# pipelined_adder_flat

pipelined_adder_flat/cell_density.png
Drawn at 3 px/um. The die is cut into 12 by 12 equal tiles; dark blue is low, red is high, 0 to 100% covered.
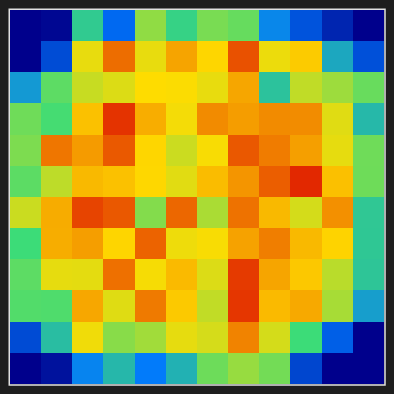
pipelined_adder_flat/placement.png
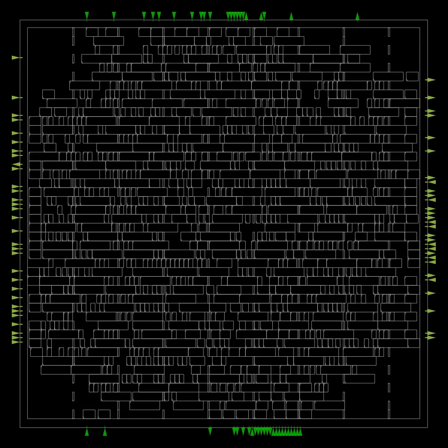
===== config.mk =====
export PLATFORM = sky130hd
export DESIGN_NAME = pipelined_adder_flat
export DESIGN_NICKNAME = d
export VERILOG_FILES = /design/src/rtl/pipelined_adder_if.sv /design/src/rtl/pipelined_adder.sv /design/src/flat_wrapper.sv
export SDC_FILE = /design/constraint.sdc
export NUM_CORES = 1
export LEC_CHECK = 0
export ABC_AREA = 0
export ABC_CLOCK_PERIOD_IN_PS = 7350
export CAP_MARGIN = 20
export CORE_MARGIN = 2
export CORE_UTILIZATION = 55
export CTS_CLUSTER_DIAMETER = 200
export CTS_CLUSTER_SIZE = 28
export DETAILED_ROUTE_END_ITERATION = 16
export GPL_TIMING_DRIVEN = 0
export PLACE_DENSITY = 0.8
export SYNTH_ARGS = -nofsm -noshare
export SYNTH_HDL_FRONTEND = slang
export SYNTH_SLANG_ARGS = --single-unit

===== constraint.sdc =====
create_clock -name clk -period 7.35 [get_ports clk]
set_input_delay 1.47 -clock clk [delete_from_list [all_inputs] [get_ports clk]]
set_output_delay 1.47 -clock clk [all_outputs]
set_load 0.005 [all_outputs]

===== src/rtl/pipelined_adder_if.sv =====
// Operand/result handshake bundle for pipelined_adder.
// The source side owns the operands and out_ready; the adder owns in_ready and the results.
interface pipelined_adder_if #(
    parameter int WIDTH = 32
);
    logic             in_valid;
    logic             in_ready;
    logic [WIDTH-1:0] a;
    logic [WIDTH-1:0] b;
    logic             carry_in;
    logic             out_valid;
    logic             out_ready;
    logic [WIDTH-1:0] sum;
    logic             carry_out;
    logic             overflow;

    modport master (
        output in_valid, a, b, carry_in, out_ready,
        input  in_ready, out_valid, sum, carry_out, overflow
    );

    modport slave (
        input  in_valid, a, b, carry_in, out_ready,
        output in_ready, out_valid, sum, carry_out, overflow
    );
endinterface


===== src/rtl/pipelined_adder.sv =====
// Pipelined WIDTH-bit adder: one CW-bit chunk per stage, carry rippled through registers.
// A single global advance moves every stage (bubbles included), so a stalled output freezes the pipe.
module pipelined_adder #(
    parameter int WIDTH  = 32,
    parameter int STAGES = 4
) (
    input logic              clk,
    input logic              reset,
    pipelined_adder_if.slave bus
);
    localparam int CW = WIDTH / STAGES;

    logic adv;
    logic ovf_q;

    assign adv          = !bus.out_valid || bus.out_ready;
    assign bus.in_ready = adv;

    genvar k;
    for (k = 0; k < STAGES; k = k + 1) begin : g_stage
        // a_in/b_in hold the operand chunks not yet added; chunk k sits in the low CW bits
        localparam int PW = (STAGES - k) * CW;
        logic [PW-1:0]       a_in;
        logic [PW-1:0]       b_in;
        logic                c_in;
        logic                v_in;
        logic [CW:0]         add;
        logic [(k+1)*CW-1:0] s_d;
        logic                v_q;
        logic                c_q;
        logic [(k+1)*CW-1:0] s_q;

        if (k == 0) begin : g_src
            assign a_in = bus.a;
            assign b_in = bus.b;
            assign c_in = bus.carry_in;
            assign v_in = bus.in_valid;
            assign s_d  = add[CW-1:0];
        end else begin : g_src
            assign a_in = g_ops[k-1].a_q;
            assign b_in = g_ops[k-1].b_q;
            assign c_in = g_stage[k-1].c_q;
            assign v_in = g_stage[k-1].v_q;
            assign s_d  = {add[CW-1:0], g_stage[k-1].s_q};
        end

        assign add = {1'b0, a_in[CW-1:0]} + {1'b0, b_in[CW-1:0]} + {{CW{1'b0}}, c_in};

        always_ff @(posedge clk or posedge reset) begin
            if (reset) begin
                v_q <= 1'b0;
                c_q <= 1'b0;
                s_q <= '0;
            end else if (adv) begin
                v_q <= v_in;
                c_q <= add[CW];
                s_q <= s_d;
            end
        end
    end

    for (k = 0; k < STAGES - 1; k = k + 1) begin : g_ops
        logic [(STAGES-1-k)*CW-1:0] a_q;
        logic [(STAGES-1-k)*CW-1:0] b_q;

        always_ff @(posedge clk or posedge reset) begin
            if (reset) begin
                a_q <= '0;
                b_q <= '0;
            end else if (adv) begin
                a_q <= g_stage[k].a_in[(STAGES-k)*CW-1:CW];
                b_q <= g_stage[k].b_in[(STAGES-k)*CW-1:CW];
            end
        end
    end

    // Carry into the MSB is a^b^sum at that bit; signed overflow is it XOR the carry out.
    always_ff @(posedge clk or posedge reset) begin
        if (reset) begin
            ovf_q <= 1'b0;
        end else if (adv) begin
            ovf_q <= g_stage[STAGES-1].a_in[CW-1] ^ g_stage[STAGES-1].b_in[CW-1]
                   ^ g_stage[STAGES-1].add[CW-1] ^ g_stage[STAGES-1].add[CW];
        end
    end

    assign bus.out_valid = g_stage[STAGES-1].v_q;
    assign bus.sum       = g_stage[STAGES-1].s_q;
    assign bus.carry_out = g_stage[STAGES-1].c_q;
    assign bus.overflow  = ovf_q;
endmodule


===== src/flat_wrapper.sv =====
// flat-port wrapper written by rule: the top's interface ports become plain ports
module pipelined_adder_flat 
#(
    parameter int WIDTH  = 32,
    parameter int STAGES = 4
)
  (clk, reset, bus_in_valid, bus_a, bus_b, bus_carry_in, bus_out_ready, bus_in_ready, bus_out_valid, bus_sum, bus_carry_out, bus_overflow);
  pipelined_adder_if #(.WIDTH(WIDTH)) bus_i ();
  input logic clk;
  input logic reset;
  input wire logic [$bits(bus_i.in_valid)-1:0] bus_in_valid;
  input wire logic [$bits(bus_i.a)-1:0] bus_a;
  input wire logic [$bits(bus_i.b)-1:0] bus_b;
  input wire logic [$bits(bus_i.carry_in)-1:0] bus_carry_in;
  input wire logic [$bits(bus_i.out_ready)-1:0] bus_out_ready;
  output wire logic [$bits(bus_i.in_ready)-1:0] bus_in_ready;
  output wire logic [$bits(bus_i.out_valid)-1:0] bus_out_valid;
  output wire logic [$bits(bus_i.sum)-1:0] bus_sum;
  output wire logic [$bits(bus_i.carry_out)-1:0] bus_carry_out;
  output wire logic [$bits(bus_i.overflow)-1:0] bus_overflow;
  assign bus_i.in_valid = bus_in_valid;
  assign bus_i.a = bus_a;
  assign bus_i.b = bus_b;
  assign bus_i.carry_in = bus_carry_in;
  assign bus_i.out_ready = bus_out_ready;
  assign bus_in_ready = bus_i.in_ready;
  assign bus_out_valid = bus_i.out_valid;
  assign bus_sum = bus_i.sum;
  assign bus_carry_out = bus_i.carry_out;
  assign bus_overflow = bus_i.overflow;
  pipelined_adder #(.WIDTH(WIDTH), .STAGES(STAGES)) u_core (.clk(clk), .reset(reset), .bus(bus_i));
endmodule

==> results_dict.tcl <==
# metrics dict for downstream scripts
set metrics [dict create \
    status "complete, no violations" \
    ys_area_um2 8020 \
    vias 6105 \
    grtUsageTotal_pct 23.4 \
    synth.logic.top_family "simple AND/OR/NAND/NOR gates" \
    cp_top_family "buffers and inverters" \
    switchingPower_uw 1510 \
    clkTransAtPathRegs_ns 0.06 \
    drv_slew 0 \
    dp_hpwl_um 12300 \
    grt_pass1_wl_um 29000 \
    fillerInstances 1114 \
    ctsRootBufferMaster "clkbuf_16" \
    critical_path_required_ns 5.88 \
    wl_um 17000 \
]
About pipelined_adder_flat/cell_density.png:
mean over tiles	62%
tiles over 75% full	38%
nearly empty tiles	5.6%
fullest tile	96%

About pipelined_adder_flat/placement.png:
fraction of area in registers: 46.7%
Post-Layout Cell Count: 1215
post-layout util: 69.0%

## state kept, by name (all words and copies together) (netlist names), 3 cells and up
name                count
u_core.g_ops.a_q       48
u_core.g_ops.b_q       48
u_core.g_stage.s_q     48
u_core.bus.sum         32
u_core.g_stage.c_q      3
u_core.g_stage.v_q      3
## cell usage in the layout (no fill, tap or decap), types with 4 or more instances in the layout
cell and instances:
buf_2 9, clkdlybuf4s50_1 104, clkinvlp_4 4, dfrtp_1 185, clkbuf_1 26, ha_1 28
clkbuf_16 17, o21ai_1 14, o21bai_1 6, buf_1 6, xnor2_1 11, inv_1 9
xor2_1 10, nor2_1 26, a21o_1 8, nand2_1 482, a31oi_1 6, fa_1 8
a21oi_1 21, nor3_1 6, o21ai_0 8
## power groups by stage
stage	logic, uW	registers (uW)	clock network [uW]
2_1_floorplan	1060	1680	0
3_3_place_gp	1500	1720	0
3_5_place_dp	1570	1740	0
4_1_cts	1590	1720	912
5_1_grt	1800	1780	956
6_report	1570	1730	901
## routing by layer
metal  routed length (um)  track usage (%)  vias to the layer above
met5                    0                0                        -
met4                  475             9.32                        0
met1                 7250             29.7                     2848
met2                 8500             40.2                      159
met3                  797             4.17                       43
li1                     -                -                     3055

# lsu_mem_ctrl_flat

## config.mk

```make
export PLATFORM = sky130hd
export DESIGN_NAME = lsu_mem_ctrl_flat
export DESIGN_NICKNAME = d
export VERILOG_FILES = /design/src/rtl/lsu_mem_ctrl_if.sv /design/src/rtl/lsu_mem_ctrl.sv /design/src/flat_wrapper.sv
export SDC_FILE = /design/constraint.sdc
export NUM_CORES = 1
export LEC_CHECK = 0
export CORE_UTILIZATION = 40
export CTS_BUF_LIST = sky130_fd_sc_hd__clkbuf_4 sky130_fd_sc_hd__clkbuf_8
export DETAILED_ROUTE_END_ITERATION = 10
export SETUP_SLACK_MARGIN = 0.05
export SLEW_MARGIN = 20
export SYNTH_ARGS = -nofsm -noshare
export SYNTH_HDL_FRONTEND = slang
export SYNTH_SLANG_ARGS = --single-unit
```

## constraint.sdc

```tcl
create_clock -name clk -period 6.6 [get_ports clk]
set_clock_uncertainty 0.2 [all_clocks]
set_input_delay 0.99 -clock clk [delete_from_list [all_inputs] [get_ports clk]]
set_output_delay 0.99 -clock clk [all_outputs]
set_load 0.02 [all_outputs]
```

## src/rtl/lsu_mem_ctrl_if.sv

```systemverilog
// Purpose: bundles the CPU request/response and data-memory signals of lsu_mem_ctrl.
// Latency: none, wiring only.
// Backpressure: req_ready from the controller stalls the CPU request channel.
// Ports: req_* (CPU -> ctrl, req_ready back), resp_* (ctrl -> CPU),
//        mem_* (ctrl -> DM, mem_rdata back from DM).
interface lsu_mem_ctrl_if #(
    parameter int ADDR_W  = 32,
    parameter int WADDR_W = 10
);
    logic               req_valid;
    logic               req_ready;
    logic               req_we;
    logic [2:0]         req_funct3;
    logic [ADDR_W-1:0]  req_addr;
    logic [31:0]        req_wdata;
    logic               resp_valid;
    logic               resp_err;
    logic [31:0]        resp_rdata;
    logic               mem_en;
    logic [3:0]         mem_we;
    logic [WADDR_W-1:0] mem_addr;
    logic [31:0]        mem_wdata;
    logic [31:0]        mem_rdata;

    // Controller side.
    modport slave (
        input  req_valid, req_we, req_funct3, req_addr, req_wdata, mem_rdata,
        output req_ready, resp_valid, resp_err, resp_rdata,
               mem_en, mem_we, mem_addr, mem_wdata
    );

    // CPU + data-memory side.
    modport master (
        output req_valid, req_we, req_funct3, req_addr, req_wdata, mem_rdata,
        input  req_ready, resp_valid, resp_err, resp_rdata,
               mem_en, mem_we, mem_addr, mem_wdata
    );
endinterface

```

## src/rtl/lsu_mem_ctrl.sv

```systemverilog
// Purpose: RV32I load/store controller; splits word-crossing accesses, aligns and extends load data.
// Latency: response at T+1 (aligned store / error), T+2 (aligned load / split store), T+3 (split load).
// Backpressure: req_ready is high only in IDLE, so one request is in flight at a time.
// Ports: clk, rst (sync, active high); bus = lsu_mem_ctrl_if.slave carrying
//        req_* handshake, resp_* registered response pulse and mem_* DM access.
module lsu_mem_ctrl #(
    parameter int MEM_WORDS = 1024,
    parameter int ADDR_W    = 32,
    parameter int WADDR_W   = 10
) (
    input  logic          clk,
    input  logic          rst,
    lsu_mem_ctrl_if.slave bus
);
    localparam logic [ADDR_W:0] MEM_BYTES = (ADDR_W+1)'(MEM_WORDS) << 2;

    typedef enum logic [2:0] {IDLE, RD_SECOND, RD_LAST, WR_SECOND, RESP} state_t;
    state_t state, state_nxt;

    // Request decode (meaningful only in IDLE)
    logic [1:0]         size, off;
    logic [2:0]         nbytes;
    logic [3:0]         lane_mask;
    logic [7:0]         m8;
    logic [63:0]        d64;
    logic [ADDR_W:0]    last_addr;
    logic [WADDR_W-1:0] w0;
    logic               illegal, split, err, hs, req_ready_c;

    // Captured request context and response
    logic [WADDR_W-1:0] r_w1;
    logic [31:0]        r_hi_wdata, r_word0, r_rdata;
    logic [3:0]         r_hi_we;
    logic [1:0]         r_off, r_size;
    logic               r_zext, r_split, r_err;

    logic [31:0]        lo_word, shifted, result;
    logic               mem_en_c;
    logic [3:0]         mem_we_c;
    logic [WADDR_W-1:0] mem_addr_c;
    logic [31:0]        mem_wdata_c;
    logic               resp_valid_c;

    assign req_ready_c = (state == IDLE) && !rst;
    assign hs          = bus.req_valid && req_ready_c;

    always_comb begin
        size = bus.req_funct3[1:0];
        off  = bus.req_addr[1:0];
        case (size)
            2'd0:    nbytes = 3'd1;
            2'd1:    nbytes = 3'd2;
            default: nbytes = 3'd4;
        endcase
        // Loads: 3,6,7 illegal (size 3 covers 3 and 7). Stores: only 0..2 legal.
        illegal   = bus.req_we ? (bus.req_funct3 > 3'd2)
                               : ((size == 2'd3) || (bus.req_funct3 > 3'd5));
        last_addr = {1'b0, bus.req_addr} + (ADDR_W+1)'(nbytes) - (ADDR_W+1)'(1);
        err       = illegal || ({1'b0, bus.req_addr} >= MEM_BYTES) || (last_addr >= MEM_BYTES);
        split     = (3'(off) + nbytes) > 3'd4;
        lane_mask = (nbytes == 3'd1) ? 4'b0001 : (nbytes == 3'd2) ? 4'b0011 : 4'b1111;
        m8        = {4'b0000, lane_mask} << off;
        d64       = {32'b0, bus.req_wdata} << {off, 3'b000};
        w0        = bus.req_addr[WADDR_W+1:2];
    end

    // Load merge: word0 is the registered first read for split loads, otherwise the live read.
    always_comb begin
        lo_word = r_split ? r_word0 : bus.mem_rdata;
        shifted = 32'({bus.mem_rdata, lo_word} >> {r_off, 3'b000});
        case (r_size)
            2'd0:    result = r_zext ? {24'b0, shifted[7:0]}  : {{24{shifted[7]}}, shifted[7:0]};
            2'd1:    result = r_zext ? {16'b0, shifted[15:0]} : {{16{shifted[15]}}, shifted[15:0]};
            default: result = shifted;
        endcase
    end

    always_ff @(posedge clk) begin
        if (rst) begin
            state      <= IDLE;
            r_err      <= 1'b0;
            r_rdata    <= 32'b0;
            r_w1       <= '0;
            r_hi_wdata <= 32'b0;
            r_hi_we    <= 4'b0;
            r_off      <= 2'b0;
            r_size     <= 2'b0;
            r_zext     <= 1'b0;
            r_split    <= 1'b0;
            r_word0    <= 32'b0;
        end else begin
            state <= state_nxt;
            if (hs) begin
                r_w1       <= w0 + WADDR_W'(1);
                r_hi_wdata <= d64[63:32];
                r_hi_we    <= m8[7:4];
                r_off      <= off;
                r_size     <= size;
                r_zext     <= bus.req_funct3[2];
                r_split    <= split;
                r_err      <= err;
                r_rdata    <= 32'b0;
            end
            if (state == RD_SECOND) r_word0 <= bus.mem_rdata;
            if (state == RD_LAST)   r_rdata <= result;
        end
    end

    always_comb begin
        state_nxt   = state;
        mem_en_c    = 1'b0;
        mem_we_c    = 4'b0;
        mem_addr_c  = w0;
        mem_wdata_c = d64[31:0];
        case (state)
            IDLE: begin
                if (hs) begin
                    if (err) begin
                        state_nxt = RESP;
                    end else begin
                        mem_en_c  = 1'b1;
                        mem_we_c  = bus.req_we ? m8[3:0] : 4'b0;
                        if (bus.req_we) state_nxt = split ? WR_SECOND : RESP;
                        else            state_nxt = split ? RD_SECOND : RD_LAST;
                    end
                end
            end
            RD_SECOND: begin
                mem_en_c   = 1'b1;
                mem_addr_c = r_w1;
                state_nxt  = RD_LAST;
            end
            RD_LAST: state_nxt = RESP;
            WR_SECOND: begin
                mem_en_c    = 1'b1;
                mem_we_c    = r_hi_we;
                mem_addr_c  = r_w1;
                mem_wdata_c = r_hi_wdata;
                state_nxt   = RESP;
            end
            RESP:    state_nxt = IDLE;
            default: state_nxt = IDLE;
        endcase
        // Reset kills any access strobe in the same cycle, not only from the next one.
        if (rst) begin
            mem_en_c = 1'b0;
            mem_we_c = 4'b0;
        end
    end

    assign resp_valid_c   = (state == RESP) && !rst;
    assign bus.req_ready  = req_ready_c;
    assign bus.resp_valid = resp_valid_c;
    assign bus.resp_err   = resp_valid_c && r_err;
    assign bus.resp_rdata = resp_valid_c ? r_rdata : 32'b0;
    assign bus.mem_en     = mem_en_c;
    assign bus.mem_we     = mem_we_c;
    assign bus.mem_addr   = mem_addr_c;
    assign bus.mem_wdata  = mem_wdata_c;
endmodule

```

## src/flat_wrapper.sv

```systemverilog
// flat-port wrapper written by rule: the top's interface ports become plain ports
module lsu_mem_ctrl_flat 
#(
    parameter int MEM_WORDS = 1024,
    parameter int ADDR_W    = 32,
    parameter int WADDR_W   = 10
)
  (clk, rst, bus_req_valid, bus_req_we, bus_req_funct3, bus_req_addr, bus_req_wdata, bus_mem_rdata, bus_req_ready, bus_resp_valid, bus_resp_err, bus_resp_rdata, bus_mem_en, bus_mem_we, bus_mem_addr, bus_mem_wdata);
  lsu_mem_ctrl_if #(.ADDR_W(ADDR_W), .WADDR_W(WADDR_W)) bus_i ();
  input  logic clk;
  input  logic rst;
  input wire logic [$bits(bus_i.req_valid)-1:0] bus_req_valid;
  input wire logic [$bits(bus_i.req_we)-1:0] bus_req_we;
  input wire logic [$bits(bus_i.req_funct3)-1:0] bus_req_funct3;
  input wire logic [$bits(bus_i.req_addr)-1:0] bus_req_addr;
  input wire logic [$bits(bus_i.req_wdata)-1:0] bus_req_wdata;
  input wire logic [$bits(bus_i.mem_rdata)-1:0] bus_mem_rdata;
  output wire logic [$bits(bus_i.req_ready)-1:0] bus_req_ready;
  output wire logic [$bits(bus_i.resp_valid)-1:0] bus_resp_valid;
  output wire logic [$bits(bus_i.resp_err)-1:0] bus_resp_err;
  output wire logic [$bits(bus_i.resp_rdata)-1:0] bus_resp_rdata;
  output wire logic [$bits(bus_i.mem_en)-1:0] bus_mem_en;
  output wire logic [$bits(bus_i.mem_we)-1:0] bus_mem_we;
  output wire logic [$bits(bus_i.mem_addr)-1:0] bus_mem_addr;
  output wire logic [$bits(bus_i.mem_wdata)-1:0] bus_mem_wdata;
  assign bus_i.req_valid = bus_req_valid;
  assign bus_i.req_we = bus_req_we;
  assign bus_i.req_funct3 = bus_req_funct3;
  assign bus_i.req_addr = bus_req_addr;
  assign bus_i.req_wdata = bus_req_wdata;
  assign bus_i.mem_rdata = bus_mem_rdata;
  assign bus_req_ready = bus_i.req_ready;
  assign bus_resp_valid = bus_i.resp_valid;
  assign bus_resp_err = bus_i.resp_err;
  assign bus_resp_rdata = bus_i.resp_rdata;
  assign bus_mem_en = bus_i.mem_en;
  assign bus_mem_we = bus_i.mem_we;
  assign bus_mem_addr = bus_i.mem_addr;
  assign bus_mem_wdata = bus_i.mem_wdata;
  lsu_mem_ctrl #(.MEM_WORDS(MEM_WORDS), .ADDR_W(ADDR_W), .WADDR_W(WADDR_W)) u_core (.clk(clk), .rst(rst), .bus(bus_i));
endmodule
```

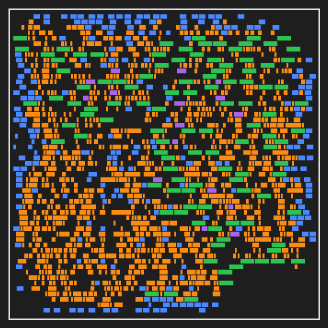
lsu_mem_ctrl_flat/placement_by_type.png
Drawn at 2 px/um.
colour	class	cells	share of their area
green	flops	111	19%
blue	other buffers and delay cells	231	19%
orange	combinational and other logic	1065	60%
purple	clock drivers and dummy loads	16	1.7%

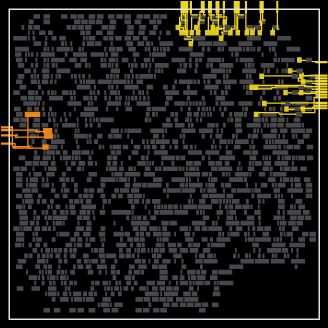
lsu_mem_ctrl_flat/io_fan.png
Drawn at 2 px/um.
colour	port	bits	direction	edge	end cells	buffers	wire
yellow	bus_resp_rdata	32	output	19 top, 13 right	32	32	454 um
orange	bus_mem_we	4	output	left	4	4	99.4 um
Ports: 185
port bufs: 184

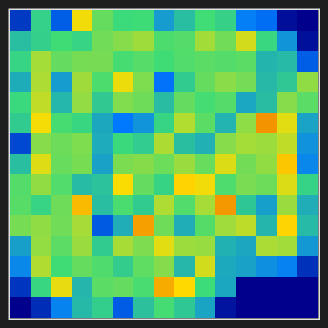
lsu_mem_ctrl_flat/cell_density.png
Drawn at 2 px/um. The die is cut into 15 by 15 equal tiles; dark blue is low, red is high, 0 to 100% covered.
mean over tiles	48%
nearly empty tiles	4.4%
tiles over 75% full	4.0%
emptiest ninth of the die	bottom right
fullest tile	83%
post-layout util: 51.9%
Pre-Place Util: 40.8%
Core Box Area: 22700 um^2

flip-flops by register name, summed over array words and instances, names as in the netlist, 2 cells and up:
register and cells:
u_core.r_word0 32, u_core.r_off 2, u_core.r_hi_wdata 24, u_core.r_w1 10
u_core.r_hi_we 3, u_core.state 3, u_core.r_size 2, u_core.r_rdata 32
routing by layer:
metal | global-route usage [%] | vias up | routed length, um | part of all wire (%)
met3 | 4.40 | 34 | 1280 | 4.5
met1 | 30.8 | 4398 | 13300 | 46
met2 | 39.1 | 220 | 13300 | 47
li1 | - | 4705 | - | -
met4 | 7.05 | 4 | 672 | 2.4
met5 | 0 | - | 27 | 0.095
kinds of logic (layout without fill, tap and decap cells):
logic type	count (synthesis)	in the layout	synth area share, %
AOI/OAI and AO/OA	317	317	21.0
xor gates and xnor gates	27	27	2.55
adders and majority gates	66	66	9.07
buffers and inverters	136	306	5.51
DFF	111	111	24.0
muxes	112	112	13.7
other	0	2	0
and+or+nand+nor	484	484	24.2
power by group:
group / internal, uW / leakage [uW] / switching, uW / total [uW]
Sequential: 683 / 0.000899 / 14.6 / 697
Combinational: 283 / 0.00359 / 348 / 631
Clock: 152 / 0.0000996 / 264 / 416
Total: 1120 / 0.00458 / 626 / 1740
==> results_dict.tcl <==
# metrics dict for downstream scripts
set metrics [dict create \
    status "complete, no violations" \
    rr_endpoint "u_core.r_rdata[16]$_SDFFE_PP0P_" \
    grt_max_degree 71 \
    worstSetupEndpointType "primary output" \
    die_h_um 154 \
    critical_path_class "in2out" \
    netlist_instances 1253 \
    clockBufferDepth 2 \
    clk-insertion-delay-late_ns 0.40 \
    crit_chain "clkdlybuf4s50_1, inv_1, ha_1, fa_2, nand2b_4, a2111oi_4, o2111ai_2, a211o_1, and2_1, a2111oi_1, and4_1, and4_4, nand4_4, o31ai_2, buf_4" \
    tool_warnings 54 \
    wl_per_cell_um 16.7 \
    pre_cts_slack_ns -0.379 \
    numCtsBuffers 9 \
    final.setup.worst_slack_ns 0.275 \
    die_area_um2 23800 \
    crit_end "bus_mem_we[0]" \
    n_all_inverters 59 \
    fin_cells 1710 \
    nNetsFinal 1587 \
    fin_crit_ns 6.32 \
    flops 111 \
    max_cap_violations 0 \
    mappedNetlistArea_um2 9270 \
]

# loong_arbiter_flat

## src/rtl/loong_arbiter_if.sv

```systemverilog
// Bus bundle between two requesters, the LOONG encryption core and the arbiter.
// The slave modport is the arbiter's view; the master modport is the environment's view.
interface loong_arbiter_if;
  logic        req0;
  logic        req1;
  logic [63:0] pt0;
  logic [63:0] pt1;
  logic [63:0] key0;
  logic [63:0] key1;
  logic        ack0;
  logic        ack1;
  logic        core_start;
  logic [63:0] core_pt;
  logic [63:0] core_key;
  logic        core_done;
  logic [63:0] core_ct;
  logic        rsp_valid;
  logic [63:0] rsp_data;
  logic        rsp_id;
  logic        rsp_err;
  logic        busy;

  modport slave (
    input  req0, req1, pt0, pt1, key0, key1, core_done, core_ct,
    output ack0, ack1, core_start, core_pt, core_key,
    output rsp_valid, rsp_data, rsp_id, rsp_err, busy
  );

  modport master (
    output req0, req1, pt0, pt1, key0, key1, core_done, core_ct,
    input  ack0, ack1, core_start, core_pt, core_key,
    input  rsp_valid, rsp_data, rsp_id, rsp_err, busy
  );
endinterface

```

## src/rtl/loong_arbiter.sv

```systemverilog
// Two-requester round-robin front end for a single LOONG encryption core:
// one job in flight, operand capture, core start pulse, timeout and response.
module loong_arbiter #(
  parameter int unsigned TIMEOUT_CYCLES = 1023
) (
  input  logic            clk,
  input  logic            reset,
  loong_arbiter_if.slave  bus
);

  typedef enum logic [1:0] {
    IDLE = 2'd0,
    LOAD = 2'd1,
    RUN  = 2'd2,
    RESP = 2'd3
  } state_t;

  localparam logic [15:0] TMO_LIMIT = 16'(TIMEOUT_CYCLES);

  state_t      state_r;
  state_t      state_s;
  logic        last_grant_r;
  logic        owner_r;
  logic [15:0] tmo_cnt_r;
  logic [15:0] tmo_cnt_s;
  logic [15:0] tmo_inc_s;
  logic        grant_s;
  logic        grant_id_s;
  logic        done_s;
  logic        timeout_s;

  logic        core_start_r;
  logic [63:0] core_pt_r;
  logic [63:0] core_key_r;
  logic        rsp_valid_r;
  logic [63:0] rsp_data_r;
  logic        rsp_id_r;
  logic        rsp_err_r;
  logic        busy_r;

  // Next-state, arbitration and timeout decisions.
  always_comb begin
    state_s    = state_r;
    grant_s    = 1'b0;
    grant_id_s = 1'b0;
    done_s     = 1'b0;
    timeout_s  = 1'b0;
    tmo_inc_s  = tmo_cnt_r + 16'd1;
    tmo_cnt_s  = tmo_cnt_r;
    case (state_r)
      IDLE: begin
        if (bus.req0 || bus.req1) begin
          grant_s = 1'b1;
          // On contention the requester that did not win last time goes first.
          if (bus.req0 && bus.req1) begin
            grant_id_s = ~last_grant_r;
          end else begin
            grant_id_s = bus.req1;
          end
          state_s = LOAD;
        end else begin
          state_s = IDLE;
        end
      end
      LOAD: begin
        tmo_cnt_s = 16'd0;
        state_s   = RUN;
      end
      RUN: begin
        tmo_cnt_s = tmo_inc_s;
        // A completion on the timeout cycle still counts as success.
        if (bus.core_done) begin
          done_s  = 1'b1;
          state_s = RESP;
        end else if (tmo_inc_s == TMO_LIMIT) begin
          timeout_s = 1'b1;
          state_s   = RESP;
        end else begin
          state_s = RUN;
        end
      end
      RESP: begin
        state_s = IDLE;
      end
      default: begin
        state_s = IDLE;
      end
    endcase
  end

  // FSM state register.
  always_ff @(posedge clk) begin
    if (reset) begin
      state_r <= IDLE;
    end else begin
      state_r <= state_s;
    end
  end

  // Operand capture, timeout counter, response and status registers.
  always_ff @(posedge clk) begin
    if (reset) begin
      last_grant_r <= 1'b1;
      owner_r      <= 1'b0;
      tmo_cnt_r    <= 16'd0;
      core_start_r <= 1'b0;
      core_pt_r    <= 64'd0;
      core_key_r   <= 64'd0;
      rsp_valid_r  <= 1'b0;
      rsp_data_r   <= 64'd0;
      rsp_id_r     <= 1'b0;
      rsp_err_r    <= 1'b0;
      busy_r       <= 1'b0;
    end else begin
      tmo_cnt_r    <= tmo_cnt_s;
      core_start_r <= (state_s == LOAD);
      rsp_valid_r  <= (state_s == RESP);
      busy_r       <= (state_s != IDLE);
      if (grant_s) begin
        last_grant_r <= grant_id_s;
        owner_r      <= grant_id_s;
        core_pt_r    <= grant_id_s ? bus.pt1  : bus.pt0;
        core_key_r   <= grant_id_s ? bus.key1 : bus.key0;
      end else begin
        last_grant_r <= last_grant_r;
        owner_r      <= owner_r;
      end
      if (done_s) begin
        rsp_data_r <= bus.core_ct;
        rsp_id_r   <= owner_r;
        rsp_err_r  <= 1'b0;
      end else if (timeout_s) begin
        rsp_data_r <= 64'd0;
        rsp_id_r   <= owner_r;
        rsp_err_r  <= 1'b1;
      end else begin
        rsp_data_r <= rsp_data_r;
      end
    end
  end

  // The grant is visible in the IDLE cycle that makes it, so ack cannot coincide with busy.
  assign bus.ack0       = grant_s & ~grant_id_s & ~reset;
  assign bus.ack1       = grant_s &  grant_id_s & ~reset;
  assign bus.core_start = core_start_r;
  assign bus.core_pt    = core_pt_r;
  assign bus.core_key   = core_key_r;
  assign bus.rsp_valid  = rsp_valid_r;
  assign bus.rsp_data   = rsp_data_r;
  assign bus.rsp_id     = rsp_id_r;
  assign bus.rsp_err    = rsp_err_r;
  assign bus.busy       = busy_r;

endmodule

```

## src/flat_wrapper.sv

```systemverilog
// flat-port wrapper written by rule: the top's interface ports become plain ports
module loong_arbiter_flat 
#(
  parameter int unsigned TIMEOUT_CYCLES = 1023
)
  (clk, reset, bus_req0, bus_req1, bus_pt0, bus_pt1, bus_key0, bus_key1, bus_core_done, bus_core_ct, bus_ack0, bus_ack1, bus_core_start, bus_core_pt, bus_core_key, bus_rsp_valid, bus_rsp_data, bus_rsp_id, bus_rsp_err, bus_busy);
  loong_arbiter_if bus_i ();
  input  logic clk;
  input  logic reset;
  input wire logic [$bits(bus_i.req0)-1:0] bus_req0;
  input wire logic [$bits(bus_i.req1)-1:0] bus_req1;
  input wire logic [$bits(bus_i.pt0)-1:0] bus_pt0;
  input wire logic [$bits(bus_i.pt1)-1:0] bus_pt1;
  input wire logic [$bits(bus_i.key0)-1:0] bus_key0;
  input wire logic [$bits(bus_i.key1)-1:0] bus_key1;
  input wire logic [$bits(bus_i.core_done)-1:0] bus_core_done;
  input wire logic [$bits(bus_i.core_ct)-1:0] bus_core_ct;
  output wire logic [$bits(bus_i.ack0)-1:0] bus_ack0;
  output wire logic [$bits(bus_i.ack1)-1:0] bus_ack1;
  output wire logic [$bits(bus_i.core_start)-1:0] bus_core_start;
  output wire logic [$bits(bus_i.core_pt)-1:0] bus_core_pt;
  output wire logic [$bits(bus_i.core_key)-1:0] bus_core_key;
  output wire logic [$bits(bus_i.rsp_valid)-1:0] bus_rsp_valid;
  output wire logic [$bits(bus_i.rsp_data)-1:0] bus_rsp_data;
  output wire logic [$bits(bus_i.rsp_id)-1:0] bus_rsp_id;
  output wire logic [$bits(bus_i.rsp_err)-1:0] bus_rsp_err;
  output wire logic [$bits(bus_i.busy)-1:0] bus_busy;
  assign bus_i.req0 = bus_req0;
  assign bus_i.req1 = bus_req1;
  assign bus_i.pt0 = bus_pt0;
  assign bus_i.pt1 = bus_pt1;
  assign bus_i.key0 = bus_key0;
  assign bus_i.key1 = bus_key1;
  assign bus_i.core_done = bus_core_done;
  assign bus_i.core_ct = bus_core_ct;
  assign bus_ack0 = bus_i.ack0;
  assign bus_ack1 = bus_i.ack1;
  assign bus_core_start = bus_i.core_start;
  assign bus_core_pt = bus_i.core_pt;
  assign bus_core_key = bus_i.core_key;
  assign bus_rsp_valid = bus_i.rsp_valid;
  assign bus_rsp_data = bus_i.rsp_data;
  assign bus_rsp_id = bus_i.rsp_id;
  assign bus_rsp_err = bus_i.rsp_err;
  assign bus_busy = bus_i.busy;
  loong_arbiter #(.TIMEOUT_CYCLES(TIMEOUT_CYCLES)) u_core (.clk(clk), .reset(reset), .bus(bus_i));
endmodule
```

## config.mk

```make
export PLATFORM = sky130hd
export DESIGN_NAME = loong_arbiter_flat
export DESIGN_NICKNAME = d
export VERILOG_FILES = /design/src/rtl/loong_arbiter_if.sv /design/src/rtl/loong_arbiter.sv /design/src/flat_wrapper.sv
export SDC_FILE = /design/constraint.sdc
export NUM_CORES = 1
export LEC_CHECK = 0
export CORE_AREA = 2 2 206 208
export DETAILED_ROUTE_END_ITERATION = 12
export DIE_AREA = 0 0 208 210
export GPL_TIMING_DRIVEN = 0
export PLACE_DENSITY_LB_ADDON = 0.08
export SYNTH_ARGS = -nofsm -noshare
export SYNTH_HDL_FRONTEND = slang
export SYNTH_SLANG_ARGS = --single-unit
```

## constraint.sdc

```tcl
create_clock -name clk -period 2.55 [get_ports clk]
set_input_delay 0.765 -clock clk [delete_from_list [all_inputs] [get_ports clk]]
set_output_delay 0.765 -clock clk [all_outputs]
set_load 0.02 [all_outputs]
```

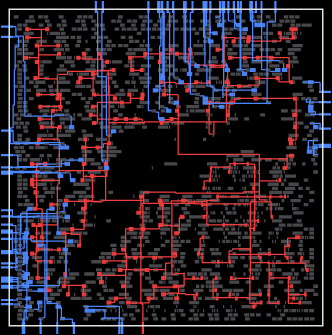
loong_arbiter_flat/io_fan.png
Drawn at 1.5 px/um.
colour	port	bits	direction	edge	end cells	buffers	wire
blue	bus_pt1	64	input	27 top, 24 left, 7 bottom, 6 right	64	64	2680 um
red	reset	1	input	bottom	213	24	3230 um

==> results_dict.tcl <==
# metrics dict for downstream scripts
set metrics [dict create \
    avgSynthCellArea_um2 9.25 \
    signal_buffers 636 \
    clock_skew_ns 0.0196 \
    n_all_inverters 8 \
    dp_hpwl_um 36600 \
    status "complete, no violations" \
    seq_area_frac_synth_pct 44.7 \
    use_met2_pct 36.8 \
    ys_area_um2 9730 \
    final-seq-area_um2 4350 \
    yosys_cells 1052 \
    route.detailed.drc 0 \
    synthArstFlopShare_pct 0 \
    rsz0062_at_grt "no" \
    antenna_left 0 \
    finalSetupViolations 0 \
    most_common_cell "dfxtp_1" \
    worst_path_largest_cell_delay_ns 0.28 \
    worstPathMaxFanout 10 \
]
==> state kept, by name, indices dropped and copies added (netlist names) <==
signal and flops:
u_core.bus.core_key 64, u_core.bus.core_pt 64, u_core.bus.rsp_data 64, u_core.tmo_cnt_r 16, u_core.state_r 2, u_core.bus.busy 1
u_core.bus.core_start 1, u_core.bus.rsp_err 1, u_core.bus.rsp_id 1, u_core.bus.rsp_valid 1, u_core.last_grant_r 1, u_core.owner_r 1
==> how the worst max path moves through the flow <==
stage                                                start                                    to  slack, ns  cells past startpoint
final                                                reset                              bus_ack1       0.11                      5
after CTS                     u_core.state_r[1]$_SDFF_PP0_                              bus_ack1      -0.13                      9
after global placement                            bus_req1                              bus_ack1      -1.82                      8
after floorplan                                   bus_req1                              bus_ack1      -0.02                      6
after detailed placement                          bus_req1                              bus_ack1      -1.85                      8
after global routing      u_core.tmo_cnt_r[1]$_SDFFE_PP0P_  u_core.bus.rsp_data[41]$_SDFFE_PP0P_     0.0001                     11
==> power breakdown <==
group / leakage [uW] / switching, uW / internal, uW
registers: 0.00179 / 361 / 4030
clock network: 0.000454 / 1580 / 2360
logic: 0.00361 / 2930 / 2370
total: 0.00585 / 4870 / 8750

# branch_pc_unit

### src/rtl/cpu_pkg.sv
// Shared definitions for the pipelined RV32 core.
// Holds the opcode and funct3 constants used by the front end, the default
// reset PC, and the 2-bit saturating counter type used by the branch
// history table together with its update rule.
package cpu_pkg;

  localparam logic [6:0] OP_JAL    = 7'b1101111;
  localparam logic [6:0] OP_BRANCH = 7'b1100011;

  localparam logic [2:0] F3_BEQ = 3'b000;
  localparam logic [2:0] F3_BLT = 3'b100;

  localparam logic [31:0] DEFAULT_RESET_PC = 32'h0000_3000;

  // 2-bit saturating counter: MSB set means "predict taken"
  typedef logic [1:0] ctr_t;
  localparam ctr_t CTR_RESET = 2'b01;

  // One training step of a saturating counter
  function automatic ctr_t ctr_next(input ctr_t c, input logic taken);
    if (taken) begin
      return (c == 2'b11) ? c : c + 2'd1;
    end
    return (c == 2'b00) ? c : c - 2'd1;
  endfunction

endpackage

### src/rtl/branch_pc_unit_bht.sv
// Branch history table: an array of 2-bit saturating counters.
// Ports:
//   clk, rstn        clock, asynchronous active-low reset (all entries -> 01)
//   rd_idx / rd_ctr  combinational read port (shows the pre-update value)
//   wr_en, wr_idx,   saturating training port; the new value becomes
//   wr_taken         visible on the read port from the next cycle
module bht
  import cpu_pkg::*;
#(
  parameter int IDX_W = 4
) (
  input  logic             clk,
  input  logic             rstn,
  input  logic [IDX_W-1:0] rd_idx,
  output ctr_t             rd_ctr,
  input  logic             wr_en,
  input  logic [IDX_W-1:0] wr_idx,
  input  logic             wr_taken
);

  localparam int N = 1 << IDX_W;

  ctr_t ctr_q [N];
  ctr_t ctr_d [N];

  always_comb begin
    ctr_d = ctr_q;
    if (wr_en) begin
      ctr_d[wr_idx] = ctr_next(ctr_q[wr_idx], wr_taken);
    end
  end

  always_ff @(posedge clk or negedge rstn) begin
    if (!rstn) begin
      for (int i = 0; i < N; i++) begin
        ctr_q[i] <= CTR_RESET;
      end
    end else begin
      ctr_q <= ctr_d;
    end
  end

  // Read from the registered array so a same-cycle write is not seen
  assign rd_ctr = ctr_q[rd_idx];

endmodule

### src/rtl/branch_pc_unit.sv
// Fetch-side program-counter unit.
// Owns the fetch PC, predicts branch direction from a BHT of 2-bit counters,
// detects mispredictions from the EX-stage resolution, redirects fetch and
// flushes the younger stages, and keeps branch / mispredict statistics.
// Ports:
//   clk, rstn                    clock, asynchronous active-low reset
//   stall                        hold the PC (overridden by a redirect)
//   if_is_br, if_is_jal,         pre-decode of the fetched instruction and
//   if_target                    its PC-relative target
//   if_pc, if_pred_taken         current fetch PC and its prediction
//   ex_valid, ex_opcode, ex_pc,  resolved instruction in EX with its
//   ex_target, ex_taken,         actual outcome and the prediction that
//   ex_pred_taken                travelled with it
//   flush                        kill IF/ID and ID/EX this cycle
//   br_cnt, miss_cnt             saturating statistics counters
module branch_pc_unit
  import cpu_pkg::*;
#(
  parameter logic [31:0] RESET_PC  = DEFAULT_RESET_PC,
  parameter int          BHT_IDX_W = 4
) (
  input  logic        clk,
  input  logic        rstn,
  input  logic        stall,
  input  logic        if_is_br,
  input  logic        if_is_jal,
  input  logic [31:0] if_target,
  output logic [31:0] if_pc,
  output logic        if_pred_taken,
  input  logic        ex_valid,
  input  logic [6:0]  ex_opcode,
  input  logic [31:0] ex_pc,
  input  logic [31:0] ex_target,
  input  logic        ex_taken,
  input  logic        ex_pred_taken,
  output logic        flush,
  output logic [31:0] br_cnt,
  output logic [31:0] miss_cnt
);

  logic [31:0] pc_q, pc_d;
  logic [31:0] br_cnt_q, br_cnt_d;
  logic [31:0] miss_cnt_q, miss_cnt_d;

  logic ex_is_branch;
  logic ex_is_cf;
  logic mispredict;
  ctr_t bht_rd_ctr;

  assign ex_is_branch = ex_valid && (ex_opcode == OP_BRANCH);
  assign ex_is_cf     = ex_is_branch || (ex_valid && (ex_opcode == OP_JAL));
  assign mispredict   = ex_is_cf && (ex_taken != ex_pred_taken);

  bht #(
    .IDX_W (BHT_IDX_W)
  ) u_bht (
    .clk      (clk),
    .rstn     (rstn),
    .rd_idx   (pc_q[BHT_IDX_W+1:2]),
    .rd_ctr   (bht_rd_ctr),
    .wr_en    (ex_is_branch),
    .wr_idx   (ex_pc[BHT_IDX_W+1:2]),
    .wr_taken (ex_taken)
  );

  // Prediction and flush are gated by rstn so both read 0 while reset is held
  always_comb begin
    if_pred_taken = 1'b0;
    if (rstn) begin
      if (if_is_jal) begin
        if_pred_taken = 1'b1;
      end else if (if_is_br) begin
        if_pred_taken = bht_rd_ctr[1];
      end
    end
  end

  assign flush = mispredict && rstn;

  // Redirect outranks stall: the stalled instruction is being flushed anyway
  always_comb begin
    pc_d = pc_q + 32'd4;
    if (mispredict) begin
      pc_d = ex_taken ? ex_target : (ex_pc + 32'd4);
    end else if (stall) begin
      pc_d = pc_q;
    end else if (if_pred_taken) begin
      pc_d = if_target;
    end
  end

  always_comb begin
    br_cnt_d   = br_cnt_q;
    miss_cnt_d = miss_cnt_q;
    if (ex_is_branch && (br_cnt_q != 32'hFFFF_FFFF)) begin
      br_cnt_d = br_cnt_q + 32'd1;
    end
    if (mispredict && (miss_cnt_q != 32'hFFFF_FFFF)) begin
      miss_cnt_d = miss_cnt_q + 32'd1;
    end
  end

  always_ff @(posedge clk or negedge rstn) begin
    if (!rstn) begin
      pc_q       <= RESET_PC;
      br_cnt_q   <= 32'd0;
      miss_cnt_q <= 32'd0;
    end else begin
      pc_q       <= pc_d;
      br_cnt_q   <= br_cnt_d;
      miss_cnt_q <= miss_cnt_d;
    end
  end

  assign if_pc    = pc_q;
  assign br_cnt   = br_cnt_q;
  assign miss_cnt = miss_cnt_q;

endmodule

### config.mk
export PLATFORM = sky130hd
export DESIGN_NAME = branch_pc_unit
export DESIGN_NICKNAME = d
export VERILOG_FILES = /design/src/rtl/cpu_pkg.sv /design/src/rtl/branch_pc_unit_bht.sv /design/src/rtl/branch_pc_unit.sv
export SDC_FILE = /design/constraint.sdc
export NUM_CORES = 1
export LEC_CHECK = 0
export ABC_AREA = 1
export ABC_CLOCK_PERIOD_IN_PS = 2000
export CORE_MARGIN = 3
export CORE_UTILIZATION = 35
export CTS_CLUSTER_SIZE = 24
export DETAILED_ROUTE_END_ITERATION = 10
export HOLD_SLACK_MARGIN = 0.15
export PLACE_DENSITY_LB_ADDON = 0.15
export SLEW_MARGIN = 20
export SYNTH_ARGS = -nofsm -noshare
export SYNTH_HDL_FRONTEND = slang
export SYNTH_SLANG_ARGS = --single-unit
export TNS_END_PERCENT = 5
### constraint.sdc
create_clock -name clk -period 2 [get_ports clk]
set_input_delay 0.2 -clock clk [delete_from_list [all_inputs] [get_ports clk]]
set_output_delay 0.2 -clock clk [all_outputs]
set_load 0.05 [all_outputs]
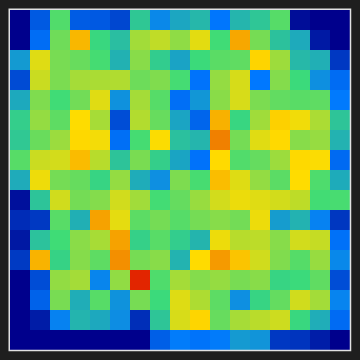
branch_pc_unit/cell_density.png
Drawn at 2 px/um. The die is cut into 17 by 17 equal tiles; dark blue is low, red is high, 0 to 100% covered.
nearly empty tiles	5.5%
mean over tiles	48%
emptiest ninth of the die	bottom left
fullest tile	96%
tiles over 75% full	7.3%

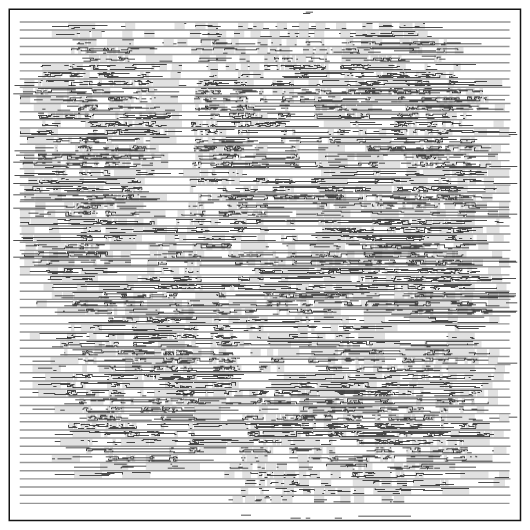
branch_pc_unit/layer_met1.png
Drawn at 3 px/um. Supply wires on this layer in grey. Cells faint in the background.
main direction	horizontal
nets with wire on the layer	1724
wire length on this layer	16000 um

==> results_dict.tcl <==
# metrics dict for downstream scripts
set metrics [dict create \
    swShare_pct 38.5 \
    fa_ha_area_share_pct 0.932 \
    final_util_pct 54.3 \
    finalSetupViolations 5 \
    synthXorXnorAreaFrac_pct 8.94 \
    fp_util_pct 35.9 \
    cts_tree "yes" \
    status "finished with violations" \
    diodes 0 \
    violations "negative setup slack" \
    cp_top_family "buffers and inverters" \
    critical_path_required_ns 1.80 \
    tightest_slew_ns 0.653 \
    worst_hold_slack_ns 0.263 \
    clock_skew_ns 0.0138 \
    fin_area_um2 14200 \
    crit_top_cell "nand2_2" \
    tns_ns -0.217 \
    sh_comb_area_pct 40.4 \
    p_total_uw 9970 \
    final.setup.worst_slack_ns -0.158 \
]
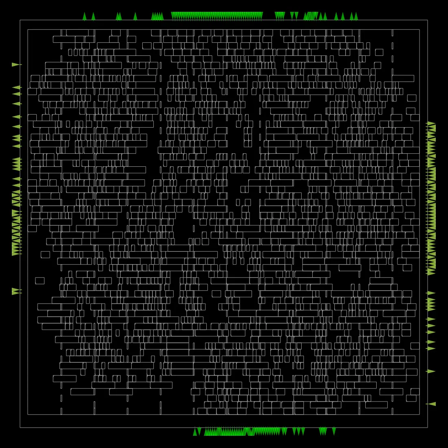
branch_pc_unit/placement.png
Core Box Area: 26200 um^2
Flops: 128

## worst paths after layout
check	from	end	slack [ns]	cells after the start
worst max-delay path	if_pc[2]$_DFFE_PN0P_	if_pred_taken	-0.16	11
worst min-delay path	rstn	if_pc[1]$_DFFE_PN0P_	0.26	2
worst max register to register	if_pc[2]$_DFFE_PN0P_	if_pc[26]$_DFFE_PN0P_	-0.02	16
worst min register to register	u_bht.ctr_q[24]$_DFFE_PN1P_	u_bht.ctr_q[24]$_DFFE_PN1P_	0.47	2
max in group asynchronous	rstn	br_cnt[0]$_DFFE_PN0P_	0.76	3
min in group clk	if_target[23]	if_pc[23]$_DFFE_PN0P_	0.43	5
## cell usage after synthesis, types with 3 or more instances
cell        n
nand3_2     3
xor2_1     65
nor4_1     14
xnor2_1    31
dfrtp_1   110
nor3_1     49
ha_1        7
clkbuf_1   17
nor2_4      4
nand2_2     4
nand3b_1   19
buf_2      13
inv_2       5
buf_4       7
nand2_1   433
o22ai_1     4
inv_1     126
dfstp_2    18
buf_6       5
nor2_1    162
nor3_2      3
a21oi_1    51
nand3_1   112
nand4_1    30
o21ai_0    73
o21ai_1    15
nor3b_1     6
nor2_2      4

# simon_word_loader_flat

simon_word_loader_flat/placement.png
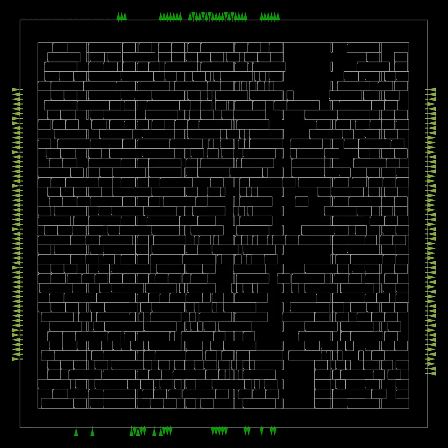
simon_word_loader_flat/placement_by_type.png
Drawn at 3 px/um.
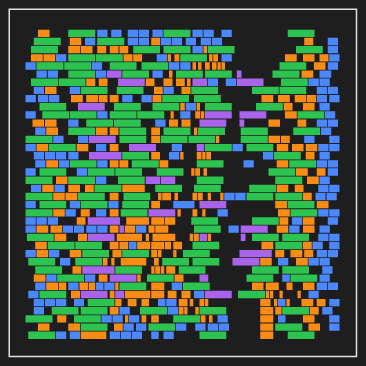
File: src/rtl/simon_word_loader_if.sv
// Host-side word bus of the SIMON word loader: an input word stream toward the
// loader and an output cipher-word stream back to the host.
interface simon_word_loader_if #(
  parameter int N = 16
);
  logic         in_valid;
  logic         in_ready;
  logic         in_sel;
  logic [N-1:0] in_word;
  logic         out_valid;
  logic         out_ready;
  logic [N-1:0] out_word;

  modport master (
    output in_valid, in_sel, in_word, out_ready,
    input  in_ready, out_valid, out_word
  );

  modport slave (
    input  in_valid, in_sel, in_word, out_ready,
    output in_ready, out_valid, out_word
  );
endinterface

File: src/rtl/simon_word_loader.sv
// Word-serial front-end for the SIMON 32/64 core: assembles plaintext and key
// from host words, hands them to the core, and streams the cipher back.
module simon_word_loader #(
  parameter int N = 16,
  parameter int M = 4
) (
  input  logic                 clk,
  input  logic                 nR,
  simon_word_loader_if.slave   host,
  output logic [2*N-1:0]       plain,
  output logic [M*N-1:0]       key,
  output logic                 newData,
  output logic                 newKey,
  input  logic                 ldData,
  input  logic                 ldKey,
  input  logic                 doneData,
  output logic                 readData,
  input  logic [2*N-1:0]       cipher
);

  localparam int KW = (M > 1) ? $clog2(M) : 1;

  localparam logic [1:0] S_IDLE = 2'd0;
  localparam logic [1:0] S_CAP  = 2'd1;
  localparam logic [1:0] S_W0   = 2'd2;
  localparam logic [1:0] S_W1   = 2'd3;

  logic           dcnt_q, dcnt_d;
  logic [KW-1:0]  kcnt_q, kcnt_d;
  logic [2*N-1:0] plain_q, plain_d;
  logic [M*N-1:0] key_q, key_d;
  logic           new_data_q, new_data_d;
  logic           new_key_q, new_key_d;
  logic           d_held_q, d_held_d;
  logic [1:0]     state_q, state_d;
  logic [2*N-1:0] obuf_q, obuf_d;

  logic xfer_d, xfer_k, last_d, last_k, key_quiet;

  // A completed plaintext waiting behind a key blocks further plaintext words
  // just like a pending one does.
  assign host.in_ready = host.in_sel ? ~new_key_q : ~(new_data_q | d_held_q);
  assign xfer_d        = host.in_valid & host.in_ready & ~host.in_sel;
  assign xfer_k        = host.in_valid & host.in_ready &  host.in_sel;
  assign last_d        = xfer_d & dcnt_q;
  assign last_k        = xfer_k & (kcnt_q == KW'(M - 1));
  assign key_quiet     = ~new_key_q & (kcnt_q == '0);

  always_comb begin
    // NOTE: every variable gets its hold value first so no path leaves it
    // unassigned, which would otherwise infer a latch.
    dcnt_d     = dcnt_q;
    kcnt_d     = kcnt_q;
    plain_d    = plain_q;
    key_d      = key_q;
    new_data_d = new_data_q;
    new_key_d  = new_key_q;
    d_held_d   = d_held_q;

    if (xfer_d) begin
      if (dcnt_q) plain_d[2*N-1:N] = host.in_word;
      else        plain_d[N-1:0]   = host.in_word;
      dcnt_d = ~dcnt_q;
    end

    if (xfer_k) begin
      key_d[kcnt_q*N +: N] = host.in_word;
      kcnt_d = last_k ? '0 : kcnt_q + KW'(1);
    end

    if (last_k)                   new_key_d = 1'b1;
    else if (ldKey && new_key_q)  new_key_d = 1'b0;

    // Plaintext is only offered once no key is pending or half-assembled.
    if (last_d) begin
      if (key_quiet) new_data_d = 1'b1;
      else           d_held_d   = 1'b1;
    end else if (d_held_q && key_quiet) begin
      d_held_d   = 1'b0;
      new_data_d = 1'b1;
    end else if (ldData && new_data_q) begin
      new_data_d = 1'b0;
    end
  end

  always_comb begin
    state_d = state_q;
    obuf_d  = obuf_q;
    unique case (state_q)
      S_IDLE: if (doneData) state_d = S_CAP;
      S_CAP: begin
        obuf_d  = cipher;
        state_d = S_W0;
      end
      S_W0:   if (host.out_ready) state_d = S_W1;
      S_W1:   if (host.out_ready) state_d = S_IDLE;
      default: state_d = S_IDLE;
    endcase
  end

  always_ff @(posedge clk or negedge nR) begin
    if (!nR) begin
      dcnt_q     <= 1'b0;
      kcnt_q     <= '0;
      plain_q    <= '0;
      key_q      <= '0;
      new_data_q <= 1'b0;
      new_key_q  <= 1'b0;
      d_held_q   <= 1'b0;
      state_q    <= S_IDLE;
      obuf_q     <= '0;
    end else begin
      // NOTE: state is updated with non-blocking assignments so every flop
      // samples the pre-edge values regardless of statement order.
      dcnt_q     <= dcnt_d;
      kcnt_q     <= kcnt_d;
      plain_q    <= plain_d;
      key_q      <= key_d;
      new_data_q <= new_data_d;
      new_key_q  <= new_key_d;
      d_held_q   <= d_held_d;
      state_q    <= state_d;
      obuf_q     <= obuf_d;
    end
  end

  assign plain          = plain_q;
  assign key            = key_q;
  assign newData        = new_data_q;
  assign newKey         = new_key_q;
  assign readData       = (state_q == S_CAP);
  assign host.out_valid = (state_q == S_W0) || (state_q == S_W1);
  assign host.out_word  = (state_q == S_W0) ? obuf_q[N-1:0] :
                          (state_q == S_W1) ? obuf_q[2*N-1:N] : '0;

endmodule

File: src/flat_wrapper.sv
// flat-port wrapper written by rule: the top's interface ports become plain ports
module simon_word_loader_flat 
#(
  parameter int N = 16,
  parameter int M = 4
)
  (clk, nR, plain, key, newData, newKey, ldData, ldKey, doneData, readData, cipher, host_in_valid, host_in_sel, host_in_word, host_out_ready, host_in_ready, host_out_valid, host_out_word);
  simon_word_loader_if #(.N(N)) host_i ();
  input  logic clk;
  input  logic nR;
  output logic [2*N-1:0] plain;
  output logic [M*N-1:0] key;
  output logic newData;
  output logic newKey;
  input  logic ldData;
  input  logic ldKey;
  input  logic doneData;
  output logic readData;
  input  logic [2*N-1:0] cipher;
  input wire logic [$bits(host_i.in_valid)-1:0] host_in_valid;
  input wire logic [$bits(host_i.in_sel)-1:0] host_in_sel;
  input wire logic [$bits(host_i.in_word)-1:0] host_in_word;
  input wire logic [$bits(host_i.out_ready)-1:0] host_out_ready;
  output wire logic [$bits(host_i.in_ready)-1:0] host_in_ready;
  output wire logic [$bits(host_i.out_valid)-1:0] host_out_valid;
  output wire logic [$bits(host_i.out_word)-1:0] host_out_word;
  assign host_i.in_valid = host_in_valid;
  assign host_i.in_sel = host_in_sel;
  assign host_i.in_word = host_in_word;
  assign host_i.out_ready = host_out_ready;
  assign host_in_ready = host_i.in_ready;
  assign host_out_valid = host_i.out_valid;
  assign host_out_word = host_i.out_word;
  simon_word_loader #(.N(N), .M(M)) u_core (.clk(clk), .nR(nR), .host(host_i), .plain(plain), .key(key), .newData(newData), .newKey(newKey), .ldData(ldData), .ldKey(ldKey), .doneData(doneData), .readData(readData), .cipher(cipher));
endmodule
File: config.mk
export PLATFORM = sky130hd
export DESIGN_NAME = simon_word_loader_flat
export DESIGN_NICKNAME = d
export VERILOG_FILES = /design/src/rtl/simon_word_loader_if.sv /design/src/rtl/simon_word_loader.sv /design/src/flat_wrapper.sv
export SDC_FILE = /design/constraint.sdc
export NUM_CORES = 1
export LEC_CHECK = 0
export CAP_MARGIN = 10
export CORE_MARGIN = 5
export CORE_UTILIZATION = 50
export CTS_CLUSTER_SIZE = 8
export DETAILED_ROUTE_END_ITERATION = 12
export HOLD_SLACK_MARGIN = 0.08
export PLACE_DENSITY = 0.85
export SLEW_MARGIN = 20
export SYNTH_ARGS = -nofsm -noshare
export SYNTH_HDL_FRONTEND = slang
export SYNTH_SLANG_ARGS = --single-unit
File: constraint.sdc
create_clock -name clk -period 3.18 [get_ports clk]
set_input_delay 0.636 -clock clk [delete_from_list [all_inputs] [get_ports clk]]
set_output_delay 0.636 -clock clk [all_outputs]
set_load 0.02 [all_outputs]
==> results_dict.tcl <==
# metrics dict for downstream scripts
set metrics [dict create \
    seq_area_frac_synth_pct 61.5 \
    ir_worst_vdd_v 0.000696 \
    p_leak_uw 0.00351 \
    netlist_instances 389 \
    status "complete, no violations" \
    clockBufferDepth 2 \
    critical_path_class "reg2out" \
    grt_pass1_vias 4514 \
    top_cell_area_share_pct 61.5 \
    tool_warnings 34 \
    ys_sh_mux_pct 13.4 \
    route.detailed.drc 0 \
    p_total_uw 8890 \
    floorplan.nets 455 \
    netlist.top_cell.by_area "dfrtp_1" \
    htree_num_levels 4 \
]
Notes on simon_word_loader_flat/placement.png above:
post-layout util: 73.8%
Core Box Area: 10800 um^2

Notes on simon_word_loader_flat/placement_by_type.png above:
colour	class	cells	share of their area
blue	other buffers and delay cells	180	23%
purple	clock drivers and dummy loads	32	8.0%
green	flops	136	43%
orange	combinational and other logic	231	26%
Final Cell Area: 8000 um^2
fraction of area in registers: 42.5%

## worst max path at each step
stage / end / from / cells after the start
6_report: host_out_word[4] / u_core.state_q[0]$_DFFE_PN0P_ / 6
5_1_grt: host_out_word[11] / u_core.state_q[0]$_DFFE_PN0P_ / 6
4_1_cts: host_out_word[11] / u_core.state_q[0]$_DFFE_PN0P_ / 6
3_5_place_dp: host_in_ready / host_in_sel / 5
3_3_place_gp: host_in_ready / host_in_sel / 5
2_1_floorplan: host_out_word[10] / u_core.state_q[0]$_DFFE_PN0P_ / 7
## critical path, stage by stage, from the launching register on
cell             delay [ns]
dfrtp_1                0.38
inv_1                  0.10
ha_1                   0.22
nor2b_1                0.11
buf_4                  0.23
a22o_1                 0.15
clkdlybuf4s50_1        0.63
## area by class of cell
class / count / area [um^2] / area share [%]
inverter: 10 / 37.5 / 0.469
sequential: 136 / 3400 / 42.5
clock buffer: 20 / 455 / 5.69
timing repair buffer: 180 / 1800 / 22.4
tap: 140 / 175 / 2.19
multi-input combinational: 221 / 1960 / 24.5
clock inverter: 12 / 173 / 2.16

# array_serializer_flat

### src/rtl/array_ser_pkg.sv
// Shared definitions for the array serializer.
// Holds the controller state type and the default array geometry
// used by the interface and the top module.
package array_ser_pkg;

    localparam int unsigned DEFAULT_DEPTH = 4;
    localparam int unsigned DEFAULT_WIDTH = 2;

    // IDLE: holding no data. SEND: holding a captured array.
    typedef enum logic {
        IDLE = 1'b0,
        SEND = 1'b1
    } state_e;

endpackage

### src/rtl/array_serializer_if.sv
// Load/stream interface of the array serializer.
//   in_valid / in_ready / in_arr  : array load handshake
//   out_valid / out_ready         : element stream handshake
//   out_data / out_idx / out_last : current element, its index, end-of-array flag
// The slave modport is the serializer side. The master modport is the
// producer/consumer side.
interface array_serializer_if
    import array_ser_pkg::*;
#(
    parameter int unsigned DEPTH = DEFAULT_DEPTH,
    parameter int unsigned WIDTH = DEFAULT_WIDTH
) ();

    localparam int unsigned IDX_W = $clog2(DEPTH);

    logic             in_valid;
    logic             in_ready;
    logic [WIDTH-1:0] in_arr [DEPTH-1:0];
    logic             out_valid;
    logic             out_ready;
    logic [WIDTH-1:0] out_data;
    logic [IDX_W-1:0] out_idx;
    logic             out_last;

    modport master (
        output in_valid,
        output in_arr,
        output out_ready,
        input  in_ready,
        input  out_valid,
        input  out_data,
        input  out_idx,
        input  out_last
    );

    modport slave (
        input  in_valid,
        input  in_arr,
        input  out_ready,
        output in_ready,
        output out_valid,
        output out_data,
        output out_idx,
        output out_last
    );

endinterface

### src/rtl/array_elem_mux.sv
// Combinational element selector.
//   arr_i  : unpacked array of DEPTH elements, WIDTH bits each
//   idx_i  : element index
//   elem_o : arr_i[idx_i]. This is zero for an index outside 0..DEPTH-1.
module array_elem_mux #(
    parameter int unsigned DEPTH = 4,
    parameter int unsigned WIDTH = 2,
    parameter int unsigned IDX_W = $clog2(DEPTH)
) (
    input  logic [WIDTH-1:0] arr_i [DEPTH-1:0],
    input  logic [IDX_W-1:0] idx_i,
    output logic [WIDTH-1:0] elem_o
);

    // An explicit compare loop keeps the select in range for
    // non-power-of-two DEPTH without relying on out-of-bounds indexing.
    always_comb begin
        elem_o = '0;
        for (int i = 0; i < DEPTH; i++) begin
            if (idx_i == IDX_W'(i)) begin
                elem_o = arr_i[i];
            end
        end
    end

endmodule

### src/rtl/array_serializer.sv
// Array serializer.
// It captures an unpacked array of DEPTH elements in one handshake and then
// streams the elements out one per accepted beat.
//   clk : rising-edge clock
//   rst : asynchronous active-high reset
//   bus : array_serializer_if slave (load handshake in, element stream out)
// With MSB_FIRST = 0, element 0 is sent first. With MSB_FIRST = 1,
// element DEPTH-1 is sent first.
module array_serializer
    import array_ser_pkg::*;
#(
    parameter int unsigned DEPTH     = DEFAULT_DEPTH,
    parameter int unsigned WIDTH     = DEFAULT_WIDTH,
    parameter bit          MSB_FIRST = 1'b0
) (
    input  logic                clk,
    input  logic                rst,
    array_serializer_if.slave   bus
);

    localparam int unsigned IDX_W = $clog2(DEPTH);

    localparam logic [IDX_W-1:0] FIRST_IDX = MSB_FIRST ? IDX_W'(DEPTH - 1) : '0;
    localparam logic [IDX_W-1:0] LAST_IDX  = MSB_FIRST ? '0 : IDX_W'(DEPTH - 1);

    state_e           state_q, state_d;
    logic [IDX_W-1:0] ptr_q, ptr_d;
    logic [WIDTH-1:0] arr_q [DEPTH-1:0];
    logic [WIDTH-1:0] arr_d [DEPTH-1:0];

    logic             sending;
    logic             is_last;
    logic             accept;
    logic             in_ready;
    logic             load;
    logic [WIDTH-1:0] elem;

    assign sending = (state_q == SEND);
    assign is_last = sending && (ptr_q == LAST_IDX);
    assign accept  = sending && bus.out_ready;

    // A new array is taken on the final accepted beat so that arrays stream
    // back to back. The gating on rst keeps in_ready low while in reset.
    assign in_ready = !rst && (!sending || (accept && is_last));
    assign load     = bus.in_valid && in_ready;

    always_comb begin
        state_d = state_q;
        ptr_d   = ptr_q;
        arr_d   = arr_q;

        if (accept) begin
            if (is_last) begin
                state_d = IDLE;
            end else if (MSB_FIRST) begin
                ptr_d = ptr_q - IDX_W'(1);
            end else begin
                ptr_d = ptr_q + IDX_W'(1);
            end
        end

        // A load takes priority over the return to IDLE on a final beat.
        if (load) begin
            state_d = SEND;
            ptr_d   = FIRST_IDX;
            arr_d   = bus.in_arr;
        end
    end

    always_ff @(posedge clk or posedge rst) begin
        if (rst) begin
            state_q <= IDLE;
            ptr_q   <= '0;
            arr_q   <= '{default: '0};
        end else begin
            state_q <= state_d;
            ptr_q   <= ptr_d;
            arr_q   <= arr_d;
        end
    end

    array_elem_mux #(
        .DEPTH (DEPTH),
        .WIDTH (WIDTH),
        .IDX_W (IDX_W)
    ) u_elem_mux (
        .arr_i  (arr_q),
        .idx_i  (ptr_q),
        .elem_o (elem)
    );

    assign bus.in_ready  = in_ready;
    assign bus.out_valid = sending;
    assign bus.out_data  = elem;
    assign bus.out_idx   = ptr_q;
    assign bus.out_last  = is_last;

endmodule

### src/flat_wrapper.sv
// flat-port wrapper written by rule: the top's interface ports become plain ports
module array_serializer_flat import array_ser_pkg::*;
#(
    parameter int unsigned DEPTH     = DEFAULT_DEPTH,
    parameter int unsigned WIDTH     = DEFAULT_WIDTH,
    parameter bit          MSB_FIRST = 1'b0
)
  (clk, rst, bus_in_valid, bus_in_arr, bus_out_ready, bus_in_ready, bus_out_valid, bus_out_data, bus_out_idx, bus_out_last);
  array_serializer_if #(.DEPTH(DEPTH), .WIDTH(WIDTH)) bus_i ();
  input  logic clk;
  input  logic rst;
  input wire logic [$bits(bus_i.in_valid)-1:0] bus_in_valid;
  input wire logic [$bits(bus_i.in_arr)-1:0] bus_in_arr;
  input wire logic [$bits(bus_i.out_ready)-1:0] bus_out_ready;
  output wire logic [$bits(bus_i.in_ready)-1:0] bus_in_ready;
  output wire logic [$bits(bus_i.out_valid)-1:0] bus_out_valid;
  output wire logic [$bits(bus_i.out_data)-1:0] bus_out_data;
  output wire logic [$bits(bus_i.out_idx)-1:0] bus_out_idx;
  output wire logic [$bits(bus_i.out_last)-1:0] bus_out_last;
  assign bus_i.in_valid = bus_in_valid;
  assign bus_i.in_arr = {>>{bus_in_arr}};
  assign bus_i.out_ready = bus_out_ready;
  assign bus_in_ready = bus_i.in_ready;
  assign bus_out_valid = bus_i.out_valid;
  assign bus_out_data = bus_i.out_data;
  assign bus_out_idx = bus_i.out_idx;
  assign bus_out_last = bus_i.out_last;
  array_serializer #(.DEPTH(DEPTH), .WIDTH(WIDTH), .MSB_FIRST(MSB_FIRST)) u_core (.clk(clk), .rst(rst), .bus(bus_i));
endmodule
### config.mk
export PLATFORM = sky130hd
export DESIGN_NAME = array_serializer_flat
export DESIGN_NICKNAME = d
export VERILOG_FILES = /design/src/rtl/array_ser_pkg.sv /design/src/rtl/array_serializer_if.sv /design/src/rtl/array_elem_mux.sv /design/src/rtl/array_serializer.sv /design/src/flat_wrapper.sv
export SDC_FILE = /design/constraint.sdc
export NUM_CORES = 1
export LEC_CHECK = 0
export ABC_AREA = 1
export CORE_MARGIN = 2
export CORE_UTILIZATION = 35
export DETAILED_ROUTE_END_ITERATION = 8
export GPL_TIMING_DRIVEN = 0
export HOLD_SLACK_MARGIN = 0.15
export PLACE_DENSITY_LB_ADDON = 0.3
export SYNTH_ARGS = -nofsm -noshare
export SYNTH_HDL_FRONTEND = slang
export SYNTH_SLANG_ARGS = --single-unit
### constraint.sdc
create_clock -name clk -period 2.6 [get_ports clk]
set_input_delay 0.26 -clock clk [delete_from_list [all_inputs] [get_ports clk]]
set_output_delay 0.26 -clock clk [all_outputs]
set_load 0.01 [all_outputs]
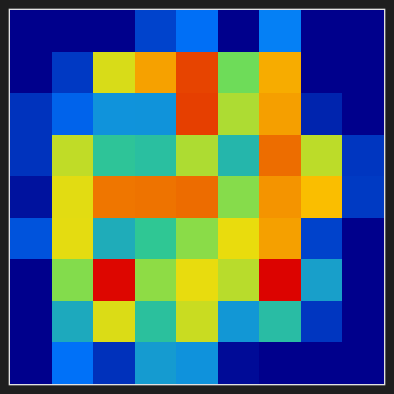
array_serializer_flat/cell_density.png
Drawn at 8 px/um. The die is cut into 9 by 9 equal tiles; dark blue is low, red is high, 0 to 100% covered.
fullest tile	100%
densest ninth of the die	middle
nearly empty tiles	24%
tiles over 75% full	17%
emptiest ninth of the die	top left
post-layout util: 50.2%
Core Box Area: 1730 um^2
Pre-Place Util: 37.0%

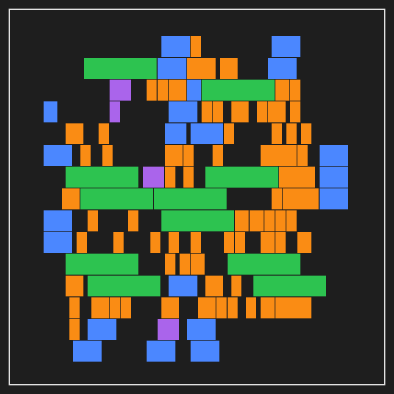
array_serializer_flat/placement_by_type.png
Drawn at 8 px/um.
colour	class	cells	share of their area
green	flops	11	33%
blue	other buffers and delay cells	21	24%
orange	combinational and other logic	68	40%
purple	clock drivers and dummy loads	4	3.1%
std cell rows: 15
Final Cell Area: 867 um^2
fraction of area in registers: 31.7%

==> results_dict.tcl <==
# metrics dict for downstream scripts
set metrics [dict create \
    yosys.cell_types.count 13 \
    status "complete, no violations" \
    clock_skew_ns 0.00306 \
    viasPerCell 4.75 \
    synth_flops 11 \
    largestClassByArea "combinational gates" \
    fin_crit_ns 2.28 \
    nNetsFinal 121 \
    clkTransAtPathRegs_ns 0.07 \
    drtPass1Iterations 4 \
    crit_arrival_ns 2.02 \
    ys_area_um2 639 \
    startpoint_type "register" \
    diodes 0 \
    dp_hpwl_um 1020 \
    rsz0062_at_grt "no" \
    cts_setup_buffers 0 \
    tightest_slew_ns 0.378 \
    r2r_cells 7 \
    num_tap_cells 25 \
]
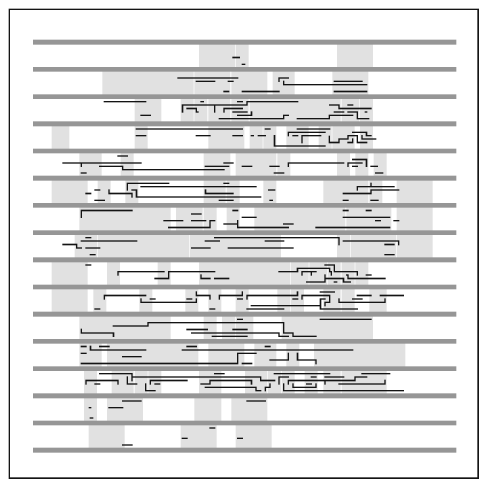
array_serializer_flat/layer_met1.png
Drawn at 10 px/um. Supply wires on this layer in grey. Cells faint in the background.
wire length on this layer	579 um
longest straight run	17.0 um
share of all routed wire	42%
main direction	horizontal
Routed WL: 1370 um
GR Util met1: 18.9%
DR vias: 613

[metal layers]
metal / share of wire, % / wire, um / vias to the layer above
li1: - / - / 308
met1: 42 / 579 / 287
met4: 1.8 / 24 / 0
met3: 4.4 / 60 / 2
met5: 0 / 0 / -
met2: 52 / 706 / 16
[synth_stat cells (all sizes together)]
cell type | instances | area [um^2]
nand3 | 4 | 25.0
nor2 | 1 | 3.75
dfrtp | 11 | 275
nand2 | 34 | 133
inv | 11 | 41.3
a21oi | 4 | 20.0
ha | 4 | 50.1
nand4 | 10 | 62.6
buf | 4 | 28.8
[power by group through the flow]
stage | Sequential (uW) | Combinational [uW] | Clock [uW]
final | 317 | 479 | 118
after CTS | 316 | 489 | 124
after floorplan | 314 | 287 | 0
after detailed placement | 319 | 485 | 0
after global routing | 329 | 547 | 134
after global placement | 316 | 477 | 0
[kinds of logic after synthesis]
family / share of synthesized area, %
compound gates: 3.13
flops: 43.1
fa+ha+maj: 7.83
simple gates: 35.0
buf+inv: 11.0
[sequential cells by signal, summed over array words and instances, names as in the netlist]
signal and count:
u_core.bus.out_valid 1, u_core.arr_q 8, u_core.bus.out_idx 2

# approx_seq_mult

### config.mk
export PLATFORM = sky130hd
export DESIGN_NAME = approx_seq_mult
export DESIGN_NICKNAME = d
export VERILOG_FILES = /design/src/rtl/approx_seq_mult.sv
export SDC_FILE = /design/constraint.sdc
export NUM_CORES = 1
export LEC_CHECK = 0
export ABC_AREA = 1
export CAP_MARGIN = 15
export CORE_MARGIN = 5
export CORE_UTILIZATION = 40
export DETAILED_ROUTE_END_ITERATION = 16
export PLACE_DENSITY = 0.67
export SETUP_SLACK_MARGIN = 0.5
export SYNTH_ARGS = -nofsm -noshare
export SYNTH_HDL_FRONTEND = slang
export SYNTH_SLANG_ARGS = --single-unit
### constraint.sdc
create_clock -name clk -period 4.05 [get_ports clk]
set_input_delay 0.405 -clock clk [delete_from_list [all_inputs] [get_ports clk]]
set_output_delay 0.405 -clock clk [all_outputs]
set_load 0.05 [all_outputs]
### src/rtl/approx_seq_mult.sv
// Sequential shift-and-add multiplier with an optional approximate mode.
// One multiplier bit is consumed per clock; in approximate mode the low
// TRUNC columns of every partial product are discarded before summation.
module approx_seq_mult #(
    parameter int WIDTH = 8,
    parameter int TRUNC = 4
) (
    input  logic                 clk,
    input  logic                 rst,
    input  logic                 start,
    input  logic                 approx_en,
    input  logic [WIDTH-1:0]     a,
    input  logic [WIDTH-1:0]     b,
    output logic                 busy,
    output logic                 done,
    output logic [2*WIDTH-1:0]   product
);

    localparam int CW = (WIDTH > 1) ? $clog2(WIDTH) : 1;
    localparam logic [2*WIDTH-1:0] TRUNC_MASK = {(2*WIDTH){1'b1}} << TRUNC;
    localparam logic [CW-1:0] LAST_BIT = CW'(WIDTH - 1);

    typedef enum logic {
        IDLE = 1'b0,
        RUN  = 1'b1
    } state_t;

    state_t             state;
    state_t             next_state;
    logic               load;
    logic               step;
    logic               finish;

    logic [WIDTH-1:0]   a_reg;
    logic [WIDTH-1:0]   b_reg;
    logic               approx_reg;
    logic [2*WIDTH-1:0] acc;
    logic [CW-1:0]      counter;

    logic [2*WIDTH-1:0] pp_shifted;
    logic [2*WIDTH-1:0] pp_masked;
    logic [2*WIDTH-1:0] acc_next;

    // State register; reset aborts any multiply in flight.
    always_ff @(posedge clk or posedge rst) begin
        if (rst) begin
            state <= IDLE;
        end else begin
            state <= next_state;
        end
    end

    // Next-state and control decode: accept start only from IDLE, finish on the last bit.
    always_comb begin
        next_state = state;
        load       = 1'b0;
        step       = 1'b0;
        finish     = 1'b0;
        case (state)
            IDLE: begin
                if (start) begin
                    next_state = RUN;
                    load       = 1'b1;
                end
            end
            RUN: begin
                step = 1'b1;
                if (counter == LAST_BIT) begin
                    next_state = IDLE;
                    finish     = 1'b1;
                end
            end
            default: next_state = IDLE;
        endcase
    end

    // Partial product for the current multiplier bit, truncated in approximate mode.
    always_comb begin
        pp_shifted = {{WIDTH{1'b0}}, a_reg} << counter;
        pp_masked  = '0;
        if (b_reg[counter]) begin
            pp_masked = approx_reg ? (pp_shifted & TRUNC_MASK) : pp_shifted;
        end
        acc_next = acc + pp_masked;
    end

    // Datapath: latch operands on accept, accumulate each RUN cycle, publish on the final bit.
    always_ff @(posedge clk or posedge rst) begin
        if (rst) begin
            a_reg      <= '0;
            b_reg      <= '0;
            approx_reg <= 1'b0;
            acc        <= '0;
            counter    <= '0;
            product    <= '0;
            done       <= 1'b0;
        end else begin
            done <= 1'b0;
            if (load) begin
                a_reg      <= a;
                b_reg      <= b;
                approx_reg <= approx_en;
                acc        <= '0;
                counter    <= '0;
            end else if (step) begin
                acc     <= acc_next;
                counter <= counter + 1'b1;
                if (finish) begin
                    product <= acc_next;
                    done    <= 1'b1;
                end
            end
        end
    end

    assign busy = (state == RUN);

endmodule

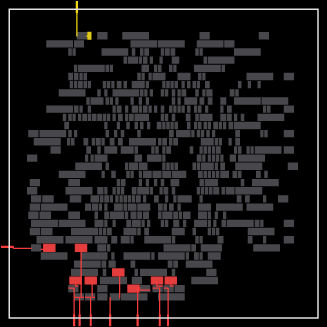
approx_seq_mult/io_fan.png
Drawn at 3 px/um.
colour	port	bits	direction	edge	end cells	buffers	wire
red	b	8	input	7 bottom, 1 left	8	8	121 um
yellow	rst	1	input	top	1	1	9.00 um
port bufs: 37
Ports: 38

==> results_dict.tcl <==
# metrics dict for downstream scripts
set metrics [dict create \
    status "complete, no violations" \
    startpoint_type "register" \
    rows 33 \
    grtUsageTotal_pct 16.1 \
    synth_flops 54 \
    die_h_um 102 \
    tns_ns 0 \
    cellPowerDensity_nw_per_um2 927 \
    wl_um 7650 \
    most_common_cell "nand2_1" \
    numCtsBuffers 5 \
    netlist_instances 461 \
    route.detailed.drc 0 \
    crit_end "acc[8]$_DFFE_PP0P_" \
    ir_worst_vdd_v 0.000278 \
    max_cap_violations 0 \
    netlist.top_cell.by_area "dfrtp_1" \
    die_area_um2 10500 \
    hold_viol 0 \
    fp_util_pct 41.4 \
    whs_endpoint "product[6]$_DFFE_PP0P_" \
    top_cell_area_share_pct 39.6 \
    pre_cts_slack_ns 1.00 \
    grt_pass1_wl_um 13500 \
    clockBufferDepth 2 \
    final.setup.worst_slack_ns 0.994 \
    crit_start "counter[0]$_DFFE_PP0P_" \
    hold_class "reg2reg" \
]
[cells by family after synthesis]
group	share of synthesized area, %
AOI/OAI and AO/OA	8.79
buffers and inverters	8.83
and+or+nand+nor	30.6
DFF	39.6
adders and majority gates	6.81
muxes	4.62
xor gates and xnor gates	0.769
[metrics by stage]
| stage | area, um^2 | instances |
|---|---|---|
| floorplan | 3420 | 461 |
| global placement | 3860 | 592 |
| detailed placement | 3860 | 592 |
| CTS | 3960 | 600 |
| global route | 3960 | 600 |
| finish | 3960 | 600 |
[per-layer routing]
metal	vias to the layer above	track usage, %	wire length (um)
met5	-	0	0
li1	1527	-	-
met2	46	28.3	3640
met3	8	1.98	272
met4	0	4.04	92
met1	1384	21.0	3640
[final cells by class]
type                       count  area, um^2  area share (%)
clock inverter                 2        12.5           0.316
inverter                      61         229            5.79
multi-input combinational    333        1760            44.6
timing repair buffer          39         385            9.74
sequential                    54        1350            34.2
tap                          105         131            3.32
clock buffer                   6        82.6            2.09
[where the power goes]
part	switching [uW]	internal (uW)	leakage, uW
clock	182	138	0.0000472
sequential	234	801	0.000662
combinational	1470	839	0.00137

# scp_079_ctrl

scp_079_ctrl/placement_by_type.png
Drawn at 4 px/um.
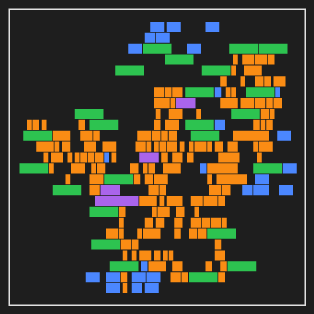
scp_079_ctrl/cell_density.png
Drawn at 4 px/um. The die is cut into 7 by 7 equal tiles; dark blue is low, red is high, 0 to 100% covered.
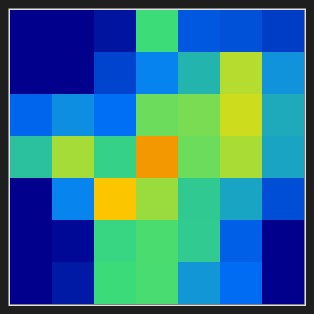
scp_079_ctrl/io_fan.png
Drawn at 4 px/um.
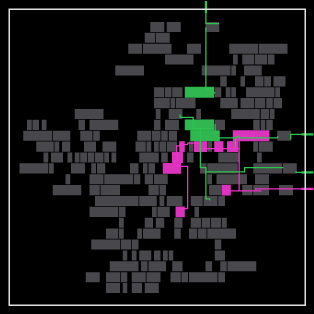
===== src/rtl/scp_079_ctrl.sv =====
// scp_079 containment controller: classifies green/yellow/red status and runs the escalation FSM.
// Optional feature: define SCP_LOCKDOWN_EN to count breach entries and latch a sticky LOCKDOWN state.
module scp_079_ctrl #(
  parameter int TIMER_W       = 6,
  parameter int ALARM_N       = 3,
  parameter int OK_CYCLES     = 40,
  parameter int WARN_CYCLES   = 10,
  parameter int ATTACK_CYCLES = 30,
  parameter int HOLD_CYCLES   = 8,
  parameter int CLEAR_CYCLES  = 5,
  parameter int CHEAT_CYCLES  = 4,
  parameter int LOCK_THRESH   = 3
) (
  input  logic               clock,
  input  logic               reset_n,
  input  logic               green,
  input  logic               yellow,
  input  logic               red,
  output logic [2:0]         state,
  output logic [TIMER_W-1:0] timer,
  output logic [ALARM_N-1:0] alarm,
  output logic               cheat_out,
  output logic               lockdown
);

  typedef enum logic [2:0] {
    S_OK     = 3'd0,
    S_WARN   = 3'd1,
    S_ATTACK = 3'd2,
    S_BREACH = 3'd3,
    S_CHEAT  = 3'd4,
    S_LOCK   = 3'd5
  } state_t;

  localparam int T_MAX = (1 << TIMER_W) - 1;
  localparam logic [TIMER_W-1:0] OK_LAST    = TIMER_W'(OK_CYCLES - 1);
  localparam logic [TIMER_W-1:0] WARN_LAST  = TIMER_W'(WARN_CYCLES - 1);
  localparam logic [TIMER_W-1:0] ATK_LAST   = TIMER_W'(ATTACK_CYCLES - 1);
  localparam logic [TIMER_W-1:0] HOLD_V     = TIMER_W'(HOLD_CYCLES);
  localparam logic [TIMER_W-1:0] CLEAR_LAST = TIMER_W'(CLEAR_CYCLES - 1);
  localparam logic [TIMER_W-1:0] CHEAT_LAST = TIMER_W'(CHEAT_CYCLES - 1);

  if (ALARM_N < 1 || OK_CYCLES < 1 || OK_CYCLES > T_MAX || WARN_CYCLES < 1 || WARN_CYCLES > T_MAX ||
      ATTACK_CYCLES < 1 || ATTACK_CYCLES > T_MAX || HOLD_CYCLES < 1 || HOLD_CYCLES > T_MAX ||
      CLEAR_CYCLES < 1 || CLEAR_CYCLES > T_MAX || CHEAT_CYCLES < 1 || CHEAT_CYCLES > T_MAX ||
      LOCK_THRESH < 1 || LOCK_THRESH > T_MAX) begin : g_bad_params
    $error("scp_079_ctrl: a duration is out of range for TIMER_W");
  end

  state_t             r_state, w_next, w_breach_dst;
  logic [TIMER_W-1:0] r_timer, r_red_run, r_green_run;
  logic [TIMER_W-1:0] w_timer_nxt, w_red_run_nxt, w_green_run_nxt;
  logic [ALARM_N-1:0] r_alarm, w_alarm_nxt;
  logic               r_cheat, r_lock, w_lock_next, w_changing;

  function automatic logic [TIMER_W-1:0] sat_inc(input logic [TIMER_W-1:0] v);
    return (v == '1) ? v : v + 1'b1;
  endfunction

`ifdef SCP_LOCKDOWN_EN
  localparam logic [TIMER_W-1:0] LOCK_LAST = TIMER_W'(LOCK_THRESH - 1);
  logic [TIMER_W-1:0] r_breach_cnt;
  logic               w_breach_entry;

  // The entry that would make the count reach LOCK_THRESH diverts to LOCKDOWN.
  assign w_breach_dst   = (r_breach_cnt >= LOCK_LAST) ? S_LOCK : S_BREACH;
  assign w_breach_entry = (w_next == S_BREACH || w_next == S_LOCK) && w_changing;
  assign w_lock_next    = (w_next == S_LOCK);

  always_ff @(posedge clock) begin
    if (!reset_n)            r_breach_cnt <= '0;
    else if (w_breach_entry) r_breach_cnt <= sat_inc(r_breach_cnt);
  end
`else
  assign w_breach_dst = S_BREACH;
  assign w_lock_next  = 1'b0;
`endif

  always_comb begin
    w_next = r_state;
    case (r_state)
      S_OK: begin
        if (red)                             w_next = w_breach_dst;
        else if (yellow)                     w_next = S_WARN;
        else if (green && r_timer == OK_LAST) w_next = S_ATTACK;
      end
      S_WARN: begin
        if (red)         w_next = w_breach_dst;
        else if (yellow) begin
          if (r_timer == WARN_LAST) w_next = w_breach_dst;
        end
        else if (green)  w_next = S_OK;
      end
      S_ATTACK: begin
        // Timeout outranks every input, including a cheat-arming green.
        if (r_timer == ATK_LAST) w_next = w_breach_dst;
        else if (red)            w_next = S_ATTACK;
        else if (yellow)         w_next = S_WARN;
        else if (green) begin
          if (r_red_run >= HOLD_V)   w_next = S_CHEAT;
          else if (r_red_run != '0)  w_next = S_OK;
        end
      end
      S_BREACH: begin
        if (green && !yellow && !red && r_green_run == CLEAR_LAST) w_next = S_OK;
      end
      S_CHEAT: begin
        if (r_timer == CHEAT_LAST) w_next = S_OK;
      end
      S_LOCK:  w_next = S_LOCK;
      default: w_next = S_OK;
    endcase
  end

  always_comb begin
    w_changing      = (w_next != r_state);
    w_timer_nxt     = w_changing ? '0 : sat_inc(r_timer);
    w_red_run_nxt   = '0;
    w_green_run_nxt = '0;
    // Run counters track strictly consecutive cycles of the dominant input.
    if (!w_changing && r_state == S_ATTACK && red)
      w_red_run_nxt = sat_inc(r_red_run);
    if (!w_changing && r_state == S_BREACH && green && !yellow && !red)
      w_green_run_nxt = sat_inc(r_green_run);
    case (w_next)
      S_WARN, S_ATTACK: w_alarm_nxt = ALARM_N'(1);
      S_BREACH, S_LOCK: w_alarm_nxt = '1;
      default:          w_alarm_nxt = '0;
    endcase
  end

  always_ff @(posedge clock) begin
    if (!reset_n) begin
      r_state     <= S_OK;
      r_timer     <= '0;
      r_red_run   <= '0;
      r_green_run <= '0;
      r_alarm     <= '0;
      r_cheat     <= 1'b0;
      r_lock      <= 1'b0;
    end else begin
      r_state     <= w_next;
      r_timer     <= w_timer_nxt;
      r_red_run   <= w_red_run_nxt;
      r_green_run <= w_green_run_nxt;
      r_alarm     <= w_alarm_nxt;
      r_cheat     <= (w_next == S_CHEAT);
      r_lock      <= w_lock_next;
    end
  end

  assign state     = r_state;
  assign timer     = r_timer;
  assign alarm     = r_alarm;
  assign cheat_out = r_cheat;
  assign lockdown  = r_lock;

endmodule


===== config.mk =====
export PLATFORM = sky130hd
export DESIGN_NAME = scp_079_ctrl
export DESIGN_NICKNAME = d
export VERILOG_FILES = /design/src/rtl/scp_079_ctrl.sv
export SDC_FILE = /design/constraint.sdc
export NUM_CORES = 1
export LEC_CHECK = 0
export CAP_MARGIN = 20
export CORE_MARGIN = 1.5
export CORE_UTILIZATION = 30
export CTS_CLUSTER_SIZE = 20
export DETAILED_ROUTE_END_ITERATION = 8
export GPL_TIMING_DRIVEN = 0
export SLEW_MARGIN = 20
export SYNTH_ARGS = -nofsm -noshare
export SYNTH_HDL_FRONTEND = slang
export SYNTH_SLANG_ARGS = --single-unit

===== constraint.sdc =====
create_clock -name clock -period 5.2 [get_ports clock]
set_input_delay 0.52 -clock clock [delete_from_list [all_inputs] [get_ports clock]]
set_output_delay 0.52 -clock clock [all_outputs]
set_load 0.005 [all_outputs]

==> results_dict.tcl <==
# metrics dict for downstream scripts
set metrics [dict create \
    cellPowerDensity_nw_per_um2 233 \
    clockPowerShare_pct 40.0 \
    power_frac_comb_pct 14.5 \
    yosys_cells 176 \
    antenna_left 0 \
    final.setup.worst_slack_ns 3.07 \
    clockBufferDepth 2 \
    numPlacedInstances 259 \
    status "complete, no violations" \
    worstPathMaxFanout 9 \
    ys_sh_mux_pct 1.34 \
    clk_share_pct 3.94 \
    rsz0062_at_grt "no" \
    pg_comb_uw 61.2 \
    maxPowerGroup "sequential cells" \
    dr_wl_met2_um 1490 \
    crit_chain "clkdlybuf4s50_1, inv_1, nor4_1, a31oi_4, nand4_1, nor2_1" \
    ys_sh_simple_pct 31.0 \
    fmax_mhz 470 \
    cts_setup_buffers 0 \
    areaGrowthSynthToFinish_pct 21.1 \
    crit_buf_inv 2 \
    netlist_instances 176 \
    use_met2_pct 20.4 \
    fa_ha_area_share_pct 5.02 \
    final-seq-area_um2 480 \
    critPathSlowestCell "clkdlybuf4s50_1" \
    mappedNetlistArea_um2 1500 \
]
About scp_079_ctrl/placement_by_type.png:
colour	class	cells	share of their area
green	flops	24	28%
blue	other buffers and delay cells	26	13%
purple	clock drivers and dummy loads	4	4.1%
orange	combinational and other logic	142	55%
fraction of area in registers: 26.5%
post-layout util: 38.1%

About scp_079_ctrl/cell_density.png:
tiles over 75% full	4.1%
mean over tiles	32%
nearly empty tiles	20%
fullest tile	83%

About scp_079_ctrl/io_fan.png:
colour	port	bits	direction	edge	end cells	buffers	wire
green	state	3	output	2 right, 1 top	3	3	105 um
magenta	yellow	1	input	right	9	1	78.6 um
port bufs: 16
Ports: 19

[final timing paths]
kind	slack [ns]	end	start
setup / recovery	3.07	r_green_run[0]$_SDFFE_PN0P_	green
hold / removal	0.58	r_green_run[0]$_SDFFE_PN0P_	r_green_run[0]$_SDFFE_PN0P_
setup reg to reg	3.16	alarm[1]$_SDFF_PN0_	r_red_run[0]$_SDFFE_PN0P_
hold reg to reg	0.58	r_green_run[0]$_SDFFE_PN0P_	r_green_run[0]$_SDFFE_PN0P_
[cells in the mapped netlist, types with 2 or more instances]
cell,instances,share of area [%]
nor2b_1,4,1.7
nand3b_1,2,1.0
a21oi_1,8,2.7
and3_1,5,2.1
dfxtp_1,24,32
nand3_1,13,4.4
or2_2,2,0.84
nor3_1,9,3.0
buf_1,2,0.50
ha_1,6,5.0
buf_4,4,2.0
nor2_1,16,4.0
a31oi_1,4,1.7
mux2i_1,2,1.3
o21a_1,2,1.0
buf_2,3,1.0
xor2_1,2,1.2
nor3b_1,3,1.5
inv_1,9,2.3
nand2_1,15,3.8
nand4_1,2,0.84
nor3_2,2,1.3
o211ai_1,6,3.0
xnor2_1,6,3.5

# trace_capture

trace_capture/cell_density.png
The die is cut into 24 by 24 equal tiles; dark blue is low, red is high, 0 to 100% covered.
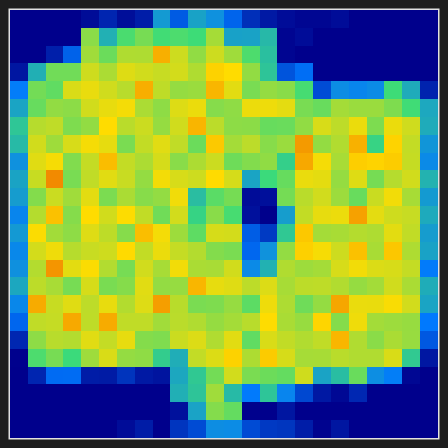
trace_capture/layer_met1.png
Drawn at 1 px/um. Supply wires on this layer in grey. Cells faint in the background.
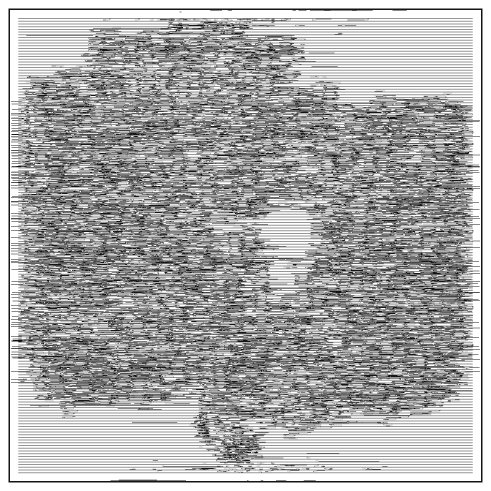
**config.mk**
```make
export PLATFORM = sky130hd
export DESIGN_NAME = trace_capture
export DESIGN_NICKNAME = d
export VERILOG_FILES = /design/src/rtl/trace_capture.sv
export SDC_FILE = /design/constraint.sdc
export NUM_CORES = 2
export LEC_CHECK = 0
export ABC_AREA = 1
export CORE_MARGIN = 8
export CORE_UTILIZATION = 45
export CTS_CLUSTER_SIZE = 8
export DETAILED_ROUTE_END_ITERATION = 10
export MAX_ROUTING_LAYER = met4
export PLACE_DENSITY = 0.63
export SLEW_MARGIN = 5
export SYNTH_ARGS = -nofsm -noshare
export SYNTH_HDL_FRONTEND = slang
export SYNTH_SLANG_ARGS = --single-unit
export TNS_END_PERCENT = 5
```
**constraint.sdc**
```tcl
create_clock -name clk -period 12.2 [get_ports clk]
set_clock_uncertainty 0.2 [all_clocks]
set_input_delay 2.44 -clock clk [delete_from_list [all_inputs] [get_ports clk]]
set_output_delay 2.44 -clock clk [all_outputs]
set_load 0.01 [all_outputs]
```
**src/rtl/trace_capture.sv**
```systemverilog
// Passive trace recorder beside the single-cycle processor: snapshots register-write and
// store events with a cycle timestamp into a first-word-fall-through FIFO for a downstream reader.
module trace_capture #(
  parameter int unsigned DEPTH       = 16,
  parameter int unsigned ADDR_W      = 4,
  parameter int unsigned TS_W        = 16,
  parameter bit          CAPTURE_ALL = 1'b0
) (
  input  logic              clk,
  input  logic              rst_n,
  input  logic              cap_en,
  input  logic              flush,
  input  logic [31:0]       pc,
  input  logic [31:0]       inst,
  input  logic              rf_wr,
  input  logic [4:0]        rw,
  input  logic [31:0]       dw,
  input  logic              dm_wr,
  input  logic [31:0]       alu_output,
  input  logic [31:0]       crt,
  output logic              out_valid,
  input  logic              out_ready,
  output logic [1:0]        out_kind,
  output logic [31:0]       out_pc,
  output logic [31:0]       out_inst,
  output logic [31:0]       out_data,
  output logic [31:0]       out_aux,
  output logic [TS_W-1:0]   out_ts,
  output logic [ADDR_W:0]   level,
  output logic [15:0]       drop_cnt,
  output logic              overflow
);

  // Reader handshake: the head entry transfers on any rising edge where out_valid and
  // out_ready are both 1 (and flush is 0). out_valid never depends on out_ready, and
  // out_ready is ignored while the FIFO is empty.

  localparam logic [ADDR_W:0] FULL_LEVEL = (ADDR_W+1)'(DEPTH);

  logic [31:0]     mem_pc   [DEPTH];
  logic [31:0]     mem_inst [DEPTH];
  logic [31:0]     mem_data [DEPTH];
  logic [31:0]     mem_aux  [DEPTH];
  logic [TS_W-1:0] mem_ts   [DEPTH];
  logic [1:0]      mem_kind [DEPTH];

  logic [ADDR_W-1:0] wr_ptr, rd_ptr;
  logic [TS_W-1:0]   ts;
  logic [ADDR_W:0]   level_nxt;

  logic        push_req, push_ok, pop, full, drop;
  logic [1:0]  in_kind;
  logic [31:0] in_data, in_aux;

  assign full     = (level == FULL_LEVEL);
  assign push_req = cap_en & ~flush & (rf_wr | dm_wr | CAPTURE_ALL);
  assign pop      = out_valid & out_ready & ~flush;
  // At full a simultaneous pop frees the head slot, which is the slot being written.
  assign push_ok  = push_req & (~full | pop);
  assign drop     = push_req & full & ~pop;

  assign in_kind = {dm_wr, rf_wr};

  always_comb begin
    in_data = '0;
    in_aux  = '0;
    if (rf_wr)      in_data = dw;
    else if (dm_wr) in_data = crt;
    if (dm_wr)      in_aux = alu_output;
    else if (rf_wr) in_aux = {27'b0, rw};
  end

  always_comb begin
    level_nxt = level;
    case ({push_ok, pop})
      2'b10:   level_nxt = level + (ADDR_W+1)'(1);
      2'b01:   level_nxt = level - (ADDR_W+1)'(1);
      default: level_nxt = level;
    endcase
  end

  always_ff @(posedge clk or negedge rst_n) begin
    if (!rst_n) begin
      wr_ptr   <= '0;
      rd_ptr   <= '0;
      level    <= '0;
      ts       <= '0;
      drop_cnt <= '0;
      overflow <= 1'b0;
    end else begin
      ts <= ts + TS_W'(1);
      if (flush) begin
        wr_ptr   <= '0;
        rd_ptr   <= '0;
        level    <= '0;
        drop_cnt <= '0;
        overflow <= 1'b0;
      end else begin
        if (push_ok) wr_ptr <= wr_ptr + ADDR_W'(1);
        if (pop)     rd_ptr <= rd_ptr + ADDR_W'(1);
        level <= level_nxt;
        if (drop) begin
          overflow <= 1'b1;
          if (drop_cnt != 16'hFFFF) drop_cnt <= drop_cnt + 16'd1;
        end
      end
    end
  end

  // Entry storage carries no reset; empty-state outputs are masked below instead.
  always_ff @(posedge clk) begin
    if (push_ok) begin
      mem_pc[wr_ptr]   <= pc;
      mem_inst[wr_ptr] <= inst;
      mem_data[wr_ptr] <= in_data;
      mem_aux[wr_ptr]  <= in_aux;
      mem_ts[wr_ptr]   <= ts;
      mem_kind[wr_ptr] <= in_kind;
    end
  end

  assign out_valid = (level != '0);
  assign out_kind  = out_valid ? mem_kind[rd_ptr] : '0;
  assign out_pc    = out_valid ? mem_pc[rd_ptr]   : '0;
  assign out_inst  = out_valid ? mem_inst[rd_ptr] : '0;
  assign out_data  = out_valid ? mem_data[rd_ptr] : '0;
  assign out_aux   = out_valid ? mem_aux[rd_ptr]  : '0;
  assign out_ts    = out_valid ? mem_ts[rd_ptr]   : '0;

endmodule

```
==> results_dict.tcl <==
# metrics dict for downstream scripts
set metrics [dict create \
    status "complete, no violations" \
    fmax_mhz 110 \
    ys_sh_simple_pct 6.64 \
    seq-cell-share_pct 66.1 \
    hold_viol 0 \
    topCellsByArea "edfxtp_1 (75%), o21ai_0 (6.2%), nor2_1 (4.9%), o221ai_1 (3.7%), clkbuf_1 (1.6%)" \
    areaGrowthSynthToFinish_pct 15.8 \
    fillerInstances 17000 \
    yosys_cells 6700 \
    route.detailed.drc 0 \
    dp_hpwl_um 119000 \
    hold_buffers 0 \
    drv_slew 0 \
    busiest_layer "met2" \
    logic_gate_count 3726 \
]
Notes on trace_capture/cell_density.png above:
emptiest ninth of the die	top right
mean over tiles	47%
tiles over 75% full	6.1%
nearly empty tiles	16%
fullest tile	84%

Notes on trace_capture/layer_met1.png above:
wire length on this layer	107 mm
share of all routed wire	42%
nets with wire on the layer	6766
main direction	horizontal
longest straight run	180 um

-- per-stage QoR --
step           std cells  area, um^2  setup slack [ns]  total power (uW)  utilization (%)
2_1_floorplan       6700       93100              2.03             12700                -
3_3_place_gp        9303       98700              4.17             15100             47.8
3_5_place_dp        9303       98700              4.11             15200             47.8
4_1_cts             9703      108000              3.09             23500             52.2
5_1_grt             9708      108000              2.72             24300             52.2
6_report            9712      108000              3.08             23300             52.2
-- final timing paths --
| path | cells past startpoint | start | slack (ns) | end |
|---|---|---|---|---|
| max | 8 | rd_ptr[0]$_DFFE_PN0P_ | 3.08 | out_data[30] |
| min reg2reg | 2 | overflow$_DFFE_PN0P_ | 0.32 | overflow$_DFFE_PN0P_ |
| max reg2reg | 10 | level[0]$_DFFE_PN0P_ | 7.70 | mem_data[2][28]$_DFFE_PP_ |
| min | 2 | overflow$_DFFE_PN0P_ | 0.32 | overflow$_DFFE_PN0P_ |
| min in group asynchronous | 2 | rst_n | 1.43 | drop_cnt[9]$_DFFE_PN0P_ |
| max in group asynchronous | 2 | rst_n | 9.85 | rd_ptr[3]$_DFFE_PN0P_ |

# branch_fetch_unit

## config.mk

```make
export PLATFORM = sky130hd
export DESIGN_NAME = branch_fetch_unit
export DESIGN_NICKNAME = d
export VERILOG_FILES = /design/src/rtl/branch_fetch_unit.sv
export SDC_FILE = /design/constraint.sdc
export NUM_CORES = 1
export LEC_CHECK = 0
export CAP_MARGIN = 20
export CORE_ASPECT_RATIO = 0.5
export CORE_UTILIZATION = 42
export CTS_BUF_LIST = sky130_fd_sc_hd__clkbuf_2
export DETAILED_ROUTE_END_ITERATION = 12
export GPL_ROUTABILITY_DRIVEN = 0
export HOLD_SLACK_MARGIN = 0.15
export PLACE_DENSITY = 0.79
export REMOVE_ABC_BUFFERS = 1
export SYNTH_ARGS = -nofsm -noshare
export SYNTH_HDL_FRONTEND = slang
export SYNTH_SLANG_ARGS = --single-unit
export TNS_END_PERCENT = 30
```

## constraint.sdc

```tcl
create_clock -name clk_i -period 1.7 [get_ports clk_i]
set_clock_uncertainty 0.05 [all_clocks]
set_input_delay 0.34 -clock clk_i [delete_from_list [all_inputs] [get_ports clk_i]]
set_output_delay 0.34 -clock clk_i [all_outputs]
set_load 0.005 [all_outputs]
```

## src/rtl/branch_fetch_unit.sv

```systemverilog
// Instruction-fetch stage: owns the PC and the IF/ID register, and resolves
// EX-stage branches with static not-taken prediction.
module branch_fetch_unit #(
  parameter int                    PC_WIDTH  = 32,
  parameter logic [PC_WIDTH-1:0]   RESET_PC  = 32'h00000000,
  parameter logic [PC_WIDTH-1:0]   NOP_INSTR = 32'h00000000,
  parameter int                    CNT_WIDTH = 16
) (
  input  logic                 clk_i,
  input  logic                 rst_i,
  input  logic                 stall_i,
  input  logic                 branch_i,
  input  logic [1:0]           branch_type_i,
  input  logic                 zero_i,
  input  logic                 sign_i,
  input  logic [PC_WIDTH-1:0]  branch_target_i,
  input  logic [PC_WIDTH-1:0]  imem_data_i,
  output logic [PC_WIDTH-1:0]  imem_addr_o,
  output logic [PC_WIDTH-1:0]  if_id_instr_o,
  output logic [PC_WIDTH-1:0]  if_id_pc4_o,
  output logic                 if_id_valid_o,
  output logic                 flush_o,
  output logic [CNT_WIDTH-1:0] taken_cnt_o
);

  localparam logic [PC_WIDTH-1:0] RESET_PC_ALIGNED = {RESET_PC[PC_WIDTH-1:2], 2'b00};

  logic [PC_WIDTH-1:0] pc;
  logic [PC_WIDTH-1:0] pc_plus4;
  logic                cond;
  logic                taken;
  logic                target_unused;

  assign pc_plus4      = pc + PC_WIDTH'(4);
  assign imem_addr_o   = pc;
  assign target_unused = ^branch_target_i[1:0];

  // Conditions are judged from the rs-rt subtract flags.
  always_comb begin
    cond = 1'b0;
    case (branch_type_i)
      2'b00:   cond = zero_i;
      2'b01:   cond = ~zero_i;
      2'b10:   cond = ~sign_i;
      2'b11:   cond = ~sign_i & ~zero_i;
      default: cond = 1'b0;
    endcase
  end

  // Gating with branch_i keeps unknown branch_type_i off flush_o.
  assign taken   = branch_i & cond;
  assign flush_o = taken & ~rst_i;

  always_ff @(posedge clk_i) begin
    if (rst_i) begin
      pc            <= RESET_PC_ALIGNED;
      if_id_instr_o <= NOP_INSTR;
      if_id_pc4_o   <= '0;
      if_id_valid_o <= 1'b0;
      taken_cnt_o   <= '0;
    end else if (taken) begin
      pc            <= {branch_target_i[PC_WIDTH-1:2], 2'b00};
      if_id_instr_o <= NOP_INSTR;
      if_id_pc4_o   <= '0;
      if_id_valid_o <= 1'b0;
      if (taken_cnt_o != {CNT_WIDTH{1'b1}})
        taken_cnt_o <= taken_cnt_o + CNT_WIDTH'(1);
    end else if (!stall_i) begin
      pc            <= pc_plus4;
      if_id_instr_o <= imem_data_i;
      if_id_pc4_o   <= pc_plus4;
      if_id_valid_o <= 1'b1;
    end
  end

endmodule

```

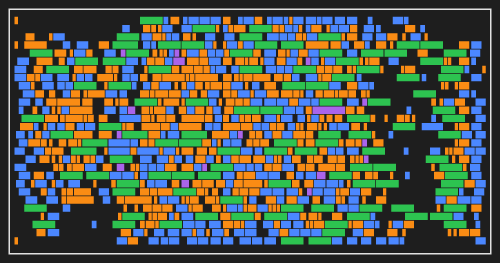
branch_fetch_unit/placement_by_type.png
Drawn at 3 px/um.
colour	class	cells	share of their area
orange	combinational and other logic	445	37%
green	flops	109	27%
purple	clock drivers and dummy loads	16	1.4%
blue	other buffers and delay cells	330	34%

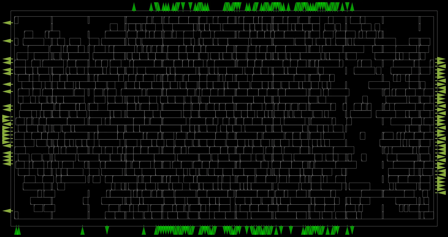
branch_fetch_unit/placement.png
Taps Inserted: 165
fraction of area in registers: 26.2%
Flops: 109

==> results_dict.tcl <==
# metrics dict for downstream scripts
set metrics [dict create \
    status "finished with violations" \
    violations "negative setup slack" \
    nNetsFinal 969 \
    topCellsByArea "dfxtp_1 (42%), mux2i_1 (8.2%), nor2_1 (7.3%), xnor2_1 (6.2%), xor2_1 (3.8%)" \
    final_util_pct 74.4 \
    max_cap_violations 0 \
    rsz0062_at_grt "yes" \
    largestClassByArea "combinational gates" \
    finalSetupViolations 40 \
    crit_chain "buf_4, and3b_2, and4_4, buf_4, nand4_1, xor2_1, a211oi_1" \
    port_buffers 179 \
    final.setup.worst_slack_ns -0.301 \
    crit_buf_inv 2 \
    use_met1_pct 29.4 \
    numCtsBuffers 9 \
    hold_viol 0 \
    grtUsageTotal_pct 24.7 \
    worst-path-stages 7 \
    logic_gate_count 428 \
    wl_met3_um 1170 \
    cp_top_family "simple AND/OR/NAND/NOR gates" \
    fin_cells 1065 \
    drv_slew 0 \
    critical_path_required_ns 2.19 \
    design.core.area_um2 12000 \
    ir_worst_vdd_v 0.000375 \
    maxUsedRoutingLayer "met4" \
    critical_path_class "reg2reg" \
    clkTransAtPathRegs_ns 0.32 \
    signal_buffers 330 \
]
[cells by family after synthesis]
| group | Yosys count | synth area share, % |
|---|---|---|
| compound gates | 85 | 10.7 |
| xor+xnor | 60 | 10.0 |
| fa+ha+maj | 2 | 0.477 |
| buf+inv | 64 | 6.37 |
| flops | 109 | 41.6 |
| mux | 45 | 8.64 |
| other cells | 1 | 0.0715 |
| simple gates | 232 | 22.1 |
[power by group through the flow]
stage,clock [uW],combinational (uW),sequential [uW]
6_report,1290,1290,2820
3_5_place_dp,0,1120,2840
5_1_grt,1430,1370,2830
3_3_place_gp,0,1100,2830
2_1_floorplan,0,327,2890
4_1_cts,1300,1160,2800
[through the flow]
| stage | total power [uW] | cell area [um^2] |
|---|---|---|
| after global placement | 3930 | 7720 |
| final | 5390 | 8910 |
| after floorplan | 3220 | 4990 |
| after CTS | 5260 | 8290 |
| after detailed placement | 3960 | 7720 |
| after global routing | 5630 | 8910 |
[sequential cells by signal, summed over array words and instances (netlist names)]
name and flops:
if_id_valid_o 1, imem_addr_o 30, if_id_pc4_o 30, if_id_instr_o 32
taken_cnt_o 16

# div_cell

[config.mk]
export PLATFORM = sky130hd
export DESIGN_NAME = div_cell
export DESIGN_NICKNAME = d
export VERILOG_FILES = /design/src/rtl/div_cell.sv
export SDC_FILE = /design/constraint.sdc
export NUM_CORES = 1
export LEC_CHECK = 0
export CORE_MARGIN = 2
export CORE_UTILIZATION = 40
export DETAILED_ROUTE_END_ITERATION = 12
export PLACE_DENSITY_LB_ADDON = 0.05
export SETUP_SLACK_MARGIN = 0.1
export SKIP_LAST_GASP = 1
export SLEW_MARGIN = 20
export SYNTH_ARGS = -nofsm -noshare
export SYNTH_HDL_FRONTEND = slang
export SYNTH_SLANG_ARGS = --single-unit
[constraint.sdc]
create_clock -name clk -period 2.4 [get_ports clk]
set_input_delay 0.24 -clock clk [delete_from_list [all_inputs] [get_ports clk]]
set_output_delay 0.24 -clock clk [all_outputs]
set_load 0.01 [all_outputs]
[src/rtl/div_cell.sv]
// rtl/div_cell.sv - Q4.12 signed fixed-point divider, restoring shift-subtract, one quotient bit per cycle
// Optional build macro: DIV_SATURATE_EN (clamp out-of-range results instead of wrapping)
module div_cell #(
    parameter int         DATA_WIDTH      = 16,
    parameter int         FRACTIONAL_BITS = 12,
    parameter logic [3:0] IDLE            = 4'b0001,
    parameter logic [3:0] LOAD            = 4'b0010,
    parameter logic [3:0] CALCULATION     = 4'b0100,
    parameter logic [3:0] DONE            = 4'b1000
) (
    input  logic                         clk,
    input  logic                         rst,
    input  logic                         start,
    input  logic signed [DATA_WIDTH-1:0] dividend,
    input  logic signed [DATA_WIDTH-1:0] divisor,
    output logic signed [DATA_WIDTH-1:0] quotient,
    output logic                         busy,
    output logic                         done,
    output logic                         div_by_zero
);

    // Numerator is |dividend| pre-scaled by the fractional bits; one iteration per numerator bit.
    localparam int NUM_W = DATA_WIDTH + FRACTIONAL_BITS;
    localparam int CNT_W = $clog2(NUM_W);
    localparam logic [CNT_W-1:0] LAST_ITER = CNT_W'(NUM_W - 1);

    localparam logic [DATA_WIDTH-1:0] MAX_POS = {1'b0, {(DATA_WIDTH-1){1'b1}}};
    localparam logic [DATA_WIDTH-1:0] MAX_NEG = {1'b1, {(DATA_WIDTH-1){1'b0}}};
    localparam logic [DATA_WIDTH-1:0] ONE     = {{(DATA_WIDTH-1){1'b0}}, 1'b1};

`ifdef DIV_SATURATE_EN
    // Largest magnitudes representable for a positive / negative result.
    localparam logic [NUM_W-1:0] POS_LIMIT = {{(NUM_W-DATA_WIDTH){1'b0}}, MAX_POS};
    localparam logic [NUM_W-1:0] NEG_LIMIT = {{(NUM_W-DATA_WIDTH){1'b0}}, MAX_NEG};
`endif

    typedef enum logic [3:0] {
        ST_IDLE = IDLE,
        ST_LOAD = LOAD,
        ST_CALC = CALCULATION,
        ST_DONE = DONE
    } state_t;

    state_t                r_state;
    logic [DATA_WIDTH-1:0] r_dividend;
    logic [DATA_WIDTH-1:0] r_divisor;
    // Numerator bits shift out of the top while quotient bits shift in at the bottom;
    // after the last iteration this register holds the full unsigned quotient.
    logic [NUM_W-1:0]      r_nq;
    logic [DATA_WIDTH-1:0] r_den;
    logic [DATA_WIDTH-1:0] r_rem;
    logic                  r_neg;
    logic                  r_dz;
    logic [CNT_W-1:0]      r_count;

    logic [DATA_WIDTH-1:0] w_dvd_mag;
    logic [DATA_WIDTH-1:0] w_dvs_mag;
    logic [DATA_WIDTH:0]   w_rem_shift;
    logic [DATA_WIDTH-1:0] w_rem_sub;
    logic                  w_ge;
    logic [DATA_WIDTH-1:0] w_result;

    // Operand magnitudes; the most negative value maps to its own unsigned magnitude.
    assign w_dvd_mag = r_dividend[DATA_WIDTH-1] ? (~r_dividend + ONE) : r_dividend;
    assign w_dvs_mag = r_divisor[DATA_WIDTH-1]  ? (~r_divisor + ONE)  : r_divisor;

    // Remainder stays below the divisor magnitude, so the shifted value fits one extra bit.
    assign w_rem_shift = {r_rem, r_nq[NUM_W-1]};
    assign w_ge        = (w_rem_shift >= {1'b0, r_den});
    assign w_rem_sub   = w_rem_shift[DATA_WIDTH-1:0] - r_den;

    assign busy = (r_state != ST_IDLE);

    // Apply the result sign to the unsigned quotient and fit it to DATA_WIDTH.
    always_comb begin
        w_result = r_neg ? (~r_nq[DATA_WIDTH-1:0] + ONE) : r_nq[DATA_WIDTH-1:0];
`ifdef DIV_SATURATE_EN
        if (!r_neg && (r_nq > POS_LIMIT)) begin
            w_result = MAX_POS;
        end else if (r_neg && (r_nq > NEG_LIMIT)) begin
            w_result = MAX_NEG;
        end
`endif
    end

    // Control FSM and datapath; done/div_by_zero default low so they pulse for one cycle.
    always_ff @(posedge clk) begin
        if (rst) begin
            r_state     <= ST_IDLE;
            r_dividend  <= '0;
            r_divisor   <= '0;
            r_nq        <= '0;
            r_den       <= '0;
            r_rem       <= '0;
            r_neg       <= 1'b0;
            r_dz        <= 1'b0;
            r_count     <= '0;
            quotient    <= '0;
            done        <= 1'b0;
            div_by_zero <= 1'b0;
        end else begin
            done        <= 1'b0;
            div_by_zero <= 1'b0;
            case (r_state)
                ST_IDLE: begin
                    if (start) begin
                        r_dividend <= dividend;
                        r_divisor  <= divisor;
                        r_state    <= ST_LOAD;
                    end
                end
                ST_LOAD: begin
                    r_nq    <= {w_dvd_mag, {FRACTIONAL_BITS{1'b0}}};
                    r_den   <= w_dvs_mag;
                    r_rem   <= '0;
                    r_neg   <= r_dividend[DATA_WIDTH-1] ^ r_divisor[DATA_WIDTH-1];
                    r_dz    <= (r_divisor == '0);
                    r_count <= '0;
                    r_state <= (r_divisor == '0) ? ST_DONE : ST_CALC;
                end
                ST_CALC: begin
                    r_rem <= w_ge ? w_rem_sub : w_rem_shift[DATA_WIDTH-1:0];
                    r_nq  <= {r_nq[NUM_W-2:0], w_ge};
                    if (r_count == LAST_ITER) begin
                        r_state <= ST_DONE;
                    end else begin
                        r_count <= r_count + 1'b1;
                    end
                end
                ST_DONE: begin
                    if (r_dz) begin
                        quotient    <= r_dividend[DATA_WIDTH-1] ? MAX_NEG : MAX_POS;
                        div_by_zero <= 1'b1;
                    end else begin
                        quotient    <= w_result;
                    end
                    done    <= 1'b1;
                    r_state <= ST_IDLE;
                end
                default: begin
                    r_state <= ST_IDLE;
                end
            endcase
        end
    end

endmodule

==> results_dict.tcl <==
# metrics dict for downstream scripts
set metrics [dict create \
    worst_hold_slack_ns 0.202 \
    n_all_inverters 29 \
    clkTransAtPathRegs_ns 0.05 \
    violations "negative setup slack" \
    status "finished with violations" \
    ctsRootBufferMaster "clkbuf_16" \
    grtUsageTotal_pct 18.8 \
    dr_wl_met2_um 6570 \
    sh_comb_area_pct 46.1 \
    die_area_um2 16400 \
    yosys_warnings 0 \
    grt_max_degree 83 \
    synth_flops 121 \
    p_total_uw 5440 \
    maxUsedRoutingLayer "met4" \
    hold_class "in2reg" \
    finalSetupViolations 14 \
    cp_top_family "simple AND/OR/NAND/NOR gates" \
    slew_headroom_pct 29.7 \
    logic_gate_count 562 \
    nNetsFinal 884 \
    worstSetupEndpointType "register" \
    critPathSlowestCell "or4_4" \
    numClockSinks 121 \
    final.setup.worst_slack_ns -0.128 \
    crit_end "r_rem[15]$_SDFFE_PP0P_" \
    r2r_cells 10 \
    clock_buffer_count 23 \
]
## power breakdown
| part | switching (uW) | internal, uW |
|---|---|---|
| Clock | 879 | 1410 |
| Sequential | 82.6 | 2070 |
| Combinational | 485 | 511 |
| Total | 1450 | 3990 |
## registers in the layout (all words and copies together), names as in the netlist
register / count
r_dividend: 16
r_neg: 1
r_divisor: 16
r_rem: 16
quotient: 16
r_count: 5
r_dz: 1
div_by_zero: 1
r_nq: 28
r_den: 16
r_state: 4
done: 1
## metrics by stage
step | utilization [%] | area (um^2) | worst slack [ns]
CTS | 50.9 | 7670 | -0.234
finish | 51.9 | 7830 | -0.128
floorplan | - | 6150 | -0.120
global placement | 46.7 | 7050 | -0.177
detailed placement | 46.7 | 7050 | -0.233
global route | 51.9 | 7830 | -0.207
## worst register-to-register path: cells and delay by family, from the launching register on
kind,cells,cell delay [ns]
flip-flops,1,0.34
AND-OR/OR-AND,5,0.78
buffers and inverters,1,0.14
AND/OR/NAND/NOR,3,0.91
adder cells (fa/ha/maj),1,0.24
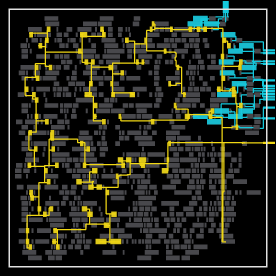
div_cell/io_fan.png
Drawn at 2 px/um.
colour	port	bits	direction	edge	end cells	buffers	wire
yellow	rst	1	input	right	106	2	1070 um
cyan	quotient	16	output	13 right, 3 top	16	16	343 um
Ports: 54
port bufs: 53


# depp_regfile

## src/rtl/depp_regfile.sv

```systemverilog
// Register bank behind the DEPP slave front end: one 8-bit request at a time over valid/done.
// Define DEPP_REGFILE_PIO_EN to build the 48-bit PIO out/oe/in registers.
module depp_regfile #(
    parameter logic [7:0] ID_VALUE  = 8'hD5,
    parameter logic [7:0] UNMAP_VAL = 8'hEE
) (
    input  logic        i_clk_8mhz,
    input  logic        i_rst,
    input  logic        i_req_valid,
    input  logic        i_req_write,
    input  logic [7:0]  i_req_addr,
    input  logic [7:0]  i_req_wdata,
    output logic        o_req_done,
    output logic [7:0]  o_req_rdata,
    output logic        o_req_err,
    input  logic        i_pps,
    output logic [3:0]  o_led,
    output logic [47:0] o_pio_out,
    output logic [47:0] o_pio_oe,
    input  logic [47:0] i_pio_in
);

    localparam int unsigned PIO_BYTES = 6;

    typedef enum logic [1:0] {
        IDLE = 2'd0,
        READ = 2'd1,
        ACK  = 2'd2,
        WAIT = 2'd3
    } state_t;

    state_t      state;
    logic [7:0]  addr_q;
    logic [7:0]  scratch;
    logic        cnt_en;
    logic [31:0] cnt;
    logic [31:0] cnt_shadow;
    logic        pps_s1, pps_s2, pps_prev;
    logic [7:0]  pps_cnt;
    logic        pps_seen;

    logic        wr_fire_c;
    logic        cnt_clr_c;
    logic        pps_edge_c;
    logic [7:0]  rdata_c;

    function automatic logic is_mapped(input logic [7:0] a);
        logic m;
        m = (a <= 8'h09);
`ifdef DEPP_REGFILE_PIO_EN
        m = m || (a >= 8'h10 && a <= 8'h15) || (a >= 8'h18 && a <= 8'h1D)
              || (a >= 8'h20 && a <= 8'h25);
`endif
        return m;
    endfunction

    assign wr_fire_c  = (state == IDLE) && i_req_valid && i_req_write;
    assign cnt_clr_c  = wr_fire_c && (i_req_addr == 8'h03) && i_req_wdata[1];
    assign pps_edge_c = pps_s2 && !pps_prev;

    // Request handshake; done/err are high exactly while in ACK
    always_ff @(posedge i_clk_8mhz) begin
        if (i_rst) begin
            state       <= IDLE;
            addr_q      <= 8'h00;
            o_req_done  <= 1'b0;
            o_req_err   <= 1'b0;
            o_req_rdata <= 8'h00;
        end else begin
            o_req_done <= 1'b0;
            o_req_err  <= 1'b0;
            case (state)
                IDLE: begin
                    if (i_req_valid) begin
                        addr_q <= i_req_addr;
                        if (i_req_write) begin
                            o_req_done <= 1'b1;
                            o_req_err  <= !is_mapped(i_req_addr);
                            state      <= ACK;
                        end else begin
                            state <= READ;
                        end
                    end
                end
                READ: begin
                    o_req_rdata <= rdata_c;
                    o_req_done  <= 1'b1;
                    o_req_err   <= !is_mapped(addr_q);
                    state       <= ACK;
                end
                ACK:  state <= WAIT;
                WAIT: if (!i_req_valid) state <= IDLE;
                default: state <= IDLE;
            endcase
        end
    end

    // Scratch, LED and counter control
    always_ff @(posedge i_clk_8mhz) begin
        if (i_rst) begin
            scratch <= 8'h00;
            o_led   <= 4'h0;
            cnt_en  <= 1'b0;
        end else if (wr_fire_c) begin
            if (i_req_addr == 8'h01) scratch <= i_req_wdata;
            if (i_req_addr == 8'h02) o_led   <= i_req_wdata[3:0];
            if (i_req_addr == 8'h03) cnt_en  <= i_req_wdata[0];
        end
    end

    // Free-running cycle counter; a read of byte 0 freezes all four bytes in the shadow
    always_ff @(posedge i_clk_8mhz) begin
        if (i_rst) begin
            cnt        <= 32'h0;
            cnt_shadow <= 32'h0;
        end else begin
            if (cnt_clr_c)   cnt <= 32'h0;
            else if (cnt_en) cnt <= cnt + 32'h1;
            if (state == READ && addr_q == 8'h04) cnt_shadow <= cnt;
        end
    end

    // PPS synchroniser, edge counter and sticky flag (a new edge beats a clear)
    always_ff @(posedge i_clk_8mhz) begin
        if (i_rst) begin
            pps_s1   <= 1'b0;
            pps_s2   <= 1'b0;
            pps_prev <= 1'b0;
            pps_cnt  <= 8'h00;
            pps_seen <= 1'b0;
        end else begin
            pps_s1   <= i_pps;
            pps_s2   <= pps_s1;
            pps_prev <= pps_s2;
            if (pps_edge_c) pps_cnt <= pps_cnt + 8'h01;
            if (pps_edge_c)
                pps_seen <= 1'b1;
            else if (wr_fire_c && i_req_addr == 8'h09 && i_req_wdata[0])
                pps_seen <= 1'b0;
        end
    end

`ifdef DEPP_REGFILE_PIO_EN
    logic [47:0] pio_in_s1, pio_in_s2;

    always_ff @(posedge i_clk_8mhz) begin
        if (i_rst) begin
            o_pio_out <= 48'h0;
            o_pio_oe  <= 48'h0;
            pio_in_s1 <= 48'h0;
            pio_in_s2 <= 48'h0;
        end else begin
            pio_in_s1 <= i_pio_in;
            pio_in_s2 <= pio_in_s1;
            for (int k = 0; k < int'(PIO_BYTES); k++) begin
                if (wr_fire_c && i_req_addr == 8'(16 + k)) o_pio_out[8*k +: 8] <= i_req_wdata;
                if (wr_fire_c && i_req_addr == 8'(24 + k)) o_pio_oe[8*k +: 8]  <= i_req_wdata;
            end
        end
    end
`else
    logic unused_pio_in;
    assign unused_pio_in = ^i_pio_in;
    assign o_pio_out     = 48'h0;
    assign o_pio_oe      = 48'h0;
`endif

    // Read mux on the latched address
    always_comb begin
        rdata_c = UNMAP_VAL;
        case (addr_q)
            8'h00: rdata_c = ID_VALUE;
            8'h01: rdata_c = scratch;
            8'h02: rdata_c = {4'h0, o_led};
            8'h03: rdata_c = {7'h0, cnt_en};
            8'h04: rdata_c = cnt[7:0];
            8'h05: rdata_c = cnt_shadow[15:8];
            8'h06: rdata_c = cnt_shadow[23:16];
            8'h07: rdata_c = cnt_shadow[31:24];
            8'h08: rdata_c = pps_cnt;
            8'h09: rdata_c = {7'h0, pps_seen};
            default: rdata_c = UNMAP_VAL;
        endcase
`ifdef DEPP_REGFILE_PIO_EN
        for (int k = 0; k < int'(PIO_BYTES); k++) begin
            if (addr_q == 8'(16 + k)) rdata_c = o_pio_out[8*k +: 8];
            if (addr_q == 8'(24 + k)) rdata_c = o_pio_oe[8*k +: 8];
            if (addr_q == 8'(32 + k)) rdata_c = pio_in_s2[8*k +: 8];
        end
`endif
    end

endmodule

```

## config.mk

```make
export PLATFORM = sky130hd
export DESIGN_NAME = depp_regfile
export DESIGN_NICKNAME = d
export VERILOG_FILES = /design/src/rtl/depp_regfile.sv
export SDC_FILE = /design/constraint.sdc
export NUM_CORES = 1
export LEC_CHECK = 0
export CAP_MARGIN = 20
export CORE_AREA = 2 2 116 118
export CTS_BUF_LIST = sky130_fd_sc_hd__clkbuf_8 sky130_fd_sc_hd__clkbuf_16
export CTS_CLUSTER_SIZE = 28
export DETAILED_ROUTE_END_ITERATION = 8
export DIE_AREA = 0 0 118 120
export PLACE_DENSITY = 0.82
export SLEW_MARGIN = 5
export SYNTH_ARGS = -nofsm -noshare
export SYNTH_HDL_FRONTEND = slang
export SYNTH_SLANG_ARGS = --single-unit
```

## constraint.sdc

```tcl
create_clock -name i_clk_8mhz -period 1.85 [get_ports i_clk_8mhz]
set_clock_uncertainty 0.05 [all_clocks]
set_input_delay 0.37 -clock i_clk_8mhz [delete_from_list [all_inputs] [get_ports i_clk_8mhz]]
set_output_delay 0.37 -clock i_clk_8mhz [all_outputs]
set_load 0.03 [all_outputs]
```

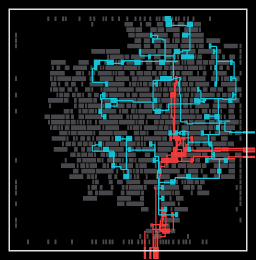
depp_regfile/io_fan.png
Drawn at 2 px/um.
colour	port	bits	direction	edge	end cells	buffers	wire
cyan	i_rst	1	input	right	70	3	698 um
red	i_req_addr	8	input	5 bottom, 3 right	16	15	397 um
port bufs: 34
Ports: 179

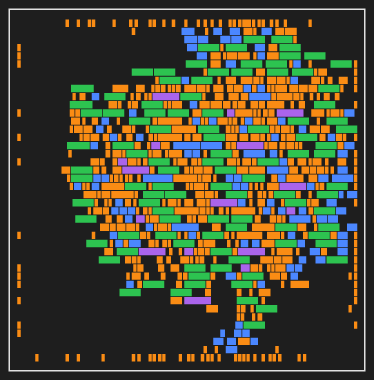
depp_regfile/placement_by_type.png
Drawn at 3 px/um.
colour	class	cells	share of their area
green	flops	101	32%
orange	combinational and other logic	502	47%
blue	other buffers and delay cells	108	16%
purple	clock drivers and dummy loads	16	4.5%

-- cell families (layout without fill, tap and decap cells) --
group,after synthesis,count (layout),synth area share (%)
AND-OR/OR-AND,92,92,10.7
XOR/XNOR,29,29,4.80
adder cells (fa/ha/maj),6,6,1.42
buffers and inverters,138,138,17.3
flip-flops,101,101,38.2
multiplexers,21,21,5.43
other,1,96,0.0708
AND/OR/NAND/NOR,244,244,22.1
-- state kept, by name (all words and copies together) (netlist names) --
register	cells
addr_q	8
cnt	32
cnt_en	1
cnt_shadow	24
o_led	4
o_req_done	1
o_req_err	1
o_req_rdata	8
pps_cnt	8
pps_prev	1
pps_s1	1
pps_s2	1
pps_seen	1
scratch	8
state	2
-- through the flow --
stage               utilization [%]  total power (uW)  instance area (um^2)  setup TNS [ns]
floorplan                         -              3540                  5660           -1.14
global placement               45.6              3870                  5920          -25.85
detailed placement             45.6              3900                  5920          -26.57
CTS                            48.7              5720                  6320               0
global route                   50.6              6040                  6570           -3.12
finish                         50.6              5810                  6570          -0.637
==> results_dict.tcl <==
# metrics dict for downstream scripts
set metrics [dict create \
    status "finished with violations" \
    violations "negative setup slack" \
    tool_warnings 79 \
    hold_viol 0 \
    logic_gate_count 488 \
    final.setup.worst_slack_ns -0.0698 \
    drv_slew 0 \
    topCellsByArea "dfxtp_1 (38%), buf_4 (14%), nand2_1 (7.2%), a21oi_1 (4.5%), nor2_1 (4.3%)" \
    mappedNetlistArea_um2 5300 \
    critPathSlowestCell "or4_4" \
    vias 4518 \
    n_all_inverters 14 \
    worst_hold_slack_ns 0.321 \
    clockBufferDepth 2 \
    synthArstFlopShare_pct 0 \
    switchingPower_uw 1980 \
    wl_met1_um 5310 \
    die_area_um2 14200 \
    signal_buffers 108 \
    mostFrequentLayoutCell "dfxtp_1" \
    r2r_cells 6 \
    seq_area_frac_synth_pct 38.2 \
    antenna_found_initial 0 \
    pg_comb_uw 1610 \
    pg_seq_uw 2380 \
    finalSetupViolations 26 \
    antenna_left 0 \
    grt.overflow.total 0 \
]


## Gallery

Cell area per tile.
picture 1
Drawn at 4 px/um. The die is cut into 10 by 10 equal tiles; dark blue is low, red is high, 0 to 100% covered.
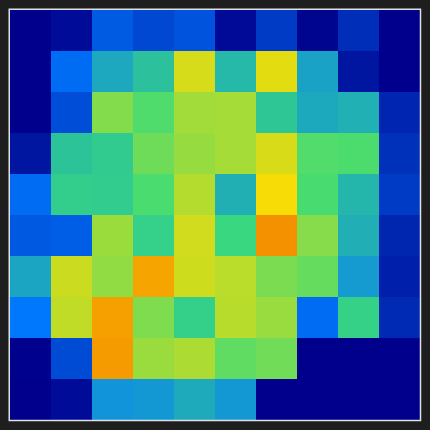
picture 2
Drawn at 3 px/um. The die is cut into 16 by 8 equal tiles; dark blue is low, red is high, 0 to 100% covered.
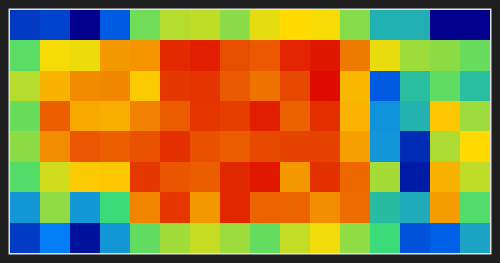
picture 3
Drawn at 3 px/um. The die is cut into 13 by 13 equal tiles; dark blue is low, red is high, 0 to 100% covered.
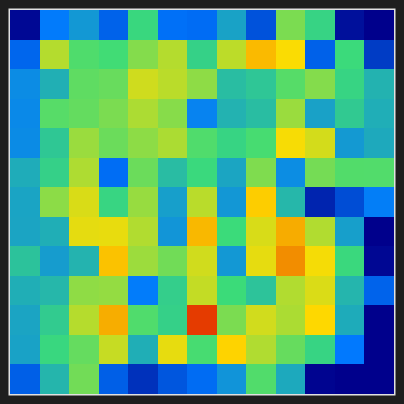
picture 4
Drawn at 3 px/um. The die is cut into 12 by 12 equal tiles; dark blue is low, red is high, 0 to 100% covered.
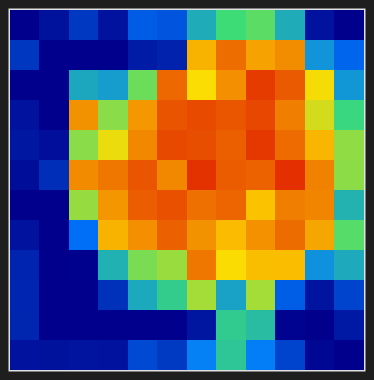
picture 5
Drawn at 3 px/um. The die is cut into 12 by 12 equal tiles; dark blue is low, red is high, 0 to 100% covered.
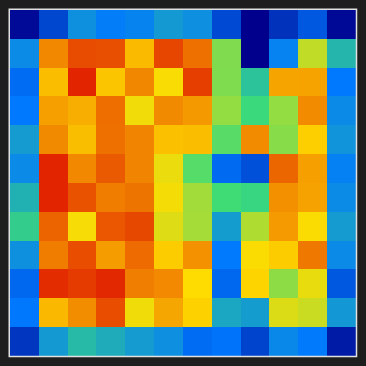
picture 6
Drawn at 2 px/um. The die is cut into 21 by 21 equal tiles; dark blue is low, red is high, 0 to 100% covered.
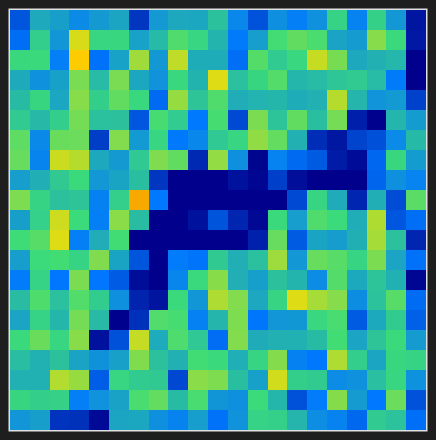
| from | picture |
|---|---|
| div_cell | picture 3 |
| loong_arbiter_flat | picture 6 |
| approx_seq_mult | picture 1 |
| simon_word_loader_flat | picture 5 |
| depp_regfile | picture 4 |
| branch_fetch_unit | picture 2 |
- smallest die: picture 1
- largest die: picture 6

Key to picture 5:
emptiest ninth of the die	top right
nearly empty tiles	2.1%
fullest tile	96%
densest ninth of the die	left middle
mean over tiles	59%


==> notes/layouts.md <==
Pictures saved along the way, in no particular order.

M1 wires.
Plate I
Drawn at 3 px/um. Supply wires on this layer in grey. Cells faint in the background.
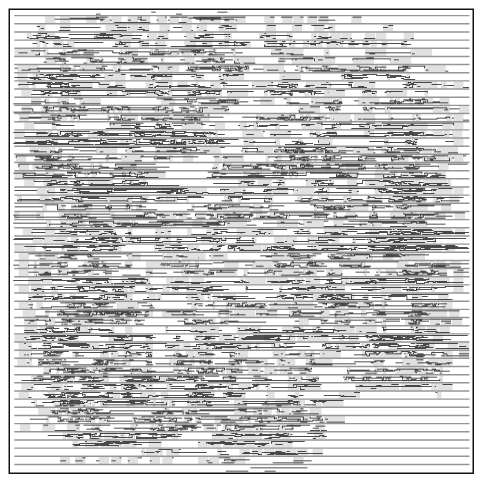
Plate II
Drawn at 4 px/um. Supply wires on this layer in grey. Cells faint in the background.
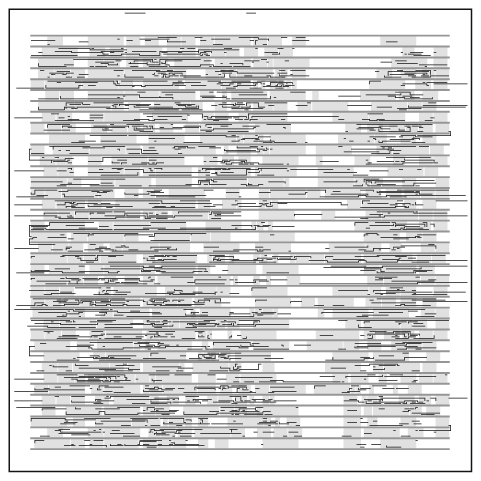
Plate III
Drawn at 2 px/um. Supply wires on this layer in grey. Cells faint in the background.
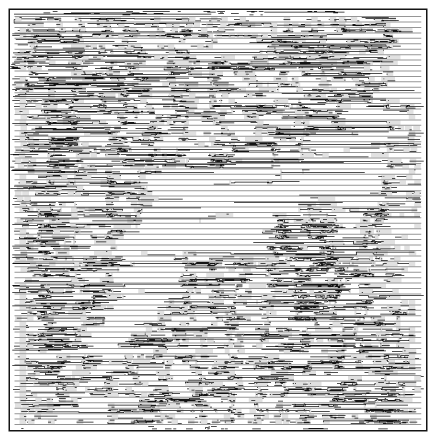
Plate IV
Drawn at 4 px/um. Supply wires on this layer in grey. Cells faint in the background.
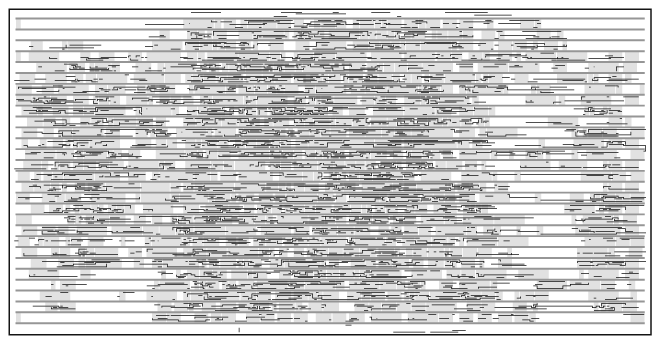
Plate V
Drawn at 4 px/um. Supply wires on this layer in grey. Cells faint in the background.
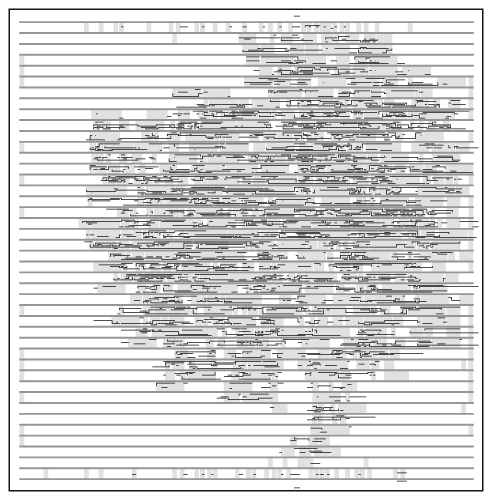
Plate VI
Drawn at 6 px/um. Supply wires on this layer in grey. Cells faint in the background.
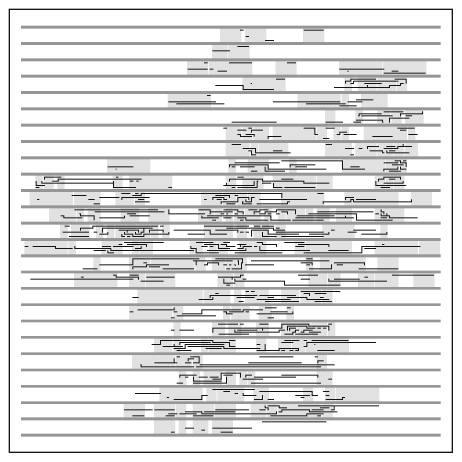
- largest die: Plate III
- smallest die: Plate VI
simon_word_loader_flat is Plate II.
depp_regfile is Plate V.
branch_fetch_unit is Plate IV.
loong_arbiter_flat is Plate III.
scp_079_ctrl is Plate VI.
lsu_mem_ctrl_flat is Plate I.

Power figures rest on the tool's default switching activity, not on a simulated workload.
